# ---- design 1 ----
## src/rtl/mem_port_arbiter_if.sv

```systemverilog
// Memory-side bus of the fetch/data port arbiter: one outstanding access,
// completed by mem_ready with read data returned alongside it.
interface mem_port_arbiter_if;
    logic        mem_req;
    logic        mem_we;
    logic [31:0] mem_addr;
    logic [31:0] mem_wdata;
    logic        mem_ready;
    logic [31:0] mem_rdata;

    modport master (
        output mem_req,
        output mem_we,
        output mem_addr,
        output mem_wdata,
        input  mem_ready,
        input  mem_rdata
    );

    modport slave (
        input  mem_req,
        input  mem_we,
        input  mem_addr,
        input  mem_wdata,
        output mem_ready,
        output mem_rdata
    );
endinterface

```

## src/rtl/mem_port_arbiter.sv

```systemverilog
// Arbitrates a single memory port between instruction fetch and the data stage.
// Data wins on contention; a stuck access is aborted after TIMEOUT wait cycles.
module mem_port_arbiter #(
    parameter int TIMEOUT = 255
) (
    input  logic                      clk,
    input  logic                      reset_x,
    input  logic                      Fi_req,
    input  logic [31:0]               Fi_addr,
    input  logic                      Fi_kill,
    input  logic                      Mi_req,
    input  logic                      Mi_we,
    input  logic [31:0]               Mi_addr,
    input  logic [31:0]               Mi_wdata,
    mem_port_arbiter_if.master        mem,
    output logic [31:0]               Fo_instr,
    output logic                      Fo_valid,
    output logic                      Fo_stall,
    output logic [31:0]               Mo_rdata,
    output logic                      Mo_valid,
    output logic                      Mo_stall,
    output logic                      o_timeoutErr
);

    localparam logic [7:0]  TIMEOUT_C = TIMEOUT[7:0];
    localparam logic [31:0] NOP_INSTR = 32'h0000_0013;

    typedef enum logic [1:0] {
        IDLE    = 2'd0,
        IFETCH  = 2'd1,
        DACCESS = 2'd2
    } state_t;

    state_t      state_q, state_d;
    logic [7:0]  cnt_q, cnt_d;
    logic        kill_q, kill_d;
    logic        mem_req_q, mem_req_d;
    logic        mem_we_q, mem_we_d;
    logic [31:0] addr_q, addr_d;
    logic [31:0] wdata_q, wdata_d;
    logic [31:0] fo_instr_q, fo_instr_d;
    logic        fo_valid_q, fo_valid_d;
    logic [31:0] mo_rdata_q, mo_rdata_d;
    logic        mo_valid_q, mo_valid_d;
    logic        err_q, err_d;

    logic fetch_pend;
    logic data_pend;
    logic kill_now;
    logic timeout_hit;

    // A requester whose valid is pulsing this cycle has just been served.
    assign fetch_pend  = Fi_req & ~fo_valid_q;
    assign data_pend   = Mi_req & ~mo_valid_q;
    assign kill_now    = kill_q | Fi_kill;
    assign timeout_hit = (cnt_q + 8'd1) == TIMEOUT_C;

    always_comb begin
        state_d    = state_q;
        cnt_d      = cnt_q;
        kill_d     = kill_q;
        mem_req_d  = mem_req_q;
        mem_we_d   = mem_we_q;
        addr_d     = addr_q;
        wdata_d    = wdata_q;
        fo_instr_d = fo_instr_q;
        fo_valid_d = 1'b0;
        mo_rdata_d = mo_rdata_q;
        mo_valid_d = 1'b0;
        err_d      = err_q;

        case (state_q)
            IDLE: begin
                kill_d = 1'b0;
                if (data_pend) begin
                    state_d   = DACCESS;
                    cnt_d     = 8'd0;
                    mem_req_d = 1'b1;
                    mem_we_d  = Mi_we;
                    addr_d    = Mi_addr;
                    wdata_d   = Mi_wdata;
                end else if (fetch_pend) begin
                    state_d   = IFETCH;
                    cnt_d     = 8'd0;
                    mem_req_d = 1'b1;
                    mem_we_d  = 1'b0;
                    addr_d    = Fi_addr;
                end
            end

            IFETCH: begin
                kill_d = kill_now;
                if (mem.mem_ready || timeout_hit) begin
                    state_d   = IDLE;
                    mem_req_d = 1'b0;
                    mem_we_d  = 1'b0;
                    kill_d    = 1'b0;
                    err_d     = err_q | ~mem.mem_ready;
                    if (!kill_now) begin
                        fo_valid_d = 1'b1;
                        fo_instr_d = mem.mem_ready ? mem.mem_rdata : NOP_INSTR;
                    end
                end else begin
                    cnt_d = cnt_q + 8'd1;
                end
            end

            DACCESS: begin
                if (mem.mem_ready) begin
                    state_d    = IDLE;
                    mem_req_d  = 1'b0;
                    mem_we_d   = 1'b0;
                    mo_valid_d = 1'b1;
                    if (!mem_we_q) begin
                        mo_rdata_d = mem.mem_rdata;
                    end
                end else if (timeout_hit) begin
                    state_d    = IDLE;
                    mem_req_d  = 1'b0;
                    mem_we_d   = 1'b0;
                    mo_valid_d = 1'b1;
                    mo_rdata_d = 32'h0;
                    err_d      = 1'b1;
                end else begin
                    cnt_d = cnt_q + 8'd1;
                end
            end

            default: begin
                state_d   = IDLE;
                mem_req_d = 1'b0;
                mem_we_d  = 1'b0;
            end
        endcase
    end

    always_ff @(posedge clk) begin
        if (reset_x) begin
            state_q    <= IDLE;
            cnt_q      <= 8'd0;
            kill_q     <= 1'b0;
            mem_req_q  <= 1'b0;
            mem_we_q   <= 1'b0;
            addr_q     <= 32'h0;
            wdata_q    <= 32'h0;
            fo_instr_q <= 32'h0;
            fo_valid_q <= 1'b0;
            mo_rdata_q <= 32'h0;
            mo_valid_q <= 1'b0;
            err_q      <= 1'b0;
        end else begin
            state_q    <= state_d;
            cnt_q      <= cnt_d;
            kill_q     <= kill_d;
            mem_req_q  <= mem_req_d;
            mem_we_q   <= mem_we_d;
            addr_q     <= addr_d;
            wdata_q    <= wdata_d;
            fo_instr_q <= fo_instr_d;
            fo_valid_q <= fo_valid_d;
            mo_rdata_q <= mo_rdata_d;
            mo_valid_q <= mo_valid_d;
            err_q      <= err_d;
        end
    end

    assign mem.mem_req   = mem_req_q;
    assign mem.mem_we    = mem_we_q;
    assign mem.mem_addr  = addr_q;
    assign mem.mem_wdata = wdata_q;

    assign Fo_instr     = fo_instr_q;
    assign Fo_valid     = fo_valid_q;
    assign Mo_rdata     = mo_rdata_q;
    assign Mo_valid     = mo_valid_q;
    assign o_timeoutErr = err_q;
    assign Fo_stall     = Fi_req & ~fo_valid_q;
    assign Mo_stall     = Mi_req & ~mo_valid_q;

endmodule

```

## src/flat_wrapper.sv

```systemverilog
// flat-port wrapper written by rule: the top's interface ports become plain ports
module mem_port_arbiter_flat 
#(
    parameter int TIMEOUT = 255
)
  (clk, reset_x, Fi_req, Fi_addr, Fi_kill, Mi_req, Mi_we, Mi_addr, Mi_wdata, Fo_instr, Fo_valid, Fo_stall, Mo_rdata, Mo_valid, Mo_stall, o_timeoutErr, mem_mem_req, mem_mem_we, mem_mem_addr, mem_mem_wdata, mem_mem_ready, mem_mem_rdata);
  mem_port_arbiter_if mem_i ();
  input  logic clk;
  input  logic reset_x;
  input  logic Fi_req;
  input  logic [31:0] Fi_addr;
  input  logic Fi_kill;
  input  logic Mi_req;
  input  logic Mi_we;
  input  logic [31:0] Mi_addr;
  input  logic [31:0] Mi_wdata;
  output logic [31:0] Fo_instr;
  output logic Fo_valid;
  output logic Fo_stall;
  output logic [31:0] Mo_rdata;
  output logic Mo_valid;
  output logic Mo_stall;
  output logic o_timeoutErr;
  output wire logic [$bits(mem_i.mem_req)-1:0] mem_mem_req;
  output wire logic [$bits(mem_i.mem_we)-1:0] mem_mem_we;
  output wire logic [$bits(mem_i.mem_addr)-1:0] mem_mem_addr;
  output wire logic [$bits(mem_i.mem_wdata)-1:0] mem_mem_wdata;
  input wire logic [$bits(mem_i.mem_ready)-1:0] mem_mem_ready;
  input wire logic [$bits(mem_i.mem_rdata)-1:0] mem_mem_rdata;
  assign mem_mem_req = mem_i.mem_req;
  assign mem_mem_we = mem_i.mem_we;
  assign mem_mem_addr = mem_i.mem_addr;
  assign mem_mem_wdata = mem_i.mem_wdata;
  assign mem_i.mem_ready = mem_mem_ready;
  assign mem_i.mem_rdata = mem_mem_rdata;
  mem_port_arbiter #(.TIMEOUT(TIMEOUT)) u_core (.clk(clk), .reset_x(reset_x), .Fi_req(Fi_req), .Fi_addr(Fi_addr), .Fi_kill(Fi_kill), .Mi_req(Mi_req), .Mi_we(Mi_we), .Mi_addr(Mi_addr), .Mi_wdata(Mi_wdata), .mem(mem_i), .Fo_instr(Fo_instr), .Fo_valid(Fo_valid), .Fo_stall(Fo_stall), .Mo_rdata(Mo_rdata), .Mo_valid(Mo_valid), .Mo_stall(Mo_stall), .o_timeoutErr(o_timeoutErr));
endmodule
```

## config.mk

```make
export PLATFORM = sky130hd
export DESIGN_NAME = mem_port_arbiter_flat
export DESIGN_NICKNAME = d
export VERILOG_FILES = /design/src/rtl/mem_port_arbiter_if.sv /design/src/rtl/mem_port_arbiter.sv /design/src/flat_wrapper.sv
export SDC_FILE = /design/constraint.sdc
export NUM_CORES = 1
export LEC_CHECK = 0
export CAP_MARGIN = 15
export CORE_ASPECT_RATIO = 1.25
export CORE_MARGIN = 2
export CORE_UTILIZATION = 41
export DETAILED_ROUTE_END_ITERATION = 12
export PLACE_DENSITY = 0.91
export SKIP_CTS_REPAIR_TIMING = 1
export SLEW_MARGIN = 10
export SYNTH_ARGS = -nofsm -noshare
export SYNTH_HDL_FRONTEND = slang
export SYNTH_SLANG_ARGS = --single-unit
```

## constraint.sdc

```tcl
create_clock -name clk -period 2.65 [get_ports clk]
set_input_delay 0.3975 -clock clk [delete_from_list [all_inputs] [get_ports clk]]
set_output_delay 0.3975 -clock clk [all_outputs]
set_load 0.02 [all_outputs]
```

# ---- design 2 ----
## config.mk

```make
export PLATFORM = sky130hd
export DESIGN_NAME = serial_bit_feeder_flat
export DESIGN_NICKNAME = d
export VERILOG_FILES = /design/src/rtl/ser_pkg.sv /design/src/rtl/serial_bit_feeder_if.sv /design/src/rtl/serial_bit_feeder.sv /design/src/flat_wrapper.sv
export SDC_FILE = /design/constraint.sdc
export NUM_CORES = 1
export LEC_CHECK = 0
export CORE_MARGIN = 4
export CORE_UTILIZATION = 48
export CTS_BUF_LIST = sky130_fd_sc_hd__clkbuf_4 sky130_fd_sc_hd__clkbuf_8
export DETAILED_ROUTE_END_ITERATION = 10
export PLACE_DENSITY = 0.72
export SYNTH_ARGS = -nofsm -noshare
export SYNTH_HDL_FRONTEND = slang
export SYNTH_SLANG_ARGS = --single-unit
```

## constraint.sdc

```tcl
create_clock -name clk -period 2.4 [get_ports clk]
set_input_delay 0.48 -clock clk [delete_from_list [all_inputs] [get_ports clk]]
set_output_delay 0.48 -clock clk [all_outputs]
set_load 0.01 [all_outputs]
```

## src/rtl/ser_pkg.sv

```systemverilog
// Shared definitions for the bit-serial feeder.
//   state_t      : feeder state (IDLE, SHIFT)
//   IDLE_BIT_DEF : default level driven on the serial output when no bit is valid
package ser_pkg;

    typedef enum logic {
        IDLE  = 1'b0,
        SHIFT = 1'b1
    } state_t;

    localparam logic IDLE_BIT_DEF = 1'b0;

endpackage

```

## src/rtl/serial_bit_feeder_if.sv

```systemverilog
// Parallel word handshake into the serial bit feeder.
//   in_data  : word to serialize (WIDTH bits)
//   in_valid : in_data is valid
//   in_ready : feeder can accept a word this cycle
// Modports: master = word producer, slave = feeder.
interface serial_bit_feeder_if #(
    parameter int WIDTH = 8
) ();

    logic [WIDTH-1:0] in_data;
    logic             in_valid;
    logic             in_ready;

    modport master (
        output in_data,
        output in_valid,
        input  in_ready
    );

    modport slave (
        input  in_data,
        input  in_valid,
        output in_ready
    );

endinterface

```

## src/rtl/serial_bit_feeder.sv

```systemverilog
// Serial bit feeder: accepts parallel words over a valid/ready handshake and
// shifts them out one bit per clock on x_out, which drives a bit-serial
// sequence detector's x input. A one-word holding register lets consecutive
// words stream with no idle bit between them.
//
// Ports:
//   clk       : clock
//   rst       : asynchronous reset, active-high
//   bus       : slave side of serial_bit_feeder_if (in_data/in_valid/in_ready)
//   x_out     : serial bit (IDLE_BIT when no bit is valid)
//   bit_valid : x_out carries a data bit
//   first_bit : x_out is the first bit of a word
//   last_bit  : x_out is the last bit of a word
//   busy      : a word is in the shifter or the holding register
//
// Build option: define SER_LSB_FIRST_EN to emit bit 0 first; by default the
// MSB is emitted first. Handshake, timing and flags are the same either way.
module serial_bit_feeder
    import ser_pkg::*;
#(
    parameter int   WIDTH    = 8,
    parameter logic IDLE_BIT = IDLE_BIT_DEF
) (
    input  logic                clk,
    input  logic                rst,
    serial_bit_feeder_if.slave  bus,
    output logic                x_out,
    output logic                bit_valid,
    output logic                first_bit,
    output logic                last_bit,
    output logic                busy
);

    localparam int CNT_W = $clog2(WIDTH);

    state_t           state;
    logic [CNT_W-1:0] cnt;        // bits remaining after the one on x_out
    logic [WIDTH-1:0] sreg;       // remaining bits, next bit in the lead position
    logic [WIDTH-1:0] hold;
    logic             hold_full;

    logic             xfer;
    logic             last_now;
    logic             load;
    logic             capture;
    logic [WIDTH-1:0] load_word;

    // Bit that leaves the word first.
    function automatic logic lead_bit(input logic [WIDTH-1:0] w);
`ifdef SER_LSB_FIRST_EN
        return w[0];
`else
        return w[WIDTH-1];
`endif
    endfunction

    // Word with its lead bit consumed.
    function automatic logic [WIDTH-1:0] advance(input logic [WIDTH-1:0] w);
`ifdef SER_LSB_FIRST_EN
        return w >> 1;
`else
        return w << 1;
`endif
    endfunction

    // in_ready depends only on registered state, never on in_valid.
    assign bus.in_ready = !hold_full;
    assign xfer         = bus.in_valid && !hold_full;
    assign last_now     = (state == SHIFT) && (cnt == '0);

    // A new word enters the shifter from idle, or at the last bit of the
    // current word; the held word has priority over the bus.
    assign load      = ((state == IDLE) && xfer) || (last_now && (hold_full || xfer));
    assign load_word = hold_full ? hold : bus.in_data;
    assign capture   = (state == SHIFT) && (cnt != '0) && xfer;

    // Data path: shifter and holding register carry no reset.
    always_ff @(posedge clk) begin
        if (load) begin
            sreg <= advance(load_word);
        end else if (state == SHIFT) begin
            sreg <= advance(sreg);
        end
        if (capture) begin
            hold <= bus.in_data;
        end
    end

    // Control and registered outputs.
    always_ff @(posedge clk or posedge rst) begin
        if (rst) begin
            state     <= IDLE;
            cnt       <= '0;
            hold_full <= 1'b0;
            x_out     <= IDLE_BIT;
            bit_valid <= 1'b0;
            first_bit <= 1'b0;
            last_bit  <= 1'b0;
            busy      <= 1'b0;
        end else begin
            case (state)
                IDLE: begin
                    if (xfer) begin
                        x_out     <= lead_bit(bus.in_data);
                        cnt       <= CNT_W'(WIDTH - 1);
                        bit_valid <= 1'b1;
                        first_bit <= 1'b1;
                        last_bit  <= 1'b0;
                        busy      <= 1'b1;
                        state     <= SHIFT;
                    end
                end
                SHIFT: begin
                    if (cnt != '0) begin
                        x_out     <= lead_bit(sreg);
                        cnt       <= cnt - 1'b1;
                        first_bit <= 1'b0;
                        last_bit  <= (cnt == CNT_W'(1));
                        if (xfer) begin
                            hold_full <= 1'b1;
                        end
                    end else if (hold_full || xfer) begin
                        // Back-to-back handover: next word's first bit follows
                        // the last bit directly.
                        x_out     <= lead_bit(load_word);
                        cnt       <= CNT_W'(WIDTH - 1);
                        first_bit <= 1'b1;
                        last_bit  <= 1'b0;
                        hold_full <= 1'b0;
                    end else begin
                        x_out     <= IDLE_BIT;
                        bit_valid <= 1'b0;
                        first_bit <= 1'b0;
                        last_bit  <= 1'b0;
                        busy      <= 1'b0;
                        state     <= IDLE;
                    end
                end
                default: state <= IDLE;
            endcase
        end
    end

endmodule

```

## src/flat_wrapper.sv

```systemverilog
// flat-port wrapper written by rule: the top's interface ports become plain ports
module serial_bit_feeder_flat import ser_pkg::*;
#(
    parameter int   WIDTH    = 8,
    parameter logic IDLE_BIT = IDLE_BIT_DEF
)
  (clk, rst, x_out, bit_valid, first_bit, last_bit, busy, bus_in_data, bus_in_valid, bus_in_ready);
  serial_bit_feeder_if #(.WIDTH(WIDTH)) bus_i ();
  input  logic clk;
  input  logic rst;
  output logic x_out;
  output logic bit_valid;
  output logic first_bit;
  output logic last_bit;
  output logic busy;
  input wire logic [$bits(bus_i.in_data)-1:0] bus_in_data;
  input wire logic [$bits(bus_i.in_valid)-1:0] bus_in_valid;
  output wire logic [$bits(bus_i.in_ready)-1:0] bus_in_ready;
  assign bus_i.in_data = bus_in_data;
  assign bus_i.in_valid = bus_in_valid;
  assign bus_in_ready = bus_i.in_ready;
  serial_bit_feeder #(.WIDTH(WIDTH), .IDLE_BIT(IDLE_BIT)) u_core (.clk(clk), .rst(rst), .bus(bus_i), .x_out(x_out), .bit_valid(bit_valid), .first_bit(first_bit), .last_bit(last_bit), .busy(busy));
endmodule
```

Figure 1. Zoomed window (design 2).
Region (16, 16) to (41, 41) microns. Cells in grey, sequential cells in the stronger grey; small squares are vias.
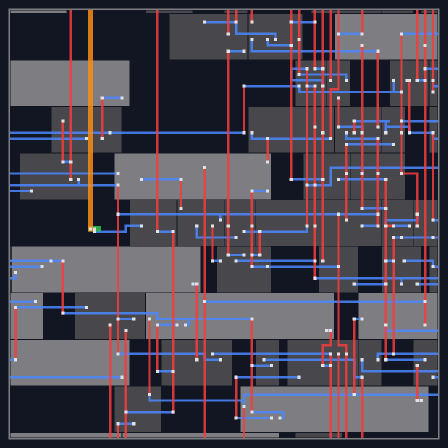
layer	colour
metal 3	green
metal 2	red
metal 4	orange
metal 1	blue
netlist names of flops here include	u_core.sreg (4)
sequential cells in the window	8
cells with their middle in the window	36
most frequent	mux2_2 (5), edfxtp_1 (5), dfrtp_1 (3)

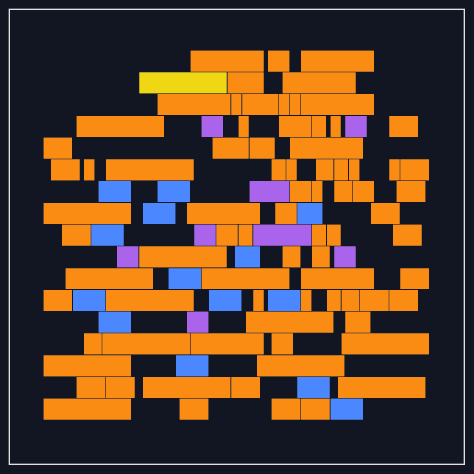
Figure 2: design 2, cells by drive strength.
(8 px per micron)
size	colour	cells
_3 and _4 cells	purple	8
_2 cells	blue	14
_6 and larger	yellow	1
_0 and _1 cells	orange	79

==> report_table.html, design 2 <==
<h3>Flow metrics</h3>
<table>
<tr><th>Metric</th><th>Value</th></tr>
<tr><th colspan="2">Outcome</th></tr>
<tr><td>Outcome</td><td>finished, final reports clean</td></tr>
<tr><th colspan="2">Yosys</th></tr>
<tr><td>Ao+oa area frac</td><td>10.55%</td></tr>
<tr><td>Net Count, Synth</td><td>97</td></tr>
<tr><td>Gate Count Post-Synth</td><td>83</td></tr>
<tr><td>Yosys warns</td><td>0</td></tr>
<tr><td>Synth logic family</td><td>multiplexers</td></tr>
<tr><td>Area reported by Yosys stat</td><td>1139 sq um</td></tr>
<tr><th colspan="2">CTS</th></tr>
<tr><td>CTS root buffer</td><td>clkbuf_4</td></tr>
<tr><td>Maximum clock insertion buffer count</td><td>2</td></tr>
<tr><td>TritonCTS sink count</td><td>24</td></tr>
<tr><th colspan="2">Global routing</th></tr>
<tr><td>First-pass GRT wire length</td><td>3312 microns</td></tr>
<tr><td>Maximum number of pins on one net before global-route repair</td><td>15</td></tr>
<tr><td>Number of antenna violations at the first check in global routing</td><td>0</td></tr>
<tr><th colspan="2">Placed design</th></tr>
<tr><td>Number of port buffers</td><td>16</td></tr>
<tr><th colspan="2">Drt</th></tr>
<tr><td>Post-Route M1 WL</td><td>847 microns</td></tr>
<tr><td>Residual antenna-violating net count after detailed routing</td><td>0</td></tr>
<tr><th colspan="2">Power</th></tr>
<tr><td>Highest-power group</td><td>sequential cells</td></tr>
<tr><td>Seq power</td><td>696 uW</td></tr>
<tr><th colspan="2">Flow run</th></tr>
<tr><td>Maximum capacitance violations</td><td>0</td></tr>
<tr><th colspan="2">Setup path</th></tr>
<tr><td>Startpoint of the most critical setup path</td><td>u_core.cnt[0]</td></tr>
<tr><th colspan="2">Cells and area</th></tr>
<tr><td>Number of cells in the finished layout apart from fillers</td><td>130</td></tr>
</table>
design 2: worst max-delay path, cell delays in order (launching register included):
cell and delay, ns:
dfrtp_1 0.43, inv_1 0.09, ha_1 0.24, nand2b_4 0.11, a211oi_4 0.47, mux2_2 0.39
design 2: cell type report:
cell class	count	share of cell area (%)
clock buffers	3	1.630
repair buffers	19	13.22
well taps	28	2.536
inverters	5	1.359
multi-input cells	50	30.16
flip-flops and latches	24	48.91
clock inverters	1	2.174
design 2: layer usage:
layer  track usage [%]  up-vias
li1                  -      342
met1             15.99      335
met2             22.44       14
met3             2.759        2
met4             6.102        0
met5                 0        -
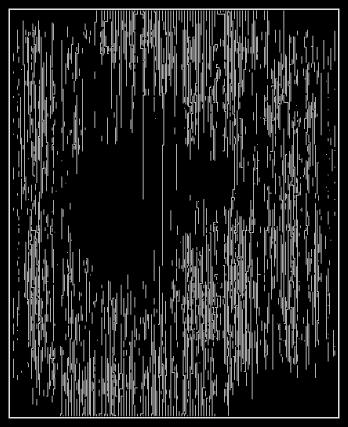
Figure 3: design 1, metal 2.
(3 px per micron)
share of all routed wire	52%
wire length on this layer	9360 microns
nets with wire on the layer	888
main direction	vertical
longest straight run	64.3 microns

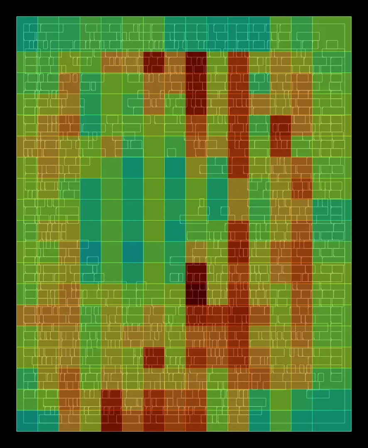
Figure 4: design 1, congestion heat map.
detail-routed net length per standard cell: 16.49 microns
met1 Usage GRT: 26.06%

==> report_table.html, design 1 <==
<h3>Flow metrics</h3>
<table>
<tr><th>Metric</th><th>Value</th></tr>
<tr><th colspan="2">Outcome</th></tr>
<tr><td>Outcome</td><td>finished, final reports clean</td></tr>
<tr><th colspan="2">Min path</th></tr>
<tr><td>Min-delay worst type</td><td>in -&gt; reg</td></tr>
<tr><th colspan="2">CTS</th></tr>
<tr><td>Maximum clock insertion buffer count</td><td>2</td></tr>
<tr><td>H-tree level count</td><td>4</td></tr>
<tr><td>CTS root buffer</td><td>clkbuf_16</td></tr>
<tr><th colspan="2">Yosys</th></tr>
<tr><td>Synth logic family</td><td>AND-OR/OR-AND gates</td></tr>
<tr><td>Dominant Register Cell</td><td>dfxtp_1</td></tr>
<tr><td>Synth cell types</td><td>44</td></tr>
<tr><td>Ao+oa area frac</td><td>25.90%</td></tr>
<tr><td>Number of synthesized flops with an enable pin</td><td>0</td></tr>
<tr><th colspan="2">Drt</th></tr>
<tr><td>DRT Pass-1 Iters</td><td>5</td></tr>
<tr><td>Final routed DRC violation total</td><td>0</td></tr>
<tr><th colspan="2">Die</th></tr>
<tr><td>Floorplan core area</td><td>13690 sq um</td></tr>
<tr><td>Floorplan row count</td><td>48</td></tr>
<tr><th colspan="2">Power</th></tr>
<tr><td>Peak VDD IR</td><td>0.3894 mV</td></tr>
<tr><td>Reported combinational group power</td><td>1.39 mW</td></tr>
<tr><td>Cell area power density</td><td>678.2 nW/um^2</td></tr>
<tr><th colspan="2">Setup path</th></tr>
<tr><td>Startpoint of the most critical setup path</td><td>u_core.cnt_q[0]</td></tr>
<tr><td>Crit-path max FO</td><td>26</td></tr>
<tr><th colspan="2">Final timing</th></tr>
<tr><td>Worst Setup Slack, final</td><td>0.2764 ns</td></tr>
<tr><td>Clock Skews</td><td>0.01184 ns</td></tr>
<tr><td>Final hold slack</td><td>0.3462 ns</td></tr>
<tr><th colspan="2">Placed design</th></tr>
<tr><td>HPWL reported at the end of detailed placement</td><td>12520 microns</td></tr>
<tr><td>Worst Setup Slack post-DPL</td><td>0.3092 ns</td></tr>
<tr><th colspan="2">Cells and area</th></tr>
<tr><td>Diode count</td><td>0</td></tr>
<tr><th colspan="2">Global routing</th></tr>
<tr><td>Total overflow reported by the global router</td><td>0</td></tr>
<tr><td>Gr usage total</td><td>23.86%</td></tr>
</table>
## design 1: worst max-delay path, stage by stage, from the launching register on
cell and delay [ns]:
dfxtp_1 0.40, ha_1 0.26, nand3_1 0.19, or3_4 0.43, a211o_1 0.34, nand2_1 0.25
buf_12 0.22, a311oi_1 0.12
## design 1: area by class of cell
| type | count | share of cell area, % |
|---|---|---|
| inverters | 17 | 0.6999 |
| well taps | 175 | 2.402 |
| clock inverters | 14 | 1.606 |
| multi-input cells | 440 | 27.71 |
| repair buffers | 284 | 31.15 |
| clock buffers | 18 | 4.817 |
| flip-flops and latches | 144 | 31.62 |

# ---- design 3 ----
===== config.mk =====
export PLATFORM = sky130hd
export DESIGN_NAME = branch_unit
export DESIGN_NICKNAME = d
export VERILOG_FILES = /design/src/rtl/branch_unit.sv
export SDC_FILE = /design/constraint.sdc
export NUM_CORES = 1
export LEC_CHECK = 0
export CORE_MARGIN = 8
export CORE_UTILIZATION = 42
export DETAILED_ROUTE_END_ITERATION = 16
export PLACE_DENSITY = 0.76
export SLEW_MARGIN = 10
export SYNTH_ARGS = -nofsm -noshare
export SYNTH_HDL_FRONTEND = slang
export SYNTH_SLANG_ARGS = --single-unit

===== constraint.sdc =====
create_clock -name clk_i -period 8 [get_ports clk_i]
set_input_delay 1.6 -clock clk_i [delete_from_list [all_inputs] [get_ports clk_i]]
set_output_delay 1.6 -clock clk_i [all_outputs]
set_load 0.05 [all_outputs]

===== src/rtl/branch_unit.sv =====
// Execute-stage branch resolution with a 2-bit bimodal predictor table
// and saturating branch / mispredict performance counters.
package branch_pkg;
   typedef enum logic [2:0] {
      CMP_BEQ  = 3'b000,
      CMP_BNE  = 3'b001,
      CMP_BLT  = 3'b100,
      CMP_BGE  = 3'b101,
      CMP_BLTU = 3'b110,
      CMP_BGEU = 3'b111
   } cmp_op_t;
endpackage

module branch_unit
   import branch_pkg::*;
#(
   parameter int unsigned XLEN      = 32,
   parameter int unsigned BHT_DEPTH = 64,
   parameter logic [1:0]  CTR_INIT  = 2'b01
) (
   input  logic            clk_i,
   input  logic            rst_i,
   input  logic [XLEN-1:0] pred_pc_i,
   output logic            pred_taken_o,
   input  logic            res_valid_i,
   input  logic            res_is_branch_i,
   input  cmp_op_t         cmp_op_c_i,
   input  logic [XLEN-1:0] data1_i,
   input  logic [XLEN-1:0] data2_i,
   input  logic [XLEN-1:0] res_pc_i,
   input  logic [XLEN-1:0] res_imm_i,
   input  logic            res_pred_taken_i,
   output logic            branch_taken_o,
   output logic            mispredict_o,
   output logic [XLEN-1:0] redirect_pc_o,
   output logic [31:0]     br_count_o,
   output logic [31:0]     mispred_count_o
);

   localparam int unsigned IW = $clog2(BHT_DEPTH);

   logic [1:0]      bht [BHT_DEPTH];
   logic [IW-1:0]   pidx;
   logic [IW-1:0]   ridx;
   logic            lt_s;
   logic            lt_u;
   logic            eq;
   logic            cond;
   logic            br_event;
   logic [1:0]      ctr;
   logic [1:0]      ctr_nxt;
   logic [XLEN-1:0] target;
   logic [XLEN-1:0] fall;
   logic [31:0]     br_cnt;
   logic [31:0]     mis_cnt;

   assign pidx = pred_pc_i[IW+1:2];
   assign ridx = res_pc_i[IW+1:2];

   // Read port has no bypass from the update port.
   assign pred_taken_o = bht[pidx][1];

   assign eq   = data1_i == data2_i;
   assign lt_s = $signed(data1_i) < $signed(data2_i);
   assign lt_u = data1_i < data2_i;

   always_comb begin
      cond = 1'b0;
      case (cmp_op_c_i)
         CMP_BEQ:  cond = eq;
         CMP_BNE:  cond = !eq;
         CMP_BLT:  cond = lt_s;
         CMP_BGE:  cond = !lt_s;
         CMP_BLTU: cond = lt_u;
         CMP_BGEU: cond = !lt_u;
         default:  cond = 1'b0;
      endcase
   end

   assign branch_taken_o = res_is_branch_i & cond;

   assign target        = res_pc_i + res_imm_i;
   assign fall          = res_pc_i + XLEN'(4);
   assign redirect_pc_o = branch_taken_o ? target : fall;

   assign br_event     = res_valid_i & res_is_branch_i;
   assign mispredict_o = br_event & (branch_taken_o != res_pred_taken_i);

   assign ctr = bht[ridx];

   always_comb begin
      ctr_nxt = ctr;
      if (branch_taken_o) begin
         if (ctr != 2'b11) ctr_nxt = ctr + 2'b01;
      end else begin
         if (ctr != 2'b00) ctr_nxt = ctr - 2'b01;
      end
   end

   always_ff @(posedge clk_i) begin
      if (rst_i) begin
         for (int i = 0; i < int'(BHT_DEPTH); i++) bht[i] <= CTR_INIT;
         br_cnt  <= '0;
         mis_cnt <= '0;
      end else if (br_event) begin
         bht[ridx] <= ctr_nxt;
         if (br_cnt != '1) br_cnt <= br_cnt + 32'd1;
         if (mispredict_o && mis_cnt != '1) mis_cnt <= mis_cnt + 32'd1;
      end
   end

   assign br_count_o      = br_cnt;
   assign mispred_count_o = mis_cnt;

endmodule

# ---- design 4 ----
[src/rtl/rca_seq_pkg.sv]
// rca_seq_pkg: shared definitions for the sequential ripple-carry adder.
//   state_t   - FSM state encoding (IDLE, ADD, DONE)
//   SLICE     - width of one adder slice, fixed by ripple_carry_adder
//   nslice    - number of slices needed for a given operand width
//   idx_width - width of the slice index register (at least 1 bit)
package rca_seq_pkg;

  typedef enum logic [1:0] {
    IDLE = 2'd0,
    ADD  = 2'd1,
    DONE = 2'd2
  } state_t;

  localparam int SLICE = 4;

  function automatic int nslice(input int width);
    return width / SLICE;
  endfunction

  // A single-slice build still needs a 1-bit index so the register exists.
  function automatic int idx_width(input int width);
    int n;
    n = width / SLICE;
    return (n > 1) ? $clog2(n) : 1;
  endfunction

endpackage

[src/rtl/ripple_carry_adder.sv]
// ripple_carry_adder: 4-bit combinational ripple-carry adder.
// Ports:
//   a, b  - 4-bit addends
//   cin   - carry in
//   sum   - 4-bit sum
//   cout  - carry out of bit 3
module ripple_carry_adder (
  input  logic [3:0] a,
  input  logic [3:0] b,
  input  logic       cin,
  output logic [3:0] sum,
  output logic       cout
);

  logic [4:0] carry;

  // Chain of full adders, carry rippling from bit 0 upward.
  always_comb begin
    carry    = 5'd0;
    sum      = 4'd0;
    carry[0] = cin;
    for (int i = 0; i < 4; i++) begin
      sum[i]       = a[i] ^ b[i] ^ carry[i];
      carry[i + 1] = (a[i] & b[i]) | (carry[i] & (a[i] ^ b[i]));
    end
    cout = carry[4];
  end

endmodule

[src/rtl/rca_seq_adder.sv]
// rca_seq_adder: multi-cycle WIDTH-bit adder that streams one 4-bit slice per
// cycle (LSB first) through a single ripple_carry_adder, feeding each slice's
// carry out back in as the next slice's carry in.
// Ports:
//   clk, rst             - rising-edge clock, asynchronous active-high reset
//   in_valid / in_ready  - operand handshake (a, b, cin sampled on accept)
//   out_valid / out_ready- result handshake (sum, cout held until taken)
//   busy                 - high while an operation is in flight (ADD or DONE)
//   ovf                  - two's-complement overflow, present only when the
//                          RCA_SEQ_OVF_EN macro is defined
module rca_seq_adder
  import rca_seq_pkg::*;
#(
  parameter int WIDTH = 16
) (
  input  logic             clk,
  input  logic             rst,
  input  logic             in_valid,
  output logic             in_ready,
  input  logic [WIDTH-1:0] a,
  input  logic [WIDTH-1:0] b,
  input  logic             cin,
  output logic             out_valid,
  input  logic             out_ready,
  output logic [WIDTH-1:0] sum,
  output logic             cout,
  output logic             busy
`ifdef RCA_SEQ_OVF_EN
  ,
  output logic             ovf
`endif
);

  localparam int NSLICE = nslice(WIDTH);
  localparam int IDXW   = idx_width(WIDTH);
  localparam logic [IDXW-1:0] LAST_IDX = IDXW'(NSLICE - 1);

  state_t            state;
  state_t            state_nxt;
  logic [IDXW-1:0]   idx;
  logic              carry;
  logic [WIDTH-1:0]  a_reg;
  logic [WIDTH-1:0]  b_reg;
  logic              accept;
  logic              step;
  logic              last;

  logic [SLICE-1:0]  add_a;
  logic [SLICE-1:0]  add_b;
  logic [SLICE-1:0]  add_sum;
  logic              add_cout;

  ripple_carry_adder u_slice (
    .a    (add_a),
    .b    (add_b),
    .cin  (carry),
    .sum  (add_sum),
    .cout (add_cout)
  );

  // Select the operand slice currently being added.
  always_comb begin
    add_a = a_reg[int'(idx) * SLICE +: SLICE];
    add_b = b_reg[int'(idx) * SLICE +: SLICE];
  end

  // Next-state logic and per-cycle datapath enables.
  always_comb begin
    state_nxt = state;
    accept    = 1'b0;
    step      = 1'b0;
    last      = 1'b0;
    case (state)
      IDLE: begin
        if (in_valid && in_ready) begin
          accept    = 1'b1;
          state_nxt = ADD;
        end else begin
          state_nxt = IDLE;
        end
      end
      ADD: begin
        step = 1'b1;
        if (idx == LAST_IDX) begin
          last      = 1'b1;
          state_nxt = DONE;
        end else begin
          state_nxt = ADD;
        end
      end
      DONE: begin
        // Returning to IDLE first means no accept can share the release cycle.
        if (out_ready) begin
          state_nxt = IDLE;
        end else begin
          state_nxt = DONE;
        end
      end
      default: begin
        state_nxt = IDLE;
      end
    endcase
  end

  // FSM state register.
  always_ff @(posedge clk or posedge rst) begin
    if (rst) begin
      state <= IDLE;
    end else begin
      state <= state_nxt;
    end
  end

  // Handshake/status outputs, registered from the next state so they change
  // in the same cycle as the state they describe.
  always_ff @(posedge clk or posedge rst) begin
    if (rst) begin
      in_ready  <= 1'b1;
      busy      <= 1'b0;
      out_valid <= 1'b0;
    end else begin
      in_ready  <= (state_nxt == IDLE);
      busy      <= (state_nxt != IDLE);
      out_valid <= (state_nxt == DONE);
    end
  end

  // Operand capture, slice-by-slice sum accumulation and carry loop.
  always_ff @(posedge clk or posedge rst) begin
    if (rst) begin
      a_reg <= '0;
      b_reg <= '0;
      carry <= 1'b0;
      idx   <= '0;
      sum   <= '0;
      cout  <= 1'b0;
    end else if (accept) begin
      a_reg <= a;
      b_reg <= b;
      carry <= cin;
      idx   <= '0;
      sum   <= '0;
      cout  <= 1'b0;
    end else if (step) begin
      sum[int'(idx) * SLICE +: SLICE] <= add_sum;
      carry <= add_cout;
      idx   <= idx + IDXW'(1);
      if (last) begin
        cout <= add_cout;
      end
    end
  end

`ifdef RCA_SEQ_OVF_EN
  // Overflow is judged on the sign bit produced by the final slice, which is
  // being written into sum on this same edge.
  always_ff @(posedge clk or posedge rst) begin
    if (rst) begin
      ovf <= 1'b0;
    end else if (accept) begin
      ovf <= 1'b0;
    end else if (step && last) begin
      ovf <= (a_reg[WIDTH-1] == b_reg[WIDTH-1]) &&
             (add_sum[SLICE-1] != a_reg[WIDTH-1]);
    end
  end
`endif

endmodule
[config.mk]
export PLATFORM = sky130hd
export DESIGN_NAME = rca_seq_adder
export DESIGN_NICKNAME = d
export VERILOG_FILES = /design/src/rtl/rca_seq_pkg.sv /design/src/rtl/ripple_carry_adder.sv /design/src/rtl/rca_seq_adder.sv
export SDC_FILE = /design/constraint.sdc
export NUM_CORES = 1
export LEC_CHECK = 0
export ABC_CLOCK_PERIOD_IN_PS = 3900
export CORE_UTILIZATION = 35
export CTS_CLUSTER_DIAMETER = 60
export DETAILED_ROUTE_END_ITERATION = 7
export SKIP_LAST_GASP = 1
export SLEW_MARGIN = 20
export SYNTH_ARGS = -nofsm -noshare
export SYNTH_HDL_FRONTEND = slang
export SYNTH_SLANG_ARGS = --single-unit
[constraint.sdc]
create_clock -name clk -period 3.9 [get_ports clk]
set_input_delay 0.78 -clock clk [delete_from_list [all_inputs] [get_ports clk]]
set_output_delay 0.78 -clock clk [all_outputs]
set_load 0.005 [all_outputs]
Figure 5. Zoomed window (design 4).
Region (31, 31) to (56, 56) microns. Cells in grey, sequential cells in the stronger grey; small squares are vias.
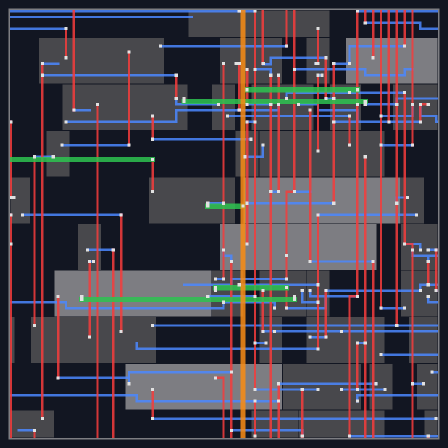
layer	colour
metal 2	red
metal 4	orange
metal 1	blue
metal 3	green
cells with their middle in the window	34
sequential cells in the window	5
netlist names of flops here include	idx (2)
most frequent	inv_1 (10), dfrtp_1 (5), fa_1 (4)

==> report_table.html, design 4 <==
<h3>Flow metrics</h3>
<table>
<tr><th>Metric</th><th>Value</th></tr>
<tr><th colspan="2">Setup path</th></tr>
<tr><td>Worst setup path endpoint</td><td>sum[11]</td></tr>
<tr><td>Slack of the worst reg-to-reg path</td><td>0.89 ns</td></tr>
<tr><td>Worst r2r path cells</td><td>10</td></tr>
<tr><th colspan="2">Outcome</th></tr>
<tr><td>Outcome</td><td>finished, final reports clean</td></tr>
<tr><th colspan="2">Final timing</th></tr>
<tr><td>Clock Skews</td><td>0.005577 ns</td></tr>
<tr><th colspan="2">CTS</th></tr>
<tr><td>CTS root buffer</td><td>clkbuf_8</td></tr>
<tr><td>Resized Gates After CTS</td><td>0</td></tr>
<tr><td>Number of buffers created by CTS</td><td>9</td></tr>
<tr><th colspan="2">Placed design</th></tr>
<tr><td>Number of port buffers</td><td>56</td></tr>
<tr><th colspan="2">Yosys</th></tr>
<tr><td>Commonest cells in the synthesized netlist</td><td>dfrtp_1 (56), mux2_2 (33), inv_1 (13)</td></tr>
<tr><th colspan="2">Power</th></tr>
<tr><td>Seq power</td><td>1.04 mW</td></tr>
<tr><td>Power dissipated by switching net loads</td><td>1.036 mW</td></tr>
<tr><td>Reported combinational group power</td><td>1.38 mW</td></tr>
<tr><td>Cell area power density</td><td>855.7 nW/um^2</td></tr>
<tr><th colspan="2">Drt</th></tr>
<tr><td>Detail-routed net length per standard cell</td><td>15.27 microns</td></tr>
</table>
## design 4: worst max-delay path, cell delays in order (launching register included)
cell and delay (ns):
dfrtp_1 0.62, mux4_2 0.57, inv_1 0.09, fa_1 0.17
inv_1 0.05, fa_1 0.36, inv_1 0.08, fa_1 0.15
inv_1 0.05, fa_1 0.51, a32o_1 0.25
## design 4: area by class of cell
class	count	area, sq um	area share, %
Sequential cell	57	1428	41.99
Tap cell	96	120.1	3.533
Timing Repair Buffer	60	590.6	17.37
Clock buffer	16	170.2	5.006
Multi-Input combinational cell	97	1042	30.66
Inverter	13	48.80	1.435
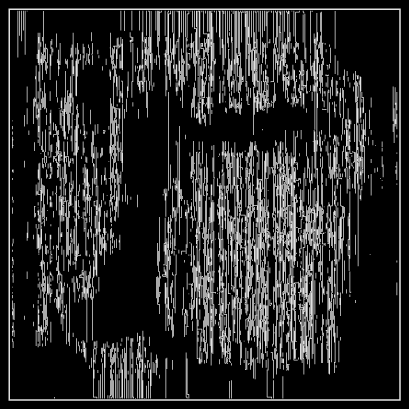
Figure 6: design 3, metal 2.
(2 px per micron)
wire length on this layer	18900 microns
nets with wire on the layer	1570

==> report_table.html, design 3 <==
<h3>Flow metrics</h3>
<table>
<tr><th>Metric</th><th>Value</th></tr>
<tr><th colspan="2">Final timing</th></tr>
<tr><td>Minimum clock period</td><td>7.092 ns</td></tr>
<tr><td>Clock Skews</td><td>0.01933 ns</td></tr>
<tr><td>Setup repair after global routing missed its margin</td><td>false</td></tr>
<tr><td>Worst-margin pin slew</td><td>1.280 ns</td></tr>
<tr><td>Number of setup violations in the final report</td><td>0</td></tr>
<tr><th colspan="2">Die</th></tr>
<tr><td>Ports</td><td>267</td></tr>
<tr><td>Well-Tap Cells</td><td>402</td></tr>
<tr><td>Chip area</td><td>37860 sq um</td></tr>
<tr><th colspan="2">Outcome</th></tr>
<tr><td>Outcome</td><td>finished, final reports clean</td></tr>
<tr><th colspan="2">Yosys</th></tr>
<tr><td>Gate Count Post-Synth</td><td>1454</td></tr>
<tr><td>Fraction of registers with async set/reset</td><td>0%</td></tr>
<tr><th colspan="2">Drt</th></tr>
<tr><td>Via-per-instance ratio</td><td>5.865</td></tr>
<tr><th colspan="2">Cells and area</th></tr>
<tr><td>Portion of the layout cell area used by clock cells</td><td>3.563%</td></tr>
<tr><td>Max FFs per register</td><td>128</td></tr>
<tr><th colspan="2">Placed design</th></tr>
<tr><td>Instance area after placement</td><td>16220 sq um</td></tr>
<tr><th colspan="2">Setup path</th></tr>
<tr><td>Type of the setup path with the least slack</td><td>in -&gt; out</td></tr>
</table>
==> design 3: cell families after synthesis <==
group                    count (synthesis)
AND-OR/OR-AND                          284
flip-flops                             192
XOR/XNOR                                83
AND/OR/NAND/NOR                        590
multiplexers                            80
adder cells (fa/ha/maj)                 69
buffers and inverters                  156
==> design 3: worst reg2reg max path, cell delays in order, from the launching register on <==
cell,delay (ns)
edfxtp_1,0.40
mux2_2,0.28
a221oi_1,0.25
a21oi_1,0.07
nor3_1,0.36
nor4_1,0.08
nor4_1,0.37
maj3_2,0.89
buf_4,0.45
nor3_1,0.10

# ---- design 5 ----
[src/rtl/io_channel_initiator.sv]
// io_channel_initiator: host end of one device's IO channel.
// Accepts a single CPU IO command, forwards it on the IOOut channel and,
// when a response is requested, collects the IOIn response and hands it to
// the CPU writeback path. One transaction is outstanding at a time.
// Optional macro IO_TIMEOUT_EN bounds the response wait to TIMEOUTCYCLES
// enabled cycles and writes back TIMEOUTVALUE to the command tag on expiry.
module io_channel_initiator #(
    parameter int                      DATABITWIDTH  = 16,
    parameter int                      TIMEOUTCYCLES = 1024,
    parameter logic [DATABITWIDTH-1:0] TIMEOUTVALUE  = {DATABITWIDTH{1'b1}}
) (
    input  logic                    clk,
    input  logic                    async_rst,
    input  logic                    clk_en,
    input  logic                    CommandREQ,
    output logic                    CommandACK,
    input  logic [3:0]              MinorOpcodeIn,
    input  logic [DATABITWIDTH-1:0] CommandDataIn,
    input  logic [3:0]              CommandDestReg,
    output logic                    IOOut_REQ,
    input  logic                    IOOut_ACK,
    output logic                    IOOut_ResponseRequested,
    output logic [3:0]              IOOut_DestReg,
    output logic [DATABITWIDTH-1:0] IOOut_Data,
    input  logic                    IOIn_REQ,
    output logic                    IOIn_ACK,
    input  logic                    IOIn_RegResponseFlag,
    input  logic                    IOIn_MemResponseFlag,
    input  logic [3:0]              IOIn_DestReg,
    input  logic [DATABITWIDTH-1:0] IOIn_Data,
    output logic                    WritebackREQ,
    input  logic                    WritebackACK,
    output logic [3:0]              WritebackDestReg,
    output logic [DATABITWIDTH-1:0] WritebackData,
    output logic                    WritebackMemFlag,
    output logic                    Busy
);

    typedef enum logic [1:0] {
        IDLE      = 2'd0,
        SEND      = 2'd1,
        WAIT_RSP  = 2'd2,
        WRITEBACK = 2'd3
    } state_t;

    state_t                  state_q;
    state_t                  state_d;

    logic                    rsp_req_q;
    logic [3:0]              cmd_dest_q;
    logic [DATABITWIDTH-1:0] cmd_data_q;
    logic [3:0]              wb_dest_q;
    logic [DATABITWIDTH-1:0] wb_data_q;
    logic                    wb_mem_q;

    logic                    cmd_fire;
    logic                    out_fire;
    logic                    in_fire;
    logic                    wb_fire;
    logic                    rsp_valid;
    logic                    timeout_hit;

    // Transfers happen only on enabled cycles in the state that owns the ACK.
    assign cmd_fire  = clk_en & CommandREQ & (state_q == IDLE);
    assign out_fire  = clk_en & IOOut_ACK  & (state_q == SEND);
    assign in_fire   = clk_en & IOIn_REQ   & (state_q == WAIT_RSP);
    assign wb_fire   = clk_en & WritebackACK & (state_q == WRITEBACK);
    // A response with neither flag set is consumed without a writeback.
    assign rsp_valid = IOIn_RegResponseFlag | IOIn_MemResponseFlag;

`ifdef IO_TIMEOUT_EN
    localparam int              CNT_W   = (TIMEOUTCYCLES > 1) ? $clog2(TIMEOUTCYCLES) : 1;
    localparam logic [CNT_W-1:0] CNT_MAX = CNT_W'(TIMEOUTCYCLES - 1);

    logic [CNT_W-1:0] wait_cnt_q;

    // A same-cycle response takes priority over the timeout.
    assign timeout_hit = clk_en & (state_q == WAIT_RSP) & ~IOIn_REQ & (wait_cnt_q == CNT_MAX);

    // Wait counter: zero outside WAIT_RSP, counts enabled WAIT_RSP cycles, saturates.
    always_ff @(posedge clk or negedge async_rst) begin
        if (!async_rst) begin
            wait_cnt_q <= '0;
        end else if (clk_en) begin
            if (state_q != WAIT_RSP) begin
                wait_cnt_q <= '0;
            end else if (wait_cnt_q != CNT_MAX) begin
                wait_cnt_q <= wait_cnt_q + 1'b1;
            end
        end
    end
`else
    logic unused_timeout_cfg;

    assign timeout_hit        = 1'b0;
    assign unused_timeout_cfg = ^{TIMEOUTVALUE, TIMEOUTCYCLES[0]};
`endif

    // Opcode bits [2:0] carry no meaning for the channel.
    logic unused_opcode_bits;
    assign unused_opcode_bits = ^MinorOpcodeIn[2:0];

    // State register.
    always_ff @(posedge clk or negedge async_rst) begin
        if (!async_rst) begin
            state_q <= IDLE;
        end else if (clk_en) begin
            state_q <= state_d;
        end
    end

    // Next-state logic.
    always_comb begin
        state_d = state_q;
        case (state_q)
            IDLE:      if (cmd_fire) state_d = SEND;
            SEND:      if (out_fire) state_d = rsp_req_q ? WAIT_RSP : IDLE;
            WAIT_RSP: begin
                if (in_fire) begin
                    state_d = rsp_valid ? WRITEBACK : IDLE;
                end else if (timeout_hit) begin
                    state_d = WRITEBACK;
                end
            end
            WRITEBACK: if (wb_fire) state_d = IDLE;
            default:   state_d = IDLE;
        endcase
    end

    // Command and response payload latches.
    always_ff @(posedge clk or negedge async_rst) begin
        if (!async_rst) begin
            rsp_req_q  <= 1'b0;
            cmd_dest_q <= '0;
            cmd_data_q <= '0;
            wb_dest_q  <= '0;
            wb_data_q  <= '0;
            wb_mem_q   <= 1'b0;
        end else begin
            if (cmd_fire) begin
                rsp_req_q  <= MinorOpcodeIn[3];
                cmd_dest_q <= CommandDestReg;
                cmd_data_q <= CommandDataIn;
            end
            if (in_fire) begin
                // Both flags set counts as a register response.
                wb_dest_q <= IOIn_DestReg;
                wb_data_q <= IOIn_Data;
                wb_mem_q  <= IOIn_MemResponseFlag & ~IOIn_RegResponseFlag;
            end else if (timeout_hit) begin
                wb_dest_q <= cmd_dest_q;
                wb_data_q <= TIMEOUTVALUE;
                wb_mem_q  <= 1'b0;
            end
        end
    end

    // CommandACK is also held low while reset is asserted.
    assign CommandACK              = async_rst & (state_q == IDLE);
    assign IOOut_REQ               = (state_q == SEND);
    assign IOIn_ACK                = (state_q == WAIT_RSP);
    assign WritebackREQ            = (state_q == WRITEBACK);
    assign Busy                    = (state_q != IDLE);
    assign IOOut_ResponseRequested = rsp_req_q;
    assign IOOut_DestReg           = cmd_dest_q;
    assign IOOut_Data              = cmd_data_q;
    assign WritebackDestReg        = wb_dest_q;
    assign WritebackData           = wb_data_q;
    assign WritebackMemFlag        = wb_mem_q;

endmodule

[config.mk]
export PLATFORM = sky130hd
export DESIGN_NAME = io_channel_initiator
export DESIGN_NICKNAME = d
export VERILOG_FILES = /design/src/rtl/io_channel_initiator.sv
export SDC_FILE = /design/constraint.sdc
export NUM_CORES = 1
export LEC_CHECK = 0
export CELL_PAD_IN_SITES_DETAIL_PLACEMENT = 1
export CELL_PAD_IN_SITES_GLOBAL_PLACEMENT = 1
export CORE_UTILIZATION = 31
export CTS_CLUSTER_SIZE = 24
export DETAILED_ROUTE_END_ITERATION = 16
export MAX_ROUTING_LAYER = met4
export PLACE_DENSITY = 0.79
export SLEW_MARGIN = 20
export SYNTH_ARGS = -nofsm -noshare
export SYNTH_HDL_FRONTEND = slang
export SYNTH_SLANG_ARGS = --single-unit
export TNS_END_PERCENT = 20
[constraint.sdc]
create_clock -name clk -period 1.75 [get_ports clk]
set_input_delay 0.35 -clock clk [delete_from_list [all_inputs] [get_ports clk]]
set_output_delay 0.35 -clock clk [all_outputs]
set_load 0.005 [all_outputs]
# ---- design 6 ----
===== config.mk =====
export PLATFORM = sky130hd
export DESIGN_NAME = gate_truth_table_tester
export DESIGN_NICKNAME = d
export VERILOG_FILES = /design/src/rtl/gate_truth_table_tester.sv
export SDC_FILE = /design/constraint.sdc
export NUM_CORES = 1
export LEC_CHECK = 0
export CAP_MARGIN = 10
export CORE_ASPECT_RATIO = 1.75
export CORE_MARGIN = 3
export CORE_UTILIZATION = 47
export CTS_CLUSTER_SIZE = 30
export DETAILED_ROUTE_END_ITERATION = 8
export PLACE_DENSITY_LB_ADDON = 0.1
export SKIP_LAST_GASP = 1
export SLEW_MARGIN = 5
export SYNTH_ARGS = -nofsm -noshare
export SYNTH_HDL_FRONTEND = slang
export SYNTH_SLANG_ARGS = --single-unit

===== constraint.sdc =====
create_clock -name clk -period 1.9 [get_ports clk]
set_input_delay 0.475 -clock clk [delete_from_list [all_inputs] [get_ports clk]]
set_output_delay 0.475 -clock clk [all_outputs]
set_load 0.02 [all_outputs]

===== src/rtl/gate_truth_table_tester.sv =====
// gate_truth_table_tester
//   Self-test sequencer for a 2-input combinational gate. It steps {a,b}
//   through 00,01,10,11. Each vector is held for SETTLE_CYCLES+1 cycles.
//   The gate output y is sampled on the last edge of each vector and
//   compared against EXPECT_TT[{a,b}].
//
// Ports:
//   clk       in   system clock, rising edge
//   rst_n     in   asynchronous active-low reset
//   start     in   begin a run (accepted only while idle)
//   y         in   output of the gate under test
//   a, b      out  gate inputs (vector bit 1 / bit 0)
//   busy      out  high while a run is in progress
//   done      out  one-cycle pulse at run completion
//   pass      out  last run had no mismatches
//   err_mask  out  bit k set when vector k mismatched
//   err_count out  number of mismatched vectors (popcount of err_mask)
module gate_truth_table_tester #(
    parameter logic [3:0]  EXPECT_TT     = 4'b1000,
    parameter int unsigned SETTLE_CYCLES = 2
) (
    input  logic       clk,
    input  logic       rst_n,
    input  logic       start,
    input  logic       y,
    output logic       a,
    output logic       b,
    output logic       busy,
    output logic       done,
    output logic       pass,
    output logic [3:0] err_mask,
    output logic [2:0] err_count
);

    typedef enum logic [1:0] {
        IDLE,
        APPLY,
        DONE
    } state_t;

    localparam logic [3:0] SETTLE_INIT = 4'(SETTLE_CYCLES);

    state_t     state_q, state_d;
    logic       a_q, a_d;
    logic       b_q, b_d;
    logic       busy_q, busy_d;
    logic       done_q, done_d;
    logic       pass_q, pass_d;
    logic [3:0] err_mask_q, err_mask_d;
    logic [2:0] err_count_q, err_count_d;
    logic [1:0] vec_q, vec_d;
    logic [3:0] cnt_q, cnt_d;

    // Result of the compare that would happen if this edge is a sample edge.
    logic       mismatch;
    logic [3:0] sample_mask;
    logic [2:0] sample_count;
    logic [1:0] vec_next;

    always_comb begin
        mismatch     = (y != EXPECT_TT[vec_q]);
        sample_mask  = err_mask_q | (mismatch ? (4'b0001 << vec_q) : 4'b0000);
        sample_count = err_count_q + {2'b00, mismatch};
        vec_next     = vec_q + 2'd1;

        state_d     = state_q;
        a_d         = a_q;
        b_d         = b_q;
        busy_d      = busy_q;
        done_d      = 1'b0;
        pass_d      = pass_q;
        err_mask_d  = err_mask_q;
        err_count_d = err_count_q;
        vec_d       = vec_q;
        cnt_d       = cnt_q;

        unique case (state_q)
            IDLE: begin
                a_d    = 1'b0;
                b_d    = 1'b0;
                busy_d = 1'b0;
                if (start) begin
                    err_mask_d  = '0;
                    err_count_d = '0;
                    pass_d      = 1'b0;
                    vec_d       = '0;
                    cnt_d       = SETTLE_INIT;
                    busy_d      = 1'b1;
                    state_d     = APPLY;
                end
            end
            APPLY: begin
                if (cnt_q != '0) begin
                    cnt_d = cnt_q - 4'd1;
                end else begin
                    err_mask_d  = sample_mask;
                    err_count_d = sample_count;
                    if (vec_q == 2'd3) begin
                        state_d = DONE;
                        busy_d  = 1'b0;
                        done_d  = 1'b1;
                        // pass must include this final sample, hence sample_mask
                        pass_d  = (sample_mask == '0);
                        a_d     = 1'b0;
                        b_d     = 1'b0;
                        vec_d   = '0;
                    end else begin
                        vec_d = vec_next;
                        a_d   = vec_next[1];
                        b_d   = vec_next[0];
                        cnt_d = SETTLE_INIT;
                    end
                end
            end
            DONE: begin
                state_d = IDLE;
            end
            default: begin
                state_d = IDLE;
            end
        endcase
    end

    always_ff @(posedge clk or negedge rst_n) begin
        if (!rst_n) begin
            state_q     <= IDLE;
            a_q         <= 1'b0;
            b_q         <= 1'b0;
            busy_q      <= 1'b0;
            done_q      <= 1'b0;
            pass_q      <= 1'b0;
            err_mask_q  <= '0;
            err_count_q <= '0;
            vec_q       <= '0;
            cnt_q       <= '0;
        end else begin
            state_q     <= state_d;
            a_q         <= a_d;
            b_q         <= b_d;
            busy_q      <= busy_d;
            done_q      <= done_d;
            pass_q      <= pass_d;
            err_mask_q  <= err_mask_d;
            err_count_q <= err_count_d;
            vec_q       <= vec_d;
            cnt_q       <= cnt_d;
        end
    end

    assign a         = a_q;
    assign b         = b_q;
    assign busy      = busy_q;
    assign done      = done_q;
    assign pass      = pass_q;
    assign err_mask  = err_mask_q;
    assign err_count = err_count_q;

endmodule


# ---- design 7 ----
File: src/rtl/ac2_drain.sv
// rtl/ac2_drain.sv - capture/drain buffer between the ac2 accumulator and the result collector
//
// Purpose:
//   When cap is high, the four ac2 bank results are snapshotted into a holding
//   buffer and a one-cycle clear request is sent back to ac2. The buffer is then
//   streamed out one word per valid/ready handshake. REV selects the bank order.
//
// Ports:
//   clk         in   1   clock, rising edge
//   rst_n       in   1   asynchronous active-low reset
//   cap         in   1   capture strobe (bank results final this cycle)
//   in_ac2_0..3 in   W   bank results, two's complement
//   out_ready   in   1   downstream accepts out_data this cycle
//   clr_err     in   1   clears ovf_err
//   out_valid   out  1   out_data/out_idx/out_last valid
//   out_data    out  W   current buffered word
//   out_idx     out  2   bank index of out_data
//   out_last    out  1   high with the fourth word of a burst
//   cl_req      out  1   one-cycle clear pulse to ac2 after an accepted capture
//   busy        out  1   burst in progress
//   ovf_err     out  1   sticky: a capture was dropped while busy
module ac2_drain #(
  parameter int M   = 16,
  parameter int Pa  = 8,
  parameter int Pw  = 4,
  parameter int REV = 0,
  localparam int W  = $clog2(M) + Pa + Pw + 1
) (
  input  logic         clk,
  input  logic         rst_n,
  input  logic         cap,
  input  logic [W-1:0] in_ac2_0,
  input  logic [W-1:0] in_ac2_1,
  input  logic [W-1:0] in_ac2_2,
  input  logic [W-1:0] in_ac2_3,
  input  logic         out_ready,
  input  logic         clr_err,
  output logic         out_valid,
  output logic [W-1:0] out_data,
  output logic [1:0]   out_idx,
  output logic         out_last,
  output logic         cl_req,
  output logic         busy,
  output logic         ovf_err
);

  typedef enum logic {
    S_IDLE = 1'b0,
    S_SEND = 1'b1
  } state_t;

  state_t       r_state;
  state_t       w_state_nxt;

  logic [W-1:0] r_buf [4];
  logic [1:0]   r_cnt;
  logic         r_cl_req;
  logic         r_ovf_err;

  logic         w_xfer;    // handshake completes at this edge
  logic         w_accept;  // capture loads the buffer at this edge
  logic         w_drop;    // capture arrives while the buffer is still in use
  logic         w_send;
  logic [1:0]   w_bank;

  // State register.
  always_ff @(posedge clk or negedge rst_n) begin
    if (!rst_n) begin
      r_state <= S_IDLE;
    end else begin
      r_state <= w_state_nxt;
    end
  end

  // Next-state and control decode. A capture in SEND is only accepted on the
  // final transfer of the burst, which gives zero-bubble back-to-back bursts.
  always_comb begin
    w_state_nxt = r_state;
    w_xfer      = 1'b0;
    w_accept    = 1'b0;
    w_drop      = 1'b0;
    case (r_state)
      S_IDLE: begin
        if (cap) begin
          w_accept    = 1'b1;
          w_state_nxt = S_SEND;
        end
      end
      S_SEND: begin
        w_xfer = out_ready;
        if (out_ready && (r_cnt == 2'd3)) begin
          if (cap) begin
            w_accept    = 1'b1;
            w_state_nxt = S_SEND;
          end else begin
            w_state_nxt = S_IDLE;
          end
        end else if (cap) begin
          w_drop = 1'b1;
        end
      end
      default: begin
        w_state_nxt = S_IDLE;
      end
    endcase
  end

  // Holding buffer and word counter.
  always_ff @(posedge clk or negedge rst_n) begin
    if (!rst_n) begin
      for (int i = 0; i < 4; i++) begin
        r_buf[i] <= '0;
      end
      r_cnt <= 2'd0;
    end else begin
      if (w_accept) begin
        r_buf[0] <= in_ac2_0;
        r_buf[1] <= in_ac2_1;
        r_buf[2] <= in_ac2_2;
        r_buf[3] <= in_ac2_3;
        r_cnt    <= 2'd0;
      end else if (w_xfer) begin
        r_cnt <= r_cnt + 2'd1;
      end
    end
  end

  // Clear pulse and sticky overflow flag. A drop in the same cycle as clr_err
  // wins so that no lost capture goes unreported.
  always_ff @(posedge clk or negedge rst_n) begin
    if (!rst_n) begin
      r_cl_req  <= 1'b0;
      r_ovf_err <= 1'b0;
    end else begin
      r_cl_req <= w_accept;
      if (w_drop) begin
        r_ovf_err <= 1'b1;
      end else if (clr_err) begin
        r_ovf_err <= 1'b0;
      end
    end
  end

  // All outputs derive from state, counter and buffer registers only.
  assign w_send    = (r_state == S_SEND);
  assign w_bank    = (REV != 0) ? (2'd3 - r_cnt) : r_cnt;

  assign out_valid = w_send;
  assign busy      = w_send;
  assign out_data  = w_send ? r_buf[w_bank] : '0;
  assign out_idx   = w_send ? w_bank : 2'd0;
  assign out_last  = w_send && (r_cnt == 2'd3);
  assign cl_req    = r_cl_req;
  assign ovf_err   = r_ovf_err;

endmodule
File: config.mk
export PLATFORM = sky130hd
export DESIGN_NAME = ac2_drain
export DESIGN_NICKNAME = d
export VERILOG_FILES = /design/src/rtl/ac2_drain.sv
export SDC_FILE = /design/constraint.sdc
export NUM_CORES = 1
export LEC_CHECK = 0
export CAP_MARGIN = 20
export CELL_PAD_IN_SITES_DETAIL_PLACEMENT = 1
export CELL_PAD_IN_SITES_GLOBAL_PLACEMENT = 1
export CORE_UTILIZATION = 30
export DETAILED_ROUTE_END_ITERATION = 10
export PLACE_DENSITY_LB_ADDON = 0.1
export SLEW_MARGIN = 20
export SYNTH_ARGS = -nofsm -noshare
export SYNTH_HDL_FRONTEND = slang
export SYNTH_SLANG_ARGS = --single-unit
File: constraint.sdc
create_clock -name clk -period 2.19 [get_ports clk]
set_input_delay 0.438 -clock clk [delete_from_list [all_inputs] [get_ports clk]]
set_output_delay 0.438 -clock clk [all_outputs]
set_load 0.01 [all_outputs]
# ---- design 8 ----
### src/rtl/enc_layer_sched_pkg.sv
// Shared definitions for the time-multiplexed dense encoder layer sequencer.
// Holds the FSM state encoding and the ROM map helper. The saturation
// constant lives beside the adder in sm_accumulate because its width follows
// that module's word-width parameter.
package enc_layer_sched_pkg;

  // FSM state encoding (3-bit constants)
  localparam logic [2:0] ST_IDLE  = 3'd0;
  localparam logic [2:0] ST_FETCH = 3'd1;
  localparam logic [2:0] ST_DRAIN = 3'd2;
  localparam logic [2:0] ST_BIAS  = 3'd3;
  localparam logic [2:0] ST_EMIT  = 3'd4;
  localparam logic [2:0] ST_FIN   = 3'd5;

  // ROM map: all weights first (row-major o*N_IN+i), biases start right after.
  function automatic int bias_base(input int n_in, input int n_out);
    return n_in * n_out;
  endfunction

endpackage

### src/rtl/enc_layer_sched_sm_accumulate.sv
// Combinational sign-magnitude adder used for both product accumulation and
// the final bias add. Compile-time option: ACC_SAT_EN clamps an overflowing
// magnitude to all-ones (sign kept); without it the magnitude carry is dropped.
module sm_accumulate #(
  parameter int W = 16
) (
  input  logic [W-1:0] acc_i,
  input  logic [W-1:0] addend_i,
  output logic [W-1:0] sum_o
);

  localparam int MW = W - 1;

`ifdef ACC_SAT_EN
  localparam logic [MW-1:0] SM_MAX = '1;
  logic [MW:0] add_wide;
`endif

  logic          sa;
  logic          sb;
  logic [MW-1:0] ma;
  logic [MW-1:0] mb;
  logic [MW-1:0] mag;
  logic          sgn;

  // Sign-magnitude add: like signs add magnitudes, unlike signs subtract the
  // smaller from the larger; a zero magnitude always comes out as +0.
  always_comb begin
    sa  = acc_i[W-1];
    sb  = addend_i[W-1];
    ma  = acc_i[MW-1:0];
    mb  = addend_i[MW-1:0];
    mag = '0;
    sgn = 1'b0;
`ifdef ACC_SAT_EN
    add_wide = '0;
`endif
    if (sa == sb) begin
`ifdef ACC_SAT_EN
      add_wide = {1'b0, ma} + {1'b0, mb};
      mag      = add_wide[MW] ? SM_MAX : add_wide[MW-1:0];
`else
      mag      = ma + mb;
`endif
      sgn = sa;
    end else if (ma >= mb) begin
      mag = ma - mb;
      sgn = sa;
    end else begin
      mag = mb - ma;
      sgn = sb;
    end
    if (mag == '0) begin
      sgn = 1'b0;
    end
    sum_o = {sgn, mag};
  end

endmodule

### src/rtl/enc_layer_sched.sv
// Time-multiplexed sequencer for one dense encoder layer:
//   y[o] = b[o] + sum_i w[o][i]*x[i]   (sign-magnitude words)
// One external multiplier (fixed latency MUL_LAT, products already rescaled)
// and one synchronous weight/bias ROM port (data one cycle after rom_en).
// Compile-time option: ACC_SAT_EN selects saturating accumulation (see
// sm_accumulate); the default build wraps the magnitude.
module enc_layer_sched
  import enc_layer_sched_pkg::*;
#(
  parameter int BITSIZE = 16,
  parameter int N_IN    = 10,
  parameter int N_OUT   = 6,
  parameter int MUL_LAT = 2,
  parameter int AW      = 7
) (
  input  logic                     clk,
  input  logic                     reset,
  input  logic                     start,
  input  logic [BITSIZE*N_IN-1:0]  x,
  output logic                     busy,
  output logic                     done,
  output logic [AW-1:0]            rom_addr,
  output logic                     rom_en,
  input  logic [BITSIZE-1:0]       rom_data,
  output logic [BITSIZE-1:0]       mul_a,
  output logic [BITSIZE-1:0]       mul_b,
  output logic                     mul_valid,
  input  logic [BITSIZE-1:0]       mul_p,
  input  logic                     mul_p_valid,
  output logic [BITSIZE-1:0]       acc_out,
  output logic [2:0]               acc_idx,
  output logic                     acc_valid,
  output logic [BITSIZE*N_OUT-1:0] y
);

  localparam int IW  = (N_IN > 1) ? $clog2(N_IN) : 1;
  localparam int DW  = $clog2(MUL_LAT + 2) + 1;
  localparam int OCW = $clog2(N_IN + MUL_LAT + 4) + 1;

  localparam logic [IW-1:0] I_LAST    = IW'(N_IN - 1);
  localparam logic [DW-1:0] D_LAST    = DW'(MUL_LAT + 1);
  localparam logic [2:0]    O_LAST    = 3'(N_OUT - 1);
  localparam logic [AW-1:0] BIAS_BASE = AW'(bias_base(N_IN, N_OUT));

  // Sequencer state and counters
  logic [2:0]         state_q, state_d;
  logic [IW-1:0]      i_q, i_d;
  logic [2:0]         o_q, o_d;
  logic [DW-1:0]      drain_q, drain_d;
  logic [AW-1:0]      waddr_q, waddr_d;
  logic [OCW-1:0]     out_cnt_q, out_cnt_d;
  logic               latch_x;

  // Datapath
  logic [BITSIZE-1:0] acc_q;
  logic [BITSIZE-1:0] addend;
  logic [BITSIZE-1:0] acc_sum;
  logic               issue;
  logic               acc_take;

  // ROM-return to multiplier-operand pipeline
  logic               rd_pend_q;
  logic [IW-1:0]      rd_idx_q;
  logic               mul_valid_q;
  logic [BITSIZE-1:0] mul_a_q;
  logic [BITSIZE-1:0] mul_b_q;

  // Streamed neuron result
  logic               acc_valid_q;
  logic [BITSIZE-1:0] acc_out_q;
  logic [2:0]         acc_idx_q;

  logic [BITSIZE-1:0] x_lat [N_IN];

  // A weight read goes out every FETCH cycle; products are only expected back
  // while fetching or draining, anything else (e.g. stragglers after an abort)
  // is dropped.
  assign issue    = (state_q == ST_FETCH);
  assign acc_take = mul_p_valid && ((state_q == ST_FETCH) || (state_q == ST_DRAIN));

  // The shared adder sees the multiplier product normally and the bias word
  // (returned by the ROM) in EMIT.
  assign addend = (state_q == ST_EMIT) ? rom_data : mul_p;

  sm_accumulate #(
    .W(BITSIZE)
  ) u_sm_add (
    .acc_i   (acc_q),
    .addend_i(addend),
    .sum_o   (acc_sum)
  );

  // Outstanding product bookkeeping: one in per weight read, one out per product.
  always_comb begin
    out_cnt_d = out_cnt_q;
    if (issue && !acc_take) begin
      out_cnt_d = out_cnt_q + 1'b1;
    end else if (!issue && acc_take) begin
      out_cnt_d = out_cnt_q - 1'b1;
    end
  end

  // Next-state logic for the per-neuron FETCH/DRAIN/BIAS/EMIT cycle.
  always_comb begin
    state_d = state_q;
    i_d     = i_q;
    o_d     = o_q;
    drain_d = drain_q;
    waddr_d = waddr_q;
    latch_x = 1'b0;
    case (state_q)
      ST_IDLE: begin
        if (start) begin
          state_d = ST_FETCH;
          i_d     = '0;
          o_d     = '0;
          drain_d = '0;
          waddr_d = '0;
          latch_x = 1'b1;
        end
      end
      ST_FETCH: begin
        // Weight addresses run contiguously across neurons (o*N_IN+i).
        waddr_d = waddr_q + 1'b1;
        if (i_q == I_LAST) begin
          state_d = ST_DRAIN;
          i_d     = '0;
          drain_d = '0;
        end else begin
          i_d = i_q + 1'b1;
        end
      end
      ST_DRAIN: begin
        // Fixed length covers ROM + operand register + multiplier latency;
        // the outstanding count confirms nothing is still in flight.
        if (drain_q == D_LAST) begin
          if (out_cnt_d == '0) begin
            state_d = ST_BIAS;
          end
        end else begin
          drain_d = drain_q + 1'b1;
        end
      end
      ST_BIAS: begin
        state_d = ST_EMIT;
      end
      ST_EMIT: begin
        if (o_q == O_LAST) begin
          state_d = ST_FIN;
        end else begin
          state_d = ST_FETCH;
          o_d     = o_q + 1'b1;
        end
      end
      ST_FIN: begin
        state_d = ST_IDLE;
      end
      default: begin
        state_d = ST_IDLE;
      end
    endcase
  end

  // FSM and counter registers.
  always_ff @(posedge clk) begin
    if (reset) begin
      state_q   <= ST_IDLE;
      i_q       <= '0;
      o_q       <= '0;
      drain_q   <= '0;
      waddr_q   <= '0;
      out_cnt_q <= '0;
    end else begin
      state_q   <= state_d;
      i_q       <= i_d;
      o_q       <= o_d;
      drain_q   <= drain_d;
      waddr_q   <= waddr_d;
      out_cnt_q <= out_cnt_d;
    end
  end

  // Accumulator: cleared while idle and after each neuron is emitted.
  always_ff @(posedge clk) begin
    if (reset) begin
      acc_q <= '0;
    end else if ((state_q == ST_IDLE) || (state_q == ST_EMIT)) begin
      acc_q <= '0;
    end else if (acc_take) begin
      acc_q <= acc_sum;
    end
  end

  // Pair each returned weight with its x element and present it to the multiplier.
  always_ff @(posedge clk) begin
    if (reset) begin
      rd_pend_q   <= 1'b0;
      rd_idx_q    <= '0;
      mul_valid_q <= 1'b0;
      mul_a_q     <= '0;
      mul_b_q     <= '0;
    end else begin
      rd_pend_q   <= issue;
      rd_idx_q    <= i_q;
      mul_valid_q <= rd_pend_q;
      if (rd_pend_q) begin
        mul_a_q <= x_lat[rd_idx_q];
        mul_b_q <= rom_data;
      end
    end
  end

  // Stream each finished neuron towards the activation stage.
  always_ff @(posedge clk) begin
    if (reset) begin
      acc_valid_q <= 1'b0;
      acc_out_q   <= '0;
      acc_idx_q   <= '0;
    end else begin
      acc_valid_q <= (state_q == ST_EMIT);
      if (state_q == ST_EMIT) begin
        acc_out_q <= acc_sum;
        acc_idx_q <= o_q;
      end
    end
  end

  genvar gi;

  // Input latch: captured only on an accepted start.
  generate
    for (gi = 0; gi < N_IN; gi++) begin : g_x
      logic [BITSIZE-1:0] x_word_q;
      always_ff @(posedge clk) begin
        if (reset) begin
          x_word_q <= '0;
        end else if (latch_x) begin
          x_word_q <= x[gi*BITSIZE +: BITSIZE];
        end
      end
      assign x_lat[gi] = x_word_q;
    end
  endgenerate

  // Output vector: each word changes only when its own neuron is emitted.
  generate
    for (gi = 0; gi < N_OUT; gi++) begin : g_y
      logic [BITSIZE-1:0] y_word_q;
      always_ff @(posedge clk) begin
        if (reset) begin
          y_word_q <= '0;
        end else if ((state_q == ST_EMIT) && (o_q == 3'(gi))) begin
          y_word_q <= acc_sum;
        end
      end
      assign y[gi*BITSIZE +: BITSIZE] = y_word_q;
    end
  endgenerate

  // ROM port: weights during FETCH, this neuron's bias during BIAS.
  always_comb begin
    rom_addr = '0;
    if (state_q == ST_FETCH) begin
      rom_addr = waddr_q;
    end else if (state_q == ST_BIAS) begin
      rom_addr = BIAS_BASE + AW'(o_q);
    end
  end

  assign rom_en    = (state_q == ST_FETCH) || (state_q == ST_BIAS);
  assign busy      = (state_q == ST_FETCH) || (state_q == ST_DRAIN) ||
                     (state_q == ST_BIAS)  || (state_q == ST_EMIT);
  assign done      = (state_q == ST_FIN);
  assign mul_valid = mul_valid_q;
  assign mul_a     = mul_a_q;
  assign mul_b     = mul_b_q;
  assign acc_valid = acc_valid_q;
  assign acc_out   = acc_out_q;
  assign acc_idx   = acc_idx_q;

endmodule

### config.mk
export PLATFORM = sky130hd
export DESIGN_NAME = enc_layer_sched
export DESIGN_NICKNAME = d
export VERILOG_FILES = /design/src/rtl/enc_layer_sched_pkg.sv /design/src/rtl/enc_layer_sched_sm_accumulate.sv /design/src/rtl/enc_layer_sched.sv
export SDC_FILE = /design/constraint.sdc
export NUM_CORES = 1
export LEC_CHECK = 0
export ABC_AREA = 1
export CORE_MARGIN = 2
export CORE_UTILIZATION = 55
export DETAILED_ROUTE_END_ITERATION = 10
export PLACE_DENSITY = 0.87
export SYNTH_ARGS = -nofsm -noshare
export SYNTH_HDL_FRONTEND = slang
export SYNTH_HIERARCHICAL = 1
export SYNTH_SLANG_ARGS = --single-unit
### constraint.sdc
create_clock -name clk -period 10.7 [get_ports clk]
set_clock_uncertainty 0.2 [all_clocks]
set_input_delay 3.21 -clock clk [delete_from_list [all_inputs] [get_ports clk]]
set_output_delay 3.21 -clock clk [all_outputs]
set_load 0.005 [all_outputs]

==> screenshots <==
Metal 2.
picture 1
(2 px per micron)
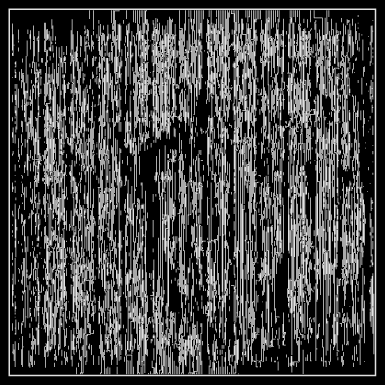
picture 2
(4 px per micron)
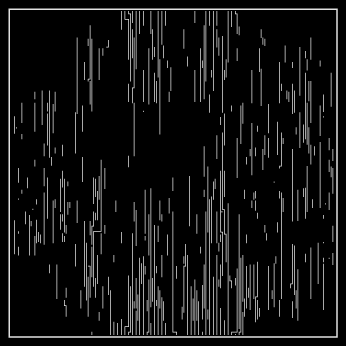
picture 3
(3 px per micron)
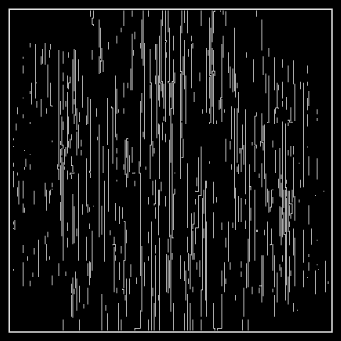
picture 4
(8 px per micron)
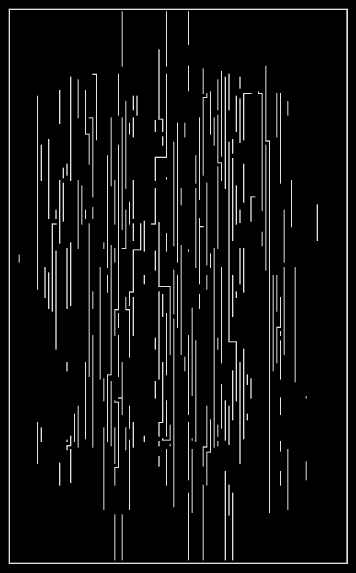
The one with the largest die is picture 1.
Picture 3 is design 7.
Picture 2 is design 5.
Picture 1 is design 8.
Picture 4 is design 6.

Figure 7. Zoomed window (design 5).
Region (28, 28) to (53, 53) microns. Cells in grey, sequential cells in the stronger grey; small squares are vias.
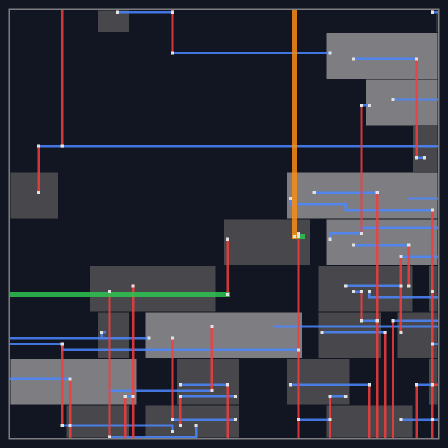
layer	colour
metal 2	red
metal 4	orange
metal 1	blue
metal 3	green
most frequent	dfrtp_1 (5), clkdlybuf4s50_1 (5)
netlist names of flops here include	IOOut_Data (3)
cells with their middle in the window	16
sequential cells in the window	5

==> report_table.html, design 5 <==
<h3>Flow metrics</h3>
<table>
<tr><th>Metric</th><th>Value</th></tr>
<tr><th colspan="2">Yosys</th></tr>
<tr><td>Synth cell types</td><td>23</td></tr>
<tr><td>Flops out of synthesis</td><td>44</td></tr>
<tr><td>Gate Count Post-Synth</td><td>114</td></tr>
<tr><td>Fraction of registers with async set/reset</td><td>100.0%</td></tr>
<tr><th colspan="2">Cells and area</th></tr>
<tr><td>Post-route design area</td><td>3137 sq um</td></tr>
<tr><td>Area growth, synth to finish</td><td>59.89%</td></tr>
<tr><td>Number of logic gates</td><td>63</td></tr>
<tr><th colspan="2">Placed design</th></tr>
<tr><td>Instance area after placement</td><td>3035 sq um</td></tr>
<tr><td>HPWL reported at the end of detailed placement</td><td>3513 microns</td></tr>
<tr><th colspan="2">CTS</th></tr>
<tr><td>H-tree level count</td><td>2</td></tr>
<tr><td>CTS tree</td><td>done</td></tr>
<tr><th colspan="2">Setup path</th></tr>
<tr><td>Critical path required time</td><td>1.40 ns</td></tr>
<tr><td>Type of element capturing the critical path</td><td>output port</td></tr>
<tr><th colspan="2">Drt</th></tr>
<tr><td>Detail-routed net length per standard cell</td><td>15.82 microns</td></tr>
<tr><td>Via-per-instance ratio</td><td>4.490</td></tr>
<tr><th colspan="2">Outcome</th></tr>
<tr><td>Outcome</td><td>finished, final reports clean</td></tr>
<tr><th colspan="2">Global routing</th></tr>
<tr><td>Top Usage Layer GRT</td><td>met2</td></tr>
<tr><th colspan="2">Die</th></tr>
<tr><td>Chip area</td><td>6650 sq um</td></tr>
</table>
design 5: power by group:
part / total [mW] / internal (mW) / switching (mW)
Clock: 0.660 / 0.316 / 0.345
Sequential: 1.82 / 1.52 / 0.298
Combinational: 2.41 / 1.76 / 0.649
Total: 4.89 / 3.60 / 1.29
design 5: sequential cells by signal (all words and copies together), names as in the netlist:
| register | cells |
|---|---|
| state_q | 2 |
| IOOut_Data | 16 |
| WritebackMemFlag | 1 |
| WritebackDestReg | 4 |
| WritebackData | 16 |
| IOOut_DestReg | 4 |
| IOOut_ResponseRequested | 1 |
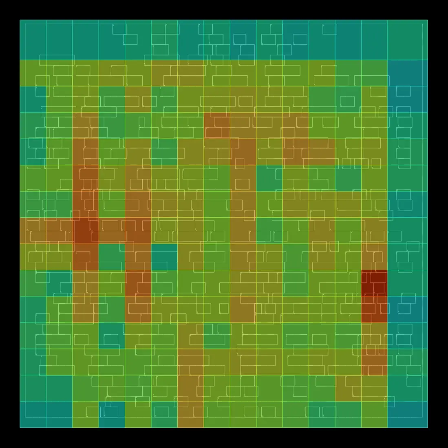
Figure 8: design 7, congestion heat map.
fraction of met3 tracks used by global routing: 3.647%
final core utilization: 43.95%
met1 Usage GRT: 19.60%

==> report_table.html, design 7 <==
<h3>Flow metrics</h3>
<table>
<tr><th>Metric</th><th>Value</th></tr>
<tr><th colspan="2">Yosys</th></tr>
<tr><td>Avg Inst Size Synth</td><td>14.67 sq um</td></tr>
<tr><td>Basic Gates by Area</td><td>1.435%</td></tr>
<tr><td>Gate Count Post-Synth</td><td>226</td></tr>
<tr><th colspan="2">Die</th></tr>
<tr><td>Floorplan core area</td><td>10790 sq um</td></tr>
<tr><th colspan="2">Drt</th></tr>
<tr><td>Number of DRC violations after detailed-routing iteration 0</td><td>45</td></tr>
<tr><td>Residual antenna-violating net count after detailed routing</td><td>0</td></tr>
<tr><th colspan="2">Cells and area</th></tr>
<tr><td>Sequential cell count of the final layout</td><td>73</td></tr>
<tr><td>Layout inverter count without the clock tree</td><td>4</td></tr>
<tr><td>Proportion of layout cells with a drive suffix above 1</td><td>31.53%</td></tr>
<tr><th colspan="2">Final timing</th></tr>
<tr><td>Setup repair after global routing missed its margin</td><td>false</td></tr>
<tr><td>Clock Skews</td><td>0.01177 ns</td></tr>
<tr><td>Number of setup violations in the final report</td><td>0</td></tr>
<tr><td>Max-slew violations</td><td>0</td></tr>
<tr><th colspan="2">CTS</th></tr>
<tr><td>Maximum clock insertion buffer count</td><td>2</td></tr>
<tr><td>H-tree level count</td><td>3</td></tr>
<tr><th colspan="2">Global routing</th></tr>
<tr><td>Vias in the first global route</td><td>2466</td></tr>
<tr><td>Total overflow reported by the global router</td><td>0</td></tr>
<tr><th colspan="2">Power</th></tr>
<tr><td>Peak VDD IR</td><td>0.5944 mV</td></tr>
<tr><td>Sequential group share of total power</td><td>35.7%</td></tr>
<tr><th colspan="2">Flow run</th></tr>
<tr><td>Log Warnings</td><td>26</td></tr>
<tr><th colspan="2">Setup path</th></tr>
<tr><td>Critical path depth</td><td>4</td></tr>
<tr><td>Crit-path max FO</td><td>17</td></tr>
<tr><td>Type of the setup path with the least slack</td><td>reg -&gt; out</td></tr>
<tr><th colspan="2">Outcome</th></tr>
<tr><td>Outcome</td><td>finished, final reports clean</td></tr>
<tr><th colspan="2">Placed design</th></tr>
<tr><td>Final RePlAce weighted congestion</td><td>0.7045</td></tr>
</table>
[design 7: through the flow]
stage	setup WS (ns)	utilization, %	area [sq um]	instances	hold WS [ns]
2_1_floorplan	0.5618	-	3314	226	0.1424
3_3_place_gp	0.1695	41.46	4474	457	0.4443
3_5_place_dp	0.1604	41.46	4474	457	0.4460
4_1_cts	0.05585	43.87	4735	473	0.06700
5_1_grt	0.001231	43.95	4743	473	0.08380
6_report	0.07892	43.95	4743	473	0.05204
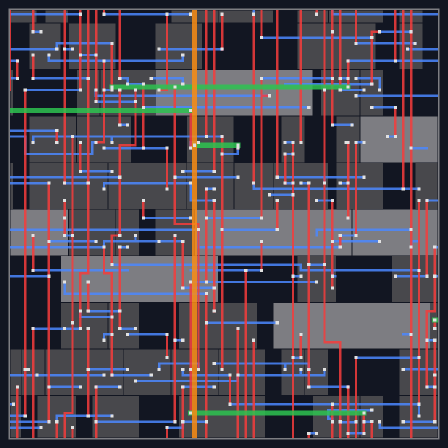
Figure 9: design 6, zoomed window.
Region (9, 22) to (34, 47) microns. Cells in grey, sequential cells in the stronger grey; small squares are vias.
layer	colour
metal 4	orange
metal 3	green
metal 2	red
metal 1	blue
sequential cells in the window	5
netlist names of flops here include	err_count (2), state_q (2)
most frequent	buf_4 (10), ha_1 (5), dfrtp_1 (5)
cells with their middle in the window	47

==> report_table.html, design 6 <==
<h3>Flow metrics</h3>
<table>
<tr><th>Metric</th><th>Value</th></tr>
<tr><th colspan="2">Yosys</th></tr>
<tr><td>Portion of netlist area occupied by mux cells</td><td>1.054%</td></tr>
<tr><td>Main area contributors</td><td>dfrtp_1 (47%), ha_1 (9.4%), nand3_1 (5.6%)</td></tr>
<tr><td>Avg Inst Size Synth</td><td>10.08 sq um</td></tr>
<tr><td>Yosys stat cell total</td><td>106</td></tr>
<tr><td>Cell with the most instances after synthesis</td><td>dfrtp_1</td></tr>
<tr><td>Area leader share</td><td>46.84%</td></tr>
<tr><td>Cell type with the largest total area after synthesis</td><td>dfrtp_1</td></tr>
<tr><td>Gate Count Post-Synth</td><td>106</td></tr>
<tr><td>Adder share</td><td>9.368%</td></tr>
<tr><td>Post-synthesis cell area</td><td>1069 sq um</td></tr>
<tr><th colspan="2">CTS</th></tr>
<tr><td>Hold_buf cts</td><td>0</td></tr>
<tr><td>H-tree level count</td><td>1</td></tr>
<tr><th colspan="2">Cells and area</th></tr>
<tr><td>Commonest Layout Cell</td><td>dfrtp_1</td></tr>
<tr><td>Layout inverter count without the clock tree</td><td>6</td></tr>
<tr><td>Multi-input gate share of total cell area</td><td>37.98%</td></tr>
<tr><th colspan="2">Global routing</th></tr>
<tr><td>Fraction of met3 tracks used by global routing</td><td>2.089%</td></tr>
<tr><th colspan="2">Setup path</th></tr>
<tr><td>Worst Path Arrival</td><td>1.38 ns</td></tr>
<tr><td>Critical path depth</td><td>1</td></tr>
<tr><th colspan="2">Final timing</th></tr>
<tr><td>Sum Neg Setup Slack</td><td>0 ns</td></tr>
<tr><th colspan="2">Outcome</th></tr>
<tr><td>Outcome</td><td>finished, final reports clean</td></tr>
<tr><th colspan="2">Die</th></tr>
<tr><td>Well-Tap Cells</td><td>24</td></tr>
<tr><td>Floorplan core area</td><td>2120 sq um</td></tr>
<tr><th colspan="2">Drt</th></tr>
<tr><td>Residual antenna-violating net count after detailed routing</td><td>0</td></tr>
<tr><td>Amount of wire on met2 after detailed routing</td><td>1307 microns</td></tr>
<tr><td>Via-per-instance ratio</td><td>5.861</td></tr>
<tr><th colspan="2">Power</th></tr>
<tr><td>Cell area power density</td><td>1635 nW/um^2</td></tr>
<tr><th colspan="2">Flow run</th></tr>
<tr><td>Maximum capacitance violations</td><td>0</td></tr>
<tr><th colspan="2">Placed design</th></tr>
<tr><td>Instance area after placement</td><td>1335 sq um</td></tr>
</table>
## design 6: power by group
part,switching [mW],total [mW],leakage (nW),internal (mW)
combinational,0.599,1.24,0.394,0.645
sequential,0.144,0.744,0.250,0.600
clock,0.141,0.258,0.0210,0.117
## design 6: metrics by stage
step           worst slack (ns)  instances  hold WS [ns]
5_1_grt                0.005758        158        0.5342
4_1_cts                 0.03680        158        0.5062
3_3_place_gp            -0.2151        154        0.5057
6_report                0.04807        158        0.4952
2_1_floorplan           0.07699        106        0.1794
3_5_place_dp            -0.2325        154        0.5120
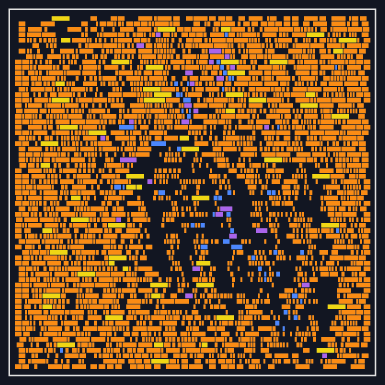
Figure 10: design 8, cells by drive strength.
(2 px per micron)
size	colour	cells
_3 and _4 cells	purple	26
_2 cells	blue	51
_0 and _1 cells	orange	2671
_6 and larger	yellow	59

==> report_table.html, design 8 <==
<h3>Flow metrics</h3>
<table>
<tr><th>Metric</th><th>Value</th></tr>
<tr><th colspan="2">Outcome</th></tr>
<tr><td>Outcome</td><td>finished, final reports clean</td></tr>
<tr><th colspan="2">Placed design</th></tr>
<tr><td>Worst Setup Slack post-DPL</td><td>3.501 ns</td></tr>
<tr><td>Total instance count after detailed placement</td><td>3141</td></tr>
<tr><th colspan="2">Cells and area</th></tr>
<tr><td>Biggest register</td><td>g_x.x_word_q</td></tr>
<tr><td>Nonclk buf count</td><td>363</td></tr>
<tr><td>Clock buffer instance count of the final layout</td><td>58</td></tr>
<tr><td>Comb gate area</td><td>8733 sq um</td></tr>
<tr><td>Multi-input gate share of total cell area</td><td>39.35%</td></tr>
<tr><td>Non-clock buffering overhead</td><td>16.25%</td></tr>
<tr><th colspan="2">Setup path</th></tr>
<tr><td>Number of buffer and inverter stages on the critical path</td><td>1</td></tr>
<tr><td>Cell-by-cell trace of the critical path</td><td>clkdlybuf4s50_1 &gt; nand2_1 &gt; nand2_1 &gt; ha_1 &gt; nand2_1 &gt; nand2_1 &gt; a21oi_2 &gt; nand2_2 &gt; nand2_4 &gt; nand3_4 &gt; nand2_1 &gt; nand3_1 &gt; o21ai_1 &gt; nor2_1 &gt; nand3_1 &gt; nor2_1 &gt; nor2_1 &gt; nand3_1 &gt; a21oi_1</td></tr>
<tr><th colspan="2">Final timing</th></tr>
<tr><td>Minimum clock period</td><td>6.781 ns</td></tr>
<tr><th colspan="2">Flow run</th></tr>
<tr><td>Maximum capacitance violations</td><td>0</td></tr>
<tr><th colspan="2">Yosys</th></tr>
<tr><td>Area leader share</td><td>40.60%</td></tr>
<tr><td>Cell type with the largest total area after synthesis</td><td>dfxtp_1</td></tr>
<tr><td>Synth cell types</td><td>48</td></tr>
<tr><td>Basic Gates by Area</td><td>24.81%</td></tr>
<tr><th colspan="2">CTS</th></tr>
<tr><td>Clock slew seen by the registers of the worst setup and hold paths</td><td>0.06 ns</td></tr>
<tr><th colspan="2">Global routing</th></tr>
<tr><td>Met1 Usage GRT</td><td>43.10%</td></tr>
<tr><td>First-pass GRT wire length</td><td>92950 microns</td></tr>
<tr><th colspan="2">Power</th></tr>
<tr><td>Overall power</td><td>4.288 mW</td></tr>
<tr><th colspan="2">Drt</th></tr>
<tr><td>Number of DRC violations after detailed-routing iteration 0</td><td>1723</td></tr>
</table>
==> design 8: cells in the final DEF (no fill, tap or decap), types with 11 or more instances in the layout <==
master,n
nand4_1,18
clkbuf_16,39
nand3_1,151
nor2_1,373
a31oi_1,11
o211ai_1,40
clkbuf_8,14
o21ai_0,321
nand2_1,445
ha_1,59
inv_2,14
nand2_2,14
dfxtp_1,352
o21ai_1,15
a21oi_1,257
inv_1,232
clkdlybuf4s50_1,353

# ---- design 9 ----
Figure 11. Zoomed window (design 9).
Region (31, 31) to (56, 56) microns. Cells in grey, sequential cells in the stronger grey; small squares are vias.
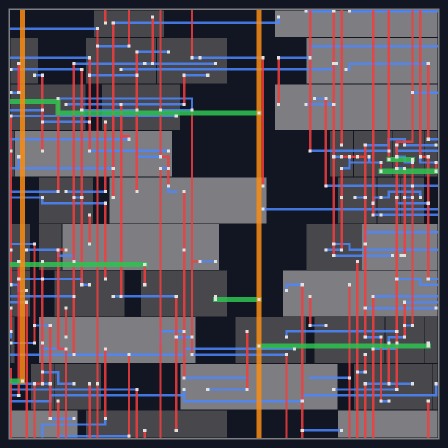

`src/rtl/button_pkg.sv`:
```
// rtl/button_pkg.sv - shared types and defaults for the button event encoder
package button_pkg;

  localparam int FIFO_DEPTH_DEFAULT = 8;

  typedef enum logic {
    IDLE = 1'b0,
    SCAN = 1'b1
  } state_t;

  typedef struct packed {
    logic       pressed;
    logic [2:0] idx;
  } event_t;

endpackage

```
`src/rtl/event_fifo.sv`:
```
// rtl/event_fifo.sv - first-word-fall-through event queue with drop-on-full overflow pulse
module event_fifo
  import button_pkg::*;
#(
  parameter int DEPTH = FIFO_DEPTH_DEFAULT
) (
  input  logic   clk,
  input  logic   n_rst,
  input  logic   push,
  input  event_t push_data,
  input  logic   pop,
  output event_t head,
  output logic   full,
  output logic   empty,
  output logic   overflow
);

  localparam int AW = $clog2(DEPTH);
  localparam logic [AW:0] FULL_COUNT = (AW + 1)'(DEPTH);

  event_t        mem [DEPTH];
  logic [AW-1:0] wr_ptr;
  logic [AW-1:0] rd_ptr;
  logic [AW:0]   count;
  logic          do_push;
  logic          do_pop;

  assign full  = (count == FULL_COUNT);
  assign empty = (count == '0);

  // A pop on the same edge frees the slot, so a push into a full queue still lands.
  assign do_pop  = pop & ~empty;
  assign do_push = push & (~full | do_pop);

  always_ff @(posedge clk or negedge n_rst) begin
    if (!n_rst) begin
      wr_ptr   <= '0;
      rd_ptr   <= '0;
      count    <= '0;
      overflow <= 1'b0;
    end else begin
      overflow <= push & full & ~do_pop;
      if (do_push) wr_ptr <= wr_ptr + 1'b1;
      if (do_pop)  rd_ptr <= rd_ptr + 1'b1;
      case ({do_push, do_pop})
        2'b10:   count <= count + 1'b1;
        2'b01:   count <= count - 1'b1;
        default: count <= count;
      endcase
    end
  end

  always_ff @(posedge clk) begin
    if (do_push) mem[wr_ptr] <= push_data;
  end

  // Storage is not reset; present zero whenever nothing valid is queued.
  assign head = empty ? '0 : mem[rd_ptr];

endmodule

```
`src/rtl/button_event_encoder.sv`:
```
// rtl/button_event_encoder.sv - turns 8-button snapshot changes into queued press/release events
module button_event_encoder
  import button_pkg::*;
#(
  parameter int FIFO_DEPTH = FIFO_DEPTH_DEFAULT
) (
  input  logic       clk,
  input  logic       n_rst,
  input  logic [7:0] buttons,
  output logic       event_valid,
  input  logic       event_ready,
  output logic [3:0] event_data,
  output logic       overflow
);

  logic [7:0] sync1;
  logic [7:0] synced;
  logic [7:0] prev;
  logic [7:0] snap;
  logic [7:0] diff;
  logic [2:0] idx;
  state_t     state;
  state_t     state_next;
  logic       push_q;
  event_t     push_ev;
  event_t     head;
  logic       fifo_full;
  logic       fifo_empty;

  always_ff @(posedge clk or negedge n_rst) begin
    if (!n_rst) begin
      sync1  <= 8'hFF;
      synced <= 8'hFF;
    end else begin
      sync1  <= buttons;
      synced <= sync1;
    end
  end

  always_ff @(posedge clk or negedge n_rst) begin
    if (!n_rst) state <= IDLE;
    else        state <= state_next;
  end

  always_comb begin
    state_next = state;
    case (state)
      IDLE:    if (synced != prev) state_next = SCAN;
      SCAN:    if (idx == 3'd7)    state_next = IDLE;
      default: state_next = IDLE;
    endcase
  end

  // Each scanned bit is registered before entering the queue, adding one cycle of latency.
  always_ff @(posedge clk or negedge n_rst) begin
    if (!n_rst) begin
      prev    <= 8'hFF;
      snap    <= 8'hFF;
      diff    <= 8'h00;
      idx     <= 3'd0;
      push_q  <= 1'b0;
      push_ev <= '0;
    end else begin
      push_q <= 1'b0;
      case (state)
        IDLE: begin
          if (synced != prev) begin
            snap <= synced;
            diff <= synced ^ prev;
            idx  <= 3'd0;
          end
        end
        SCAN: begin
          push_q          <= diff[idx];
          push_ev.pressed <= ~snap[idx];
          push_ev.idx     <= idx;
          idx             <= idx + 3'd1;
          if (idx == 3'd7) prev <= snap;
        end
        default: ;
      endcase
    end
  end

  event_fifo #(
    .DEPTH(FIFO_DEPTH)
  ) u_event_fifo (
    .clk      (clk),
    .n_rst    (n_rst),
    .push     (push_q),
    .push_data(push_ev),
    .pop      (event_ready),
    .head     (head),
    .full     (fifo_full),
    .empty    (fifo_empty),
    .overflow (overflow)
  );

  assign event_valid = ~fifo_empty;
  assign event_data  = head;

endmodule

```
`config.mk`:
```
export PLATFORM = sky130hd
export DESIGN_NAME = button_event_encoder
export DESIGN_NICKNAME = d
export VERILOG_FILES = /design/src/rtl/button_pkg.sv /design/src/rtl/event_fifo.sv /design/src/rtl/button_event_encoder.sv
export SDC_FILE = /design/constraint.sdc
export NUM_CORES = 1
export LEC_CHECK = 0
export CAP_MARGIN = 20
export CORE_MARGIN = 2
export CORE_UTILIZATION = 55
export CTS_CLUSTER_SIZE = 8
export DETAILED_ROUTE_END_ITERATION = 7
export GPL_TIMING_DRIVEN = 0
export PLACE_DENSITY = 0.8
export SYNTH_ARGS = -nofsm -noshare
export SYNTH_HDL_FRONTEND = slang
export SYNTH_SLANG_ARGS = --single-unit
```
`constraint.sdc`:
```
create_clock -name clk -period 5.1 [get_ports clk]
set_clock_uncertainty 0.1 [all_clocks]
set_input_delay 0.765 -clock clk [delete_from_list [all_inputs] [get_ports clk]]
set_output_delay 0.765 -clock clk [all_outputs]
set_load 0.03 [all_outputs]
```
# ---- design 10 ----
## src/rtl/event_rx_pkg.sv

```systemverilog
// Shared types and constants for the pixel-arbiter event receiver.
// Optional macro EVT_RX_TS_DELTA_EN (consumed by event_rx_decoder) switches out_ts_o to timestamp deltas.
package event_rx_pkg;

  localparam int DEF_ROWS       = 4;
  localparam int DEF_COLS       = 4;
  localparam int DEF_POLARITY   = 2;
  localparam int DEF_TS_WIDTH   = 8;
  localparam int DEF_FIFO_DEPTH = 8;
  localparam int DEF_CNT_W      = 16;

  localparam int DEF_ROW_AW = $clog2(DEF_ROWS);
  localparam int DEF_COL_AW = $clog2(DEF_COLS);
  localparam int DEF_WIDTH  = DEF_TS_WIDTH + DEF_ROW_AW + DEF_COL_AW + DEF_POLARITY;

  localparam logic [1:0] POL_ON  = 2'b01;
  localparam logic [1:0] POL_OFF = 2'b10;

  typedef enum logic [1:0] {
    IDLE  = 2'd0,
    RUN   = 2'd1,
    DRAIN = 2'd2
  } rx_state_t;

  // Decoded event at the default geometry; polarity is reduced to 1 = ON, 0 = OFF.
  typedef struct packed {
    logic [DEF_TS_WIDTH-1:0] ts;
    logic [DEF_ROW_AW-1:0]   row;
    logic [DEF_COL_AW-1:0]   col;
    logic                    pol;
  } rx_evt_t;

endpackage

```

## src/rtl/event_rx_fifo.sv

```systemverilog
// Synchronous FIFO with first-word fall-through head; output reads as zero while empty.
// Occupancy drives full/empty so the pointers can wrap naturally at power-of-two depth.
module event_rx_fifo #(
  parameter  int W     = 8,
  parameter  int DEPTH = 8,
  localparam int AW    = $clog2(DEPTH),
  localparam int CW    = AW + 1
) (
  input  logic          clk_i,
  input  logic          reset_i,
  input  logic          push_i,
  input  logic          pop_i,
  input  logic [W-1:0]  din_i,
  output logic [W-1:0]  dout_o,
  output logic          full_o,
  output logic          empty_o,
  output logic [CW-1:0] count_o
);

  logic [W-1:0]  r_mem [DEPTH];
  logic [AW-1:0] r_wr_ptr;
  logic [AW-1:0] r_rd_ptr;
  logic [CW-1:0] r_count;

  logic w_full;
  logic w_empty;
  logic w_push;
  logic w_pop;

  assign w_full  = (r_count == CW'(DEPTH));
  assign w_empty = (r_count == '0);
  assign w_pop   = pop_i && !w_empty;
  // A push into a full buffer is legal only when the head leaves in the same cycle.
  assign w_push  = push_i && (!w_full || w_pop);

  always_ff @(posedge clk_i) begin
    if (w_push) begin
      r_mem[r_wr_ptr] <= din_i;
    end
  end

  always_ff @(posedge clk_i or posedge reset_i) begin
    if (reset_i) begin
      r_wr_ptr <= '0;
      r_rd_ptr <= '0;
      r_count  <= '0;
    end else begin
      if (w_push) begin
        r_wr_ptr <= r_wr_ptr + 1'b1;
      end
      if (w_pop) begin
        r_rd_ptr <= r_rd_ptr + 1'b1;
      end
      case ({w_push, w_pop})
        2'b10:   r_count <= r_count + 1'b1;
        2'b01:   r_count <= r_count - 1'b1;
        default: r_count <= r_count;
      endcase
    end
  end

  assign dout_o  = w_empty ? '0 : r_mem[r_rd_ptr];
  assign full_o  = w_full;
  assign empty_o = w_empty;
  assign count_o = r_count;

endmodule

```

## src/rtl/event_rx_decoder.sv

```systemverilog
// Decodes arbiter event words, rejects malformed ones, buffers and drains them to a valid/ready sink.
// Define EVT_RX_TS_DELTA_EN to report timestamp deltas between pushed events instead of absolute values.
module event_rx_decoder
  import event_rx_pkg::*;
#(
  parameter  int ROWS       = DEF_ROWS,
  parameter  int COLS       = DEF_COLS,
  parameter  int POLARITY   = DEF_POLARITY,
  parameter  int TS_WIDTH   = DEF_TS_WIDTH,
  parameter  int FIFO_DEPTH = DEF_FIFO_DEPTH,
  parameter  int CNT_W      = DEF_CNT_W,
  localparam int ROW_AW     = $clog2(ROWS),
  localparam int COL_AW     = $clog2(COLS),
  localparam int WIDTH      = TS_WIDTH + ROW_AW + COL_AW + POLARITY,
  localparam int CW         = $clog2(FIFO_DEPTH) + 1
) (
  input  logic                clk_i,
  input  logic                reset_i,
  input  logic                enable_i,
  input  logic                evt_valid_i,
  input  logic [WIDTH-1:0]    evt_data_i,
  output logic                out_valid_o,
  input  logic                out_ready_i,
  output logic [TS_WIDTH-1:0] out_ts_o,
  output logic [ROW_AW-1:0]   out_row_o,
  output logic [COL_AW-1:0]   out_col_o,
  output logic                out_pol_o,
  output logic [CW-1:0]       fifo_count_o,
  output logic [CNT_W-1:0]    drop_cnt_o,
  output logic [CNT_W-1:0]    err_cnt_o,
  output logic                drain_done_o,
  output logic [1:0]          state_o
);

  // Handshake: an event transfers on a rising edge where out_valid_o && out_ready_i;
  // while out_valid_o=1 and out_ready_i=0 the head and every out_* field hold stable.

  typedef struct packed {
    logic [TS_WIDTH-1:0] ts;
    logic [ROW_AW-1:0]   row;
    logic [COL_AW-1:0]   col;
    logic                pol;
  } evt_t;

  rx_state_t r_state;
  rx_state_t w_state_nxt;

  logic [CNT_W-1:0] r_drop_cnt;
  logic [CNT_W-1:0] r_err_cnt;

  logic [POLARITY-1:0] w_pol;
  logic [COL_AW-1:0]   w_col;
  logic [ROW_AW-1:0]   w_row;
  logic [TS_WIDTH-1:0] w_ts;
  logic [TS_WIDTH-1:0] w_ts_store;
  logic                w_legal;
  logic                w_strobe;
  logic                w_push;
  logic                w_pop;
  logic                w_drop;
  logic                w_err;
  logic                w_full;
  logic                w_empty;
  evt_t                w_din;
  evt_t                w_head;

  assign w_pol = evt_data_i[POLARITY-1:0];
  assign w_col = evt_data_i[POLARITY +: COL_AW];
  assign w_row = evt_data_i[POLARITY+COL_AW +: ROW_AW];
  assign w_ts  = evt_data_i[WIDTH-1 -: TS_WIDTH];

  assign w_legal = ((w_pol == POLARITY'(POL_ON)) || (w_pol == POLARITY'(POL_OFF)))
                && (int'(w_row) < ROWS) && (int'(w_col) < COLS);

  assign w_strobe = (r_state == RUN) && evt_valid_i;
  assign w_pop    = out_valid_o && out_ready_i;
  assign w_push   = w_strobe && w_legal && (!w_full || w_pop);
  assign w_drop   = w_strobe && w_legal && w_full && !w_pop;
  assign w_err    = w_strobe && !w_legal;

`ifdef EVT_RX_TS_DELTA_EN
  logic [TS_WIDTH-1:0] r_prev_ts;
  logic                r_first;

  // The first push of each run reports its absolute timestamp.
  always_ff @(posedge clk_i or posedge reset_i) begin
    if (reset_i) begin
      r_prev_ts <= '0;
      r_first   <= 1'b1;
    end else if (r_state == IDLE && enable_i) begin
      r_first   <= 1'b1;
    end else if (w_push) begin
      r_prev_ts <= w_ts;
      r_first   <= 1'b0;
    end
  end

  assign w_ts_store = r_first ? w_ts : (w_ts - r_prev_ts);
`else
  assign w_ts_store = w_ts;
`endif

  assign w_din = '{ts: w_ts_store, row: w_row, col: w_col, pol: (w_pol == POLARITY'(POL_ON))};

  event_rx_fifo #(
    .W     ($bits(evt_t)),
    .DEPTH (FIFO_DEPTH)
  ) u_fifo (
    .clk_i   (clk_i),
    .reset_i (reset_i),
    .push_i  (w_push),
    .pop_i   (w_pop),
    .din_i   (w_din),
    .dout_o  (w_head),
    .full_o  (w_full),
    .empty_o (w_empty),
    .count_o (fifo_count_o)
  );

  // enable_i wins over the empty exit so a quick re-enable never emits a drain pulse.
  always_comb begin
    w_state_nxt = r_state;
    case (r_state)
      IDLE:    if (enable_i) w_state_nxt = RUN;
      RUN:     if (!enable_i) w_state_nxt = DRAIN;
      DRAIN: begin
        if (enable_i) begin
          w_state_nxt = RUN;
        end else if (w_empty) begin
          w_state_nxt = IDLE;
        end
      end
      default: w_state_nxt = IDLE;
    endcase
  end

  always_ff @(posedge clk_i or posedge reset_i) begin
    if (reset_i) begin
      r_state    <= IDLE;
      r_drop_cnt <= '0;
      r_err_cnt  <= '0;
    end else begin
      r_state <= w_state_nxt;
      if (w_drop && (r_drop_cnt != '1)) begin
        r_drop_cnt <= r_drop_cnt + 1'b1;
      end
      if (w_err && (r_err_cnt != '1)) begin
        r_err_cnt <= r_err_cnt + 1'b1;
      end
    end
  end

  assign out_valid_o  = !w_empty;
  assign out_ts_o     = w_head.ts;
  assign out_row_o    = w_head.row;
  assign out_col_o    = w_head.col;
  assign out_pol_o    = w_head.pol;
  assign drop_cnt_o   = r_drop_cnt;
  assign err_cnt_o    = r_err_cnt;
  assign drain_done_o = (r_state == DRAIN) && !enable_i && w_empty;
  assign state_o      = r_state;

endmodule
```

## config.mk

```make
export PLATFORM = sky130hd
export DESIGN_NAME = event_rx_decoder
export DESIGN_NICKNAME = d
export VERILOG_FILES = /design/src/rtl/event_rx_pkg.sv /design/src/rtl/event_rx_fifo.sv /design/src/rtl/event_rx_decoder.sv
export SDC_FILE = /design/constraint.sdc
export NUM_CORES = 1
export LEC_CHECK = 0
export CAP_MARGIN = 20
export CORE_ASPECT_RATIO = 1.2
export CORE_MARGIN = 1
export CORE_UTILIZATION = 50
export DETAILED_ROUTE_END_ITERATION = 7
export PLACE_DENSITY = 0.87
export SLEW_MARGIN = 20
export SYNTH_ARGS = -nofsm -noshare
export SYNTH_HDL_FRONTEND = slang
export SYNTH_SLANG_ARGS = --single-unit
```

## constraint.sdc

```tcl
create_clock -name clk_i -period 2.85 [get_ports clk_i]
set_clock_uncertainty 0.15 [all_clocks]
set_input_delay 0.7125 -clock clk_i [delete_from_list [all_inputs] [get_ports clk_i]]
set_output_delay 0.7125 -clock clk_i [all_outputs]
set_load 0.02 [all_outputs]
```

# ---- design 11 ----
===== config.mk =====
export PLATFORM = sky130hd
export DESIGN_NAME = minmax_window_ctrl
export DESIGN_NICKNAME = d
export VERILOG_FILES = /design/src/rtl/minmax_window_ctrl.sv
export SDC_FILE = /design/constraint.sdc
export NUM_CORES = 1
export LEC_CHECK = 0
export CAP_MARGIN = 40
export CORE_MARGIN = 8
export CORE_UTILIZATION = 40
export CTS_BUF_LIST = sky130_fd_sc_hd__clkbuf_16
export DETAILED_ROUTE_END_ITERATION = 8
export PLACE_DENSITY = 0.66
export SLEW_MARGIN = 10
export SYNTH_ARGS = -nofsm -noshare
export SYNTH_HDL_FRONTEND = slang
export SYNTH_SLANG_ARGS = --single-unit

===== constraint.sdc =====
create_clock -name i_clk -period 5.45 [get_ports i_clk]
set_clock_uncertainty 0.1 [all_clocks]
set_input_delay 1.09 -clock i_clk [delete_from_list [all_inputs] [get_ports i_clk]]
set_output_delay 1.09 -clock i_clk [all_outputs]
set_load 0.005 [all_outputs]

===== src/rtl/minmax_window_ctrl.sv =====
// Windowed signed max/min tracker: groups a valid/ready sample stream into
// WIN_LEN-sample windows and hands each window's extremes downstream.
module minmax_window_ctrl #(
  parameter int unsigned DATA_W  = 32,
  parameter int unsigned WIN_LEN = 8,
  parameter int unsigned CNT_W   = 8
) (
  input  logic              i_clk,
  input  logic              i_rst_n,
  input  logic              i_start,
  input  logic              i_continuous,
  input  logic              i_abort,
  input  logic              i_in_valid,
  input  logic [DATA_W-1:0] i_in_data,
  output logic              o_in_ready,
  output logic              o_out_valid,
  input  logic              i_out_ready,
  output logic [DATA_W-1:0] o_out_max,
  output logic [DATA_W-1:0] o_out_min,
  output logic              o_busy,
  output logic [CNT_W-1:0]  o_win_cnt
);

  // Sample counter only needs to reach WIN_LEN-1; the last accept moves to DONE.
  localparam int unsigned SCNT_W = (WIN_LEN < 2) ? 1 : $clog2(WIN_LEN);

  typedef enum logic [1:0] {
    S_IDLE  = 2'd0,
    S_ACCUM = 2'd1,
    S_DONE  = 2'd2
  } state_t;

  state_t              r_state;
  state_t              w_state_nxt;
  logic [SCNT_W-1:0]   r_cnt;
  logic [SCNT_W-1:0]   w_cnt_nxt;
  logic [DATA_W-1:0]   r_max;
  logic [DATA_W-1:0]   w_max_nxt;
  logic [DATA_W-1:0]   r_min;
  logic [DATA_W-1:0]   w_min_nxt;
  logic [CNT_W-1:0]    r_win_cnt;
  logic [CNT_W-1:0]    w_win_nxt;
  logic                r_in_ready;
  logic                r_out_valid;
  logic                r_busy;
  logic                w_cnt_last;

  assign w_cnt_last = (r_cnt == SCNT_W'(WIN_LEN - 1));

  // Next-state and datapath update; abort overrides every other event in ACCUM/DONE.
  always_comb begin
    w_state_nxt = r_state;
    w_cnt_nxt   = r_cnt;
    w_max_nxt   = r_max;
    w_min_nxt   = r_min;
    w_win_nxt   = r_win_cnt;
    unique case (r_state)
      S_IDLE: begin
        if (i_start && !i_abort) begin
          w_state_nxt = S_ACCUM;
          w_cnt_nxt   = '0;
        end
      end
      S_ACCUM: begin
        if (i_abort) begin
          w_state_nxt = S_IDLE;
          w_cnt_nxt   = '0;
          w_max_nxt   = '0;
          w_min_nxt   = '0;
        end else if (i_in_valid) begin
          if (r_cnt == '0) begin
            w_max_nxt = i_in_data;
            w_min_nxt = i_in_data;
          end else begin
            if ($signed(i_in_data) > $signed(r_max)) w_max_nxt = i_in_data;
            if ($signed(i_in_data) < $signed(r_min)) w_min_nxt = i_in_data;
          end
          if (w_cnt_last) begin
            w_state_nxt = S_DONE;
            w_cnt_nxt   = '0;
          end else begin
            w_cnt_nxt = r_cnt + SCNT_W'(1);
          end
        end
      end
      S_DONE: begin
        if (i_abort) begin
          w_state_nxt = S_IDLE;
          w_cnt_nxt   = '0;
          w_max_nxt   = '0;
          w_min_nxt   = '0;
        end else if (i_out_ready) begin
          w_win_nxt   = r_win_cnt + CNT_W'(1);
          w_cnt_nxt   = '0;
          w_state_nxt = i_continuous ? S_ACCUM : S_IDLE;
        end
      end
      default: begin
        w_state_nxt = S_IDLE;
        w_cnt_nxt   = '0;
      end
    endcase
  end

  // State, datapath and registered status flags decoded from the next state.
  always_ff @(posedge i_clk or negedge i_rst_n) begin
    if (!i_rst_n) begin
      r_state     <= S_IDLE;
      r_cnt       <= '0;
      r_max       <= '0;
      r_min       <= '0;
      r_win_cnt   <= '0;
      r_in_ready  <= 1'b0;
      r_out_valid <= 1'b0;
      r_busy      <= 1'b0;
    end else begin
      r_state     <= w_state_nxt;
      r_cnt       <= w_cnt_nxt;
      r_max       <= w_max_nxt;
      r_min       <= w_min_nxt;
      r_win_cnt   <= w_win_nxt;
      r_in_ready  <= (w_state_nxt == S_ACCUM);
      r_out_valid <= (w_state_nxt == S_DONE);
      r_busy      <= (w_state_nxt != S_IDLE);
    end
  end

  assign o_in_ready  = r_in_ready;
  assign o_out_valid = r_out_valid;
  assign o_out_max   = r_max;
  assign o_out_min   = r_min;
  assign o_busy      = r_busy;
  assign o_win_cnt   = r_win_cnt;

endmodule


==> layout pictures side by side <==
Metal 2.
image #1
(4 px per micron)
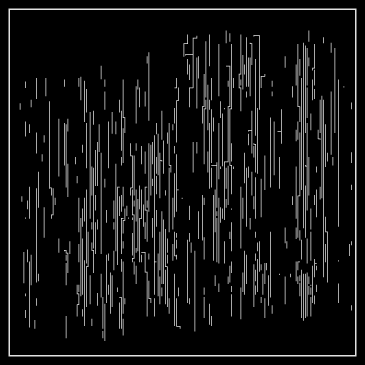
image #2
(3 px per micron)
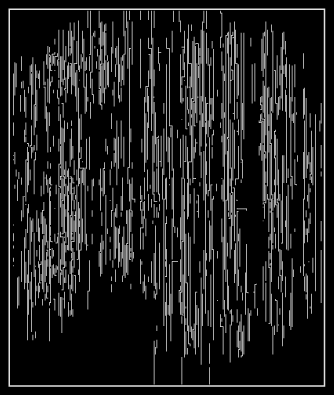
image #3
(3 px per micron)
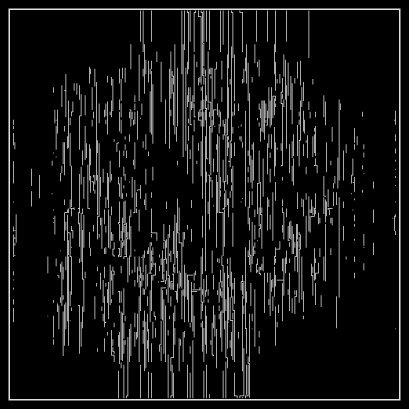
- design 9 = image #1
- design 11 = image #3
- design 10 = image #2
- largest die: image #3
- smallest die: image #1

Figure 12. Where the registers sit (design 9).
(4 px per micron) Other sequential cells in the stronger grey, the rest of the logic in the fainter grey.
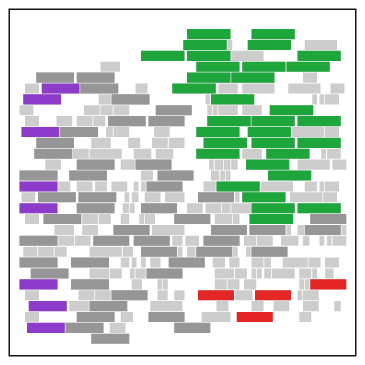
name in the netlist	colour	flops
u_event_fifo.mem	green	32
sync1	purple	8
u_event_fifo.count	red	4

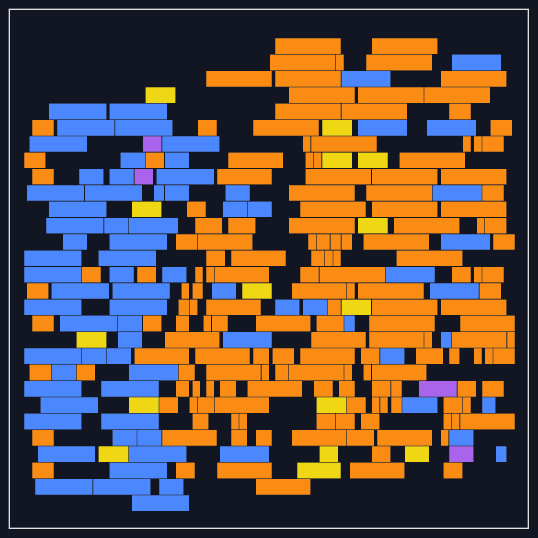
Figure 13: design 9, cells by drive strength.
(6 px per micron)
size	colour	cells
_6 and larger	yellow	15
_2 cells	blue	75
_0 and _1 cells	orange	165
_3 and _4 cells	purple	4
nonclk buf count: 25
Worst Setup Slack, final: 1.852 ns
post-route design area: 4180 sq um
Area growth, synth to finish: 12.30%

About Figure 11:
layer	colour
metal 3	green
metal 4	orange
metal 2	red
metal 1	blue
sequential cells in the window	10
cells with their middle in the window	36
netlist names of flops here include	idx (3), u_event_fifo.mem (3), push_ev (2)
most frequent	dfrtp_1 (7), mux2_2 (6)

==> report_table.html, design 9 <==
<h3>Flow metrics</h3>
<table>
<tr><th>Metric</th><th>Value</th></tr>
<tr><th colspan="2">Cells and area</th></tr>
<tr><td>Register area</td><td>2502 sq um</td></tr>
<tr><td>Number of filler cells placed in the layout</td><td>463</td></tr>
<tr><td>Multi-input gate share of total cell area</td><td>27.96%</td></tr>
<tr><th colspan="2">Drt</th></tr>
<tr><td>Via-per-instance ratio</td><td>5.670</td></tr>
<tr><th colspan="2">Yosys</th></tr>
<tr><td>Synth cell types</td><td>33</td></tr>
<tr><td>Number of synthesized flops with an enable pin</td><td>32</td></tr>
<tr><th colspan="2">Outcome</th></tr>
<tr><td>Outcome</td><td>finished, final reports clean</td></tr>
<tr><th colspan="2">Power</th></tr>
<tr><td>Overall power</td><td>2.670 mW</td></tr>
<tr><td>Sequential group share of total power</td><td>47.8%</td></tr>
<tr><th colspan="2">Setup path</th></tr>
<tr><td>Slack of the worst reg-to-reg path</td><td>2.95 ns</td></tr>
<tr><td>Type of element capturing the critical path</td><td>output port</td></tr>
<tr><th colspan="2">Final timing</th></tr>
<tr><td>Fmax</td><td>0.3079 GHz</td></tr>
<tr><td>Final hold slack</td><td>0.2583 ns</td></tr>
<tr><th colspan="2">Global routing</th></tr>
<tr><td>Total overflow reported by the global router</td><td>0</td></tr>
<tr><th colspan="2">Placed design</th></tr>
<tr><td>Final RePlAce weighted congestion</td><td>0.8351</td></tr>
</table>
-- design 9: cell families (layout without fill, tap and decap cells) --
kind of cell | after synthesis | in the layout | synth area share, %
buffers and inverters | 11 | 43 | 1.378
AOI/OAI and AO/OA | 19 | 19 | 4.538
adders and majority gates | 5 | 5 | 1.681
and+or+nand+nor | 43 | 43 | 5.580
DFF | 92 | 92 | 67.23
muxes | 41 | 41 | 15.83
xor gates and xnor gates | 16 | 16 | 3.765
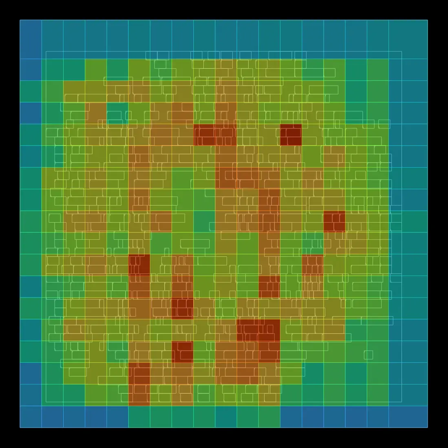
Figure 14: design 11, congestion heat map.
M2 GR Usage: 24.81%
detail-routed net length per standard cell: 16.82 microns
Top Usage Layer GRT: met2
gr usage total: 15.92%
final core utilization: 54.44%

==> report_table.html, design 11 <==
<h3>Flow metrics</h3>
<table>
<tr><th>Metric</th><th>Value</th></tr>
<tr><th colspan="2">Setup path</th></tr>
<tr><td>Delay of the slowest cell on the worst path</td><td>0.76 ns</td></tr>
<tr><td>Worst setup path endpoint</td><td>o_out_min[10]</td></tr>
<tr><td>Number of buffer and inverter stages on the critical path</td><td>2</td></tr>
<tr><td>Type of the setup path with the least slack</td><td>in -&gt; reg</td></tr>
<tr><td>Critical path depth</td><td>9</td></tr>
<tr><th colspan="2">Yosys</th></tr>
<tr><td>Commonest cells in the synthesized netlist</td><td>dfrtp_1 (80), ha_1 (71), inv_1 (70)</td></tr>
<tr><td>Synth logic family</td><td>adder cells</td></tr>
<tr><th colspan="2">Flow run</th></tr>
<tr><td>Log Warnings</td><td>30</td></tr>
<tr><th colspan="2">Cells and area</th></tr>
<tr><td>Sequential cell count of the final layout</td><td>80</td></tr>
<tr><td>Portion of the layout cell area used by clock cells</td><td>5.263%</td></tr>
<tr><th colspan="2">Final timing</th></tr>
<tr><td>Worst Setup Slack, final</td><td>1.276 ns</td></tr>
<tr><td>Sum Neg Setup Slack</td><td>0 ns</td></tr>
<tr><th colspan="2">Power</th></tr>
<tr><td>Cell area power density</td><td>493.0 nW/um^2</td></tr>
<tr><th colspan="2">CTS</th></tr>
<tr><td>CTS root buffer</td><td>clkbuf_16</td></tr>
<tr><th colspan="2">Global routing</th></tr>
<tr><td>First-pass GRT wire length</td><td>21020 microns</td></tr>
<tr><th colspan="2">Outcome</th></tr>
<tr><td>Outcome</td><td>finished, final reports clean</td></tr>
</table>
==> design 11: sequential cells by signal (all words and copies together) (netlist names) <==
register     flops
o_out_valid      1
o_win_cnt        8
r_state          2
o_in_ready       1
o_out_max       32
r_cnt            3
o_busy           1
o_out_min       32
==> design 11: where the power goes <==
part	switching, mW	internal (mW)	leakage (nW)
Clock	0.246	0.492	0.182
Combinational	0.712	0.968	1.98
Sequential	0.172	0.798	1.04
Total	1.13	2.26	3.21
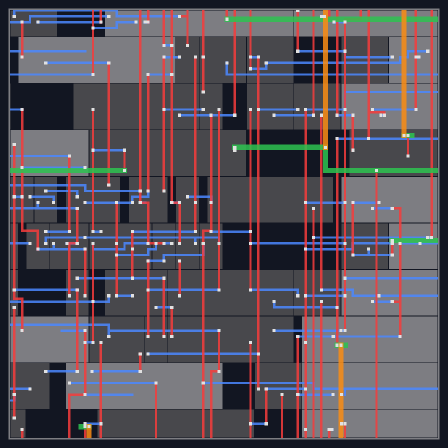
Figure 15: design 10, zoomed window.
Region (40, 50) to (65, 75) microns. Cells in grey, sequential cells in the stronger grey; small squares are vias.
layer	colour
metal 1	blue
metal 4	orange
metal 2	red
metal 3	green
sequential cells in the window	12
cells with their middle in the window	46
netlist names of flops here include	u_fifo.r_mem (8), u_fifo.r_wr_ptr (3)
most frequent	buf_4 (8), edfxtp_1 (8), nor2_1 (6)

==> report_table.html, design 10 <==
<h3>Flow metrics</h3>
<table>
<tr><th>Metric</th><th>Value</th></tr>
<tr><th colspan="2">Final timing</th></tr>
<tr><td>Sum Neg Setup Slack</td><td>-0.05970 ns</td></tr>
<tr><td>Setup repair after global routing missed its margin</td><td>true</td></tr>
<tr><td>Number of setup violations in the final report</td><td>6</td></tr>
<tr><td>Worst Setup Slack, final</td><td>-0.01582 ns</td></tr>
<tr><th colspan="2">Cells and area</th></tr>
<tr><td>Non-clock buffering overhead</td><td>13.68%</td></tr>
<tr><td>Layout inverter count without the clock tree</td><td>7</td></tr>
<tr><td>Diode count</td><td>0</td></tr>
<tr><td>Number of cells in the finished layout apart from fillers</td><td>688</td></tr>
<tr><td>Register area</td><td>4225 sq um</td></tr>
<tr><th colspan="2">Setup path</th></tr>
<tr><td>Type of the setup path with the least slack</td><td>reg -&gt; out</td></tr>
<tr><td>Cell-by-cell trace of the critical path</td><td>buf_12 &gt; buf_4 &gt; mux4_2 &gt; mux2i_1 &gt; nor2_1 &gt; buf_2</td></tr>
<tr><td>Type of element capturing the critical path</td><td>output port</td></tr>
<tr><td>Worst r2r path cells</td><td>12</td></tr>
<tr><th colspan="2">Outcome</th></tr>
<tr><td>Outcome</td><td>finished with violations</td></tr>
<tr><td>Failing checks</td><td>setup timing</td></tr>
<tr><th colspan="2">Flow run</th></tr>
<tr><td>Log Warnings</td><td>29</td></tr>
<tr><th colspan="2">Power</th></tr>
<tr><td>Clk pwr share</td><td>29.7%</td></tr>
<tr><td>Int Pwr</td><td>4.960 mW</td></tr>
<tr><th colspan="2">CTS</th></tr>
<tr><td>TritonCTS sink count</td><td>148</td></tr>
<tr><td>CTS tree</td><td>done</td></tr>
<tr><th colspan="2">Yosys</th></tr>
<tr><td>Cell with the most instances after synthesis</td><td>edfxtp_1</td></tr>
<tr><td>Xor/xnor cell area share of the yosys netlist</td><td>4.853%</td></tr>
<tr><td>Flops out of synthesis</td><td>148</td></tr>
<tr><td>Main area contributors</td><td>edfxtp_1 (49%), dfrtp_1 (17%), mux4_2 (9.3%)</td></tr>
</table>
[design 10: power by group through the flow]
stage               registers (mW)  clock network [mW]  logic [mW]
floorplan                     2.74                   0        1.34
global placement              2.67                   0        2.23
detailed placement            2.69                   0        2.29
CTS                           2.64                2.15        2.32
global route                  2.67                2.24        2.55
finish                        2.65                2.12        2.38
[design 10: sequential cells by signal, indices dropped and copies added (netlist names)]
name / count
err_cnt_o: 16
state_o: 2
drop_cnt_o: 16
u_fifo.count_o: 4
u_fifo.r_wr_ptr: 3
u_fifo.r_mem: 104
u_fifo.r_rd_ptr: 3


==> layout pictures side by side <==
Cells by drive strength.
panel A
(4 px per micron)
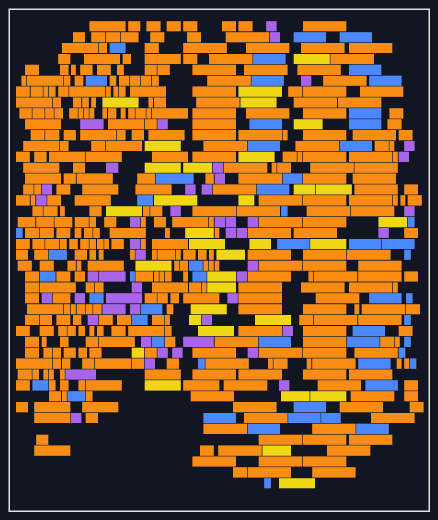
panel B
(6 px per micron)
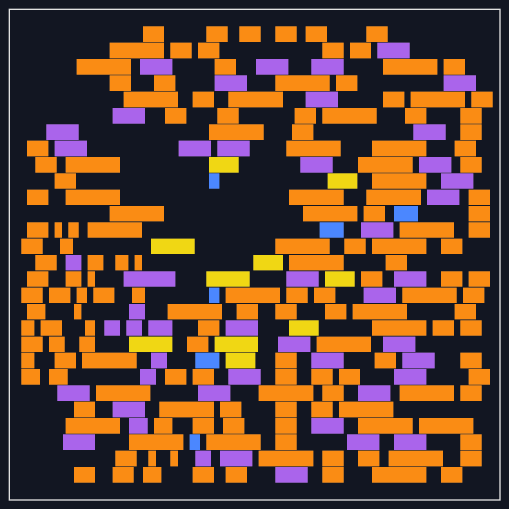
panel C
(6 px per micron)
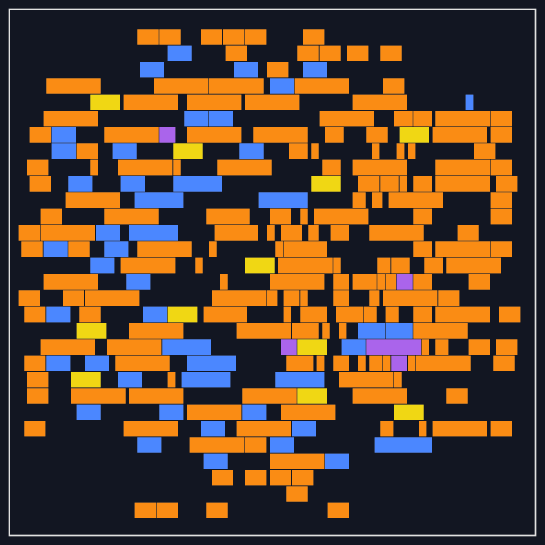
panel D
(4 px per micron)
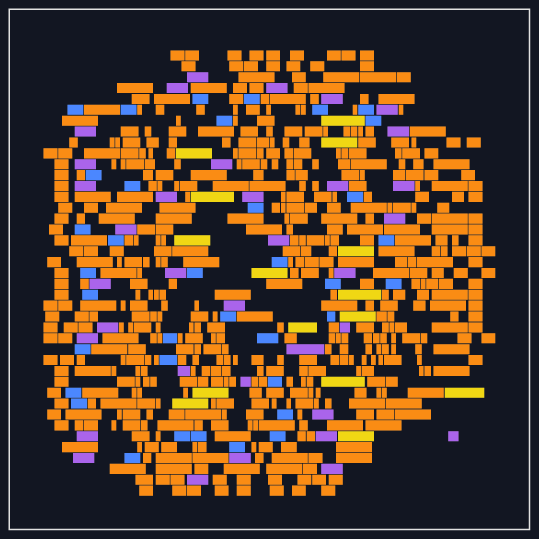
panel E
(4 px per micron)
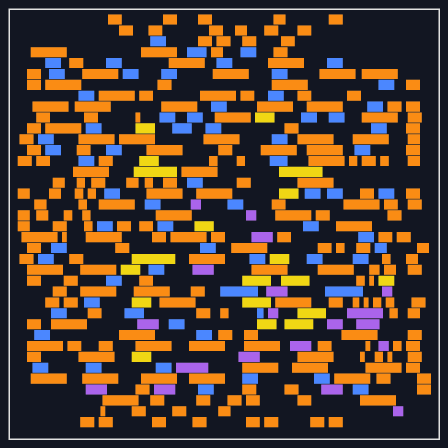
panel F
(3 px per micron)
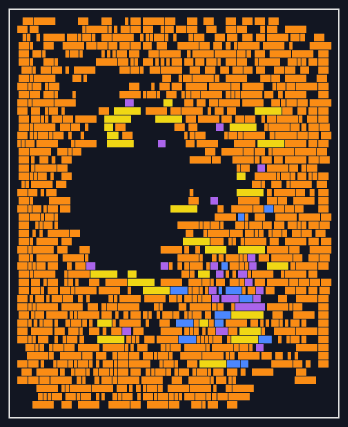
design 11 -> panel D
design 7 -> panel E
design 4 -> panel C
design 5 -> panel B
design 1 -> panel F
design 10 -> panel A


==> gallery <==
Zoomed window.
(a)
Region (85, 85) to (110, 110) microns. Cells in grey, sequential cells in the stronger grey; small squares are vias.
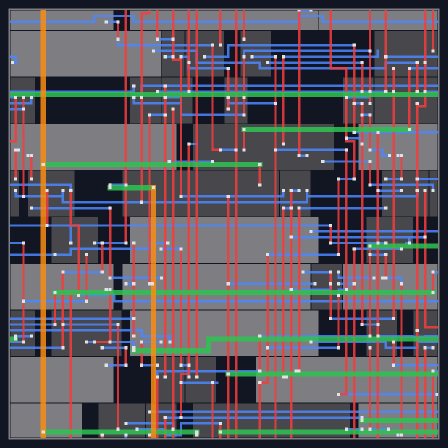
(b)
Region (41, 41) to (66, 66) microns. Cells in grey, sequential cells in the stronger grey; small squares are vias.
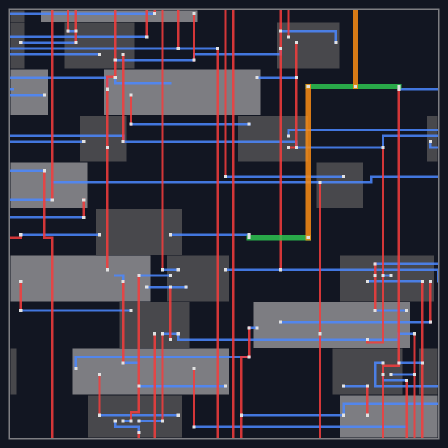
(c)
Region (52, 52) to (77, 77) microns. Cells in grey, sequential cells in the stronger grey; small squares are vias.
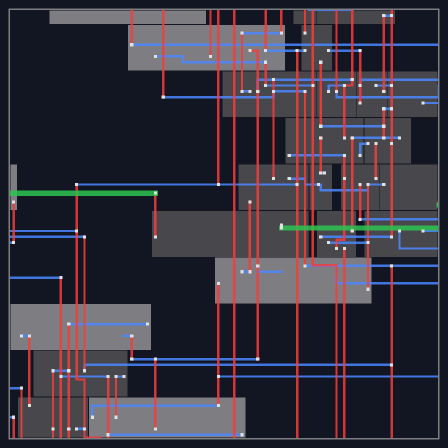
(d)
Region (79, 79) to (104, 104) microns. Cells in grey, sequential cells in the stronger grey; small squares are vias.
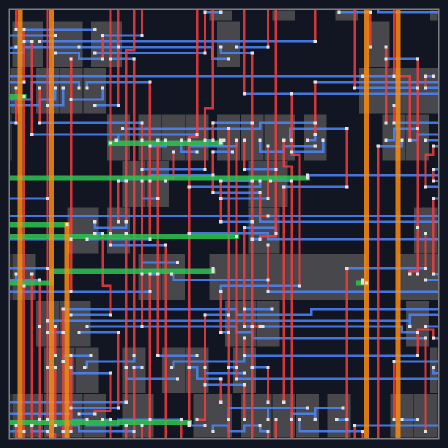
(e)
Region (42, 55) to (67, 80) microns. Cells in grey, sequential cells in the stronger grey; small squares are vias.
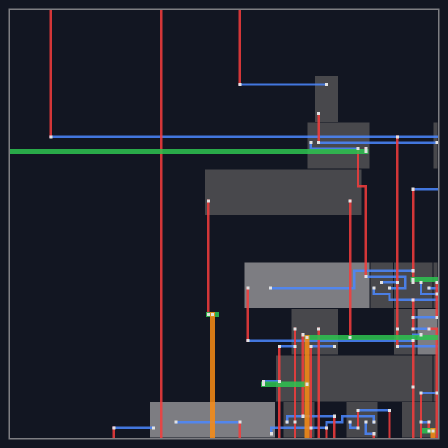
- design 7 = (b)
- design 1 = (e)
- design 11 = (c)
- design 3 = (a)
- design 8 = (d)

Power is estimated from default activity; no workload was simulated.
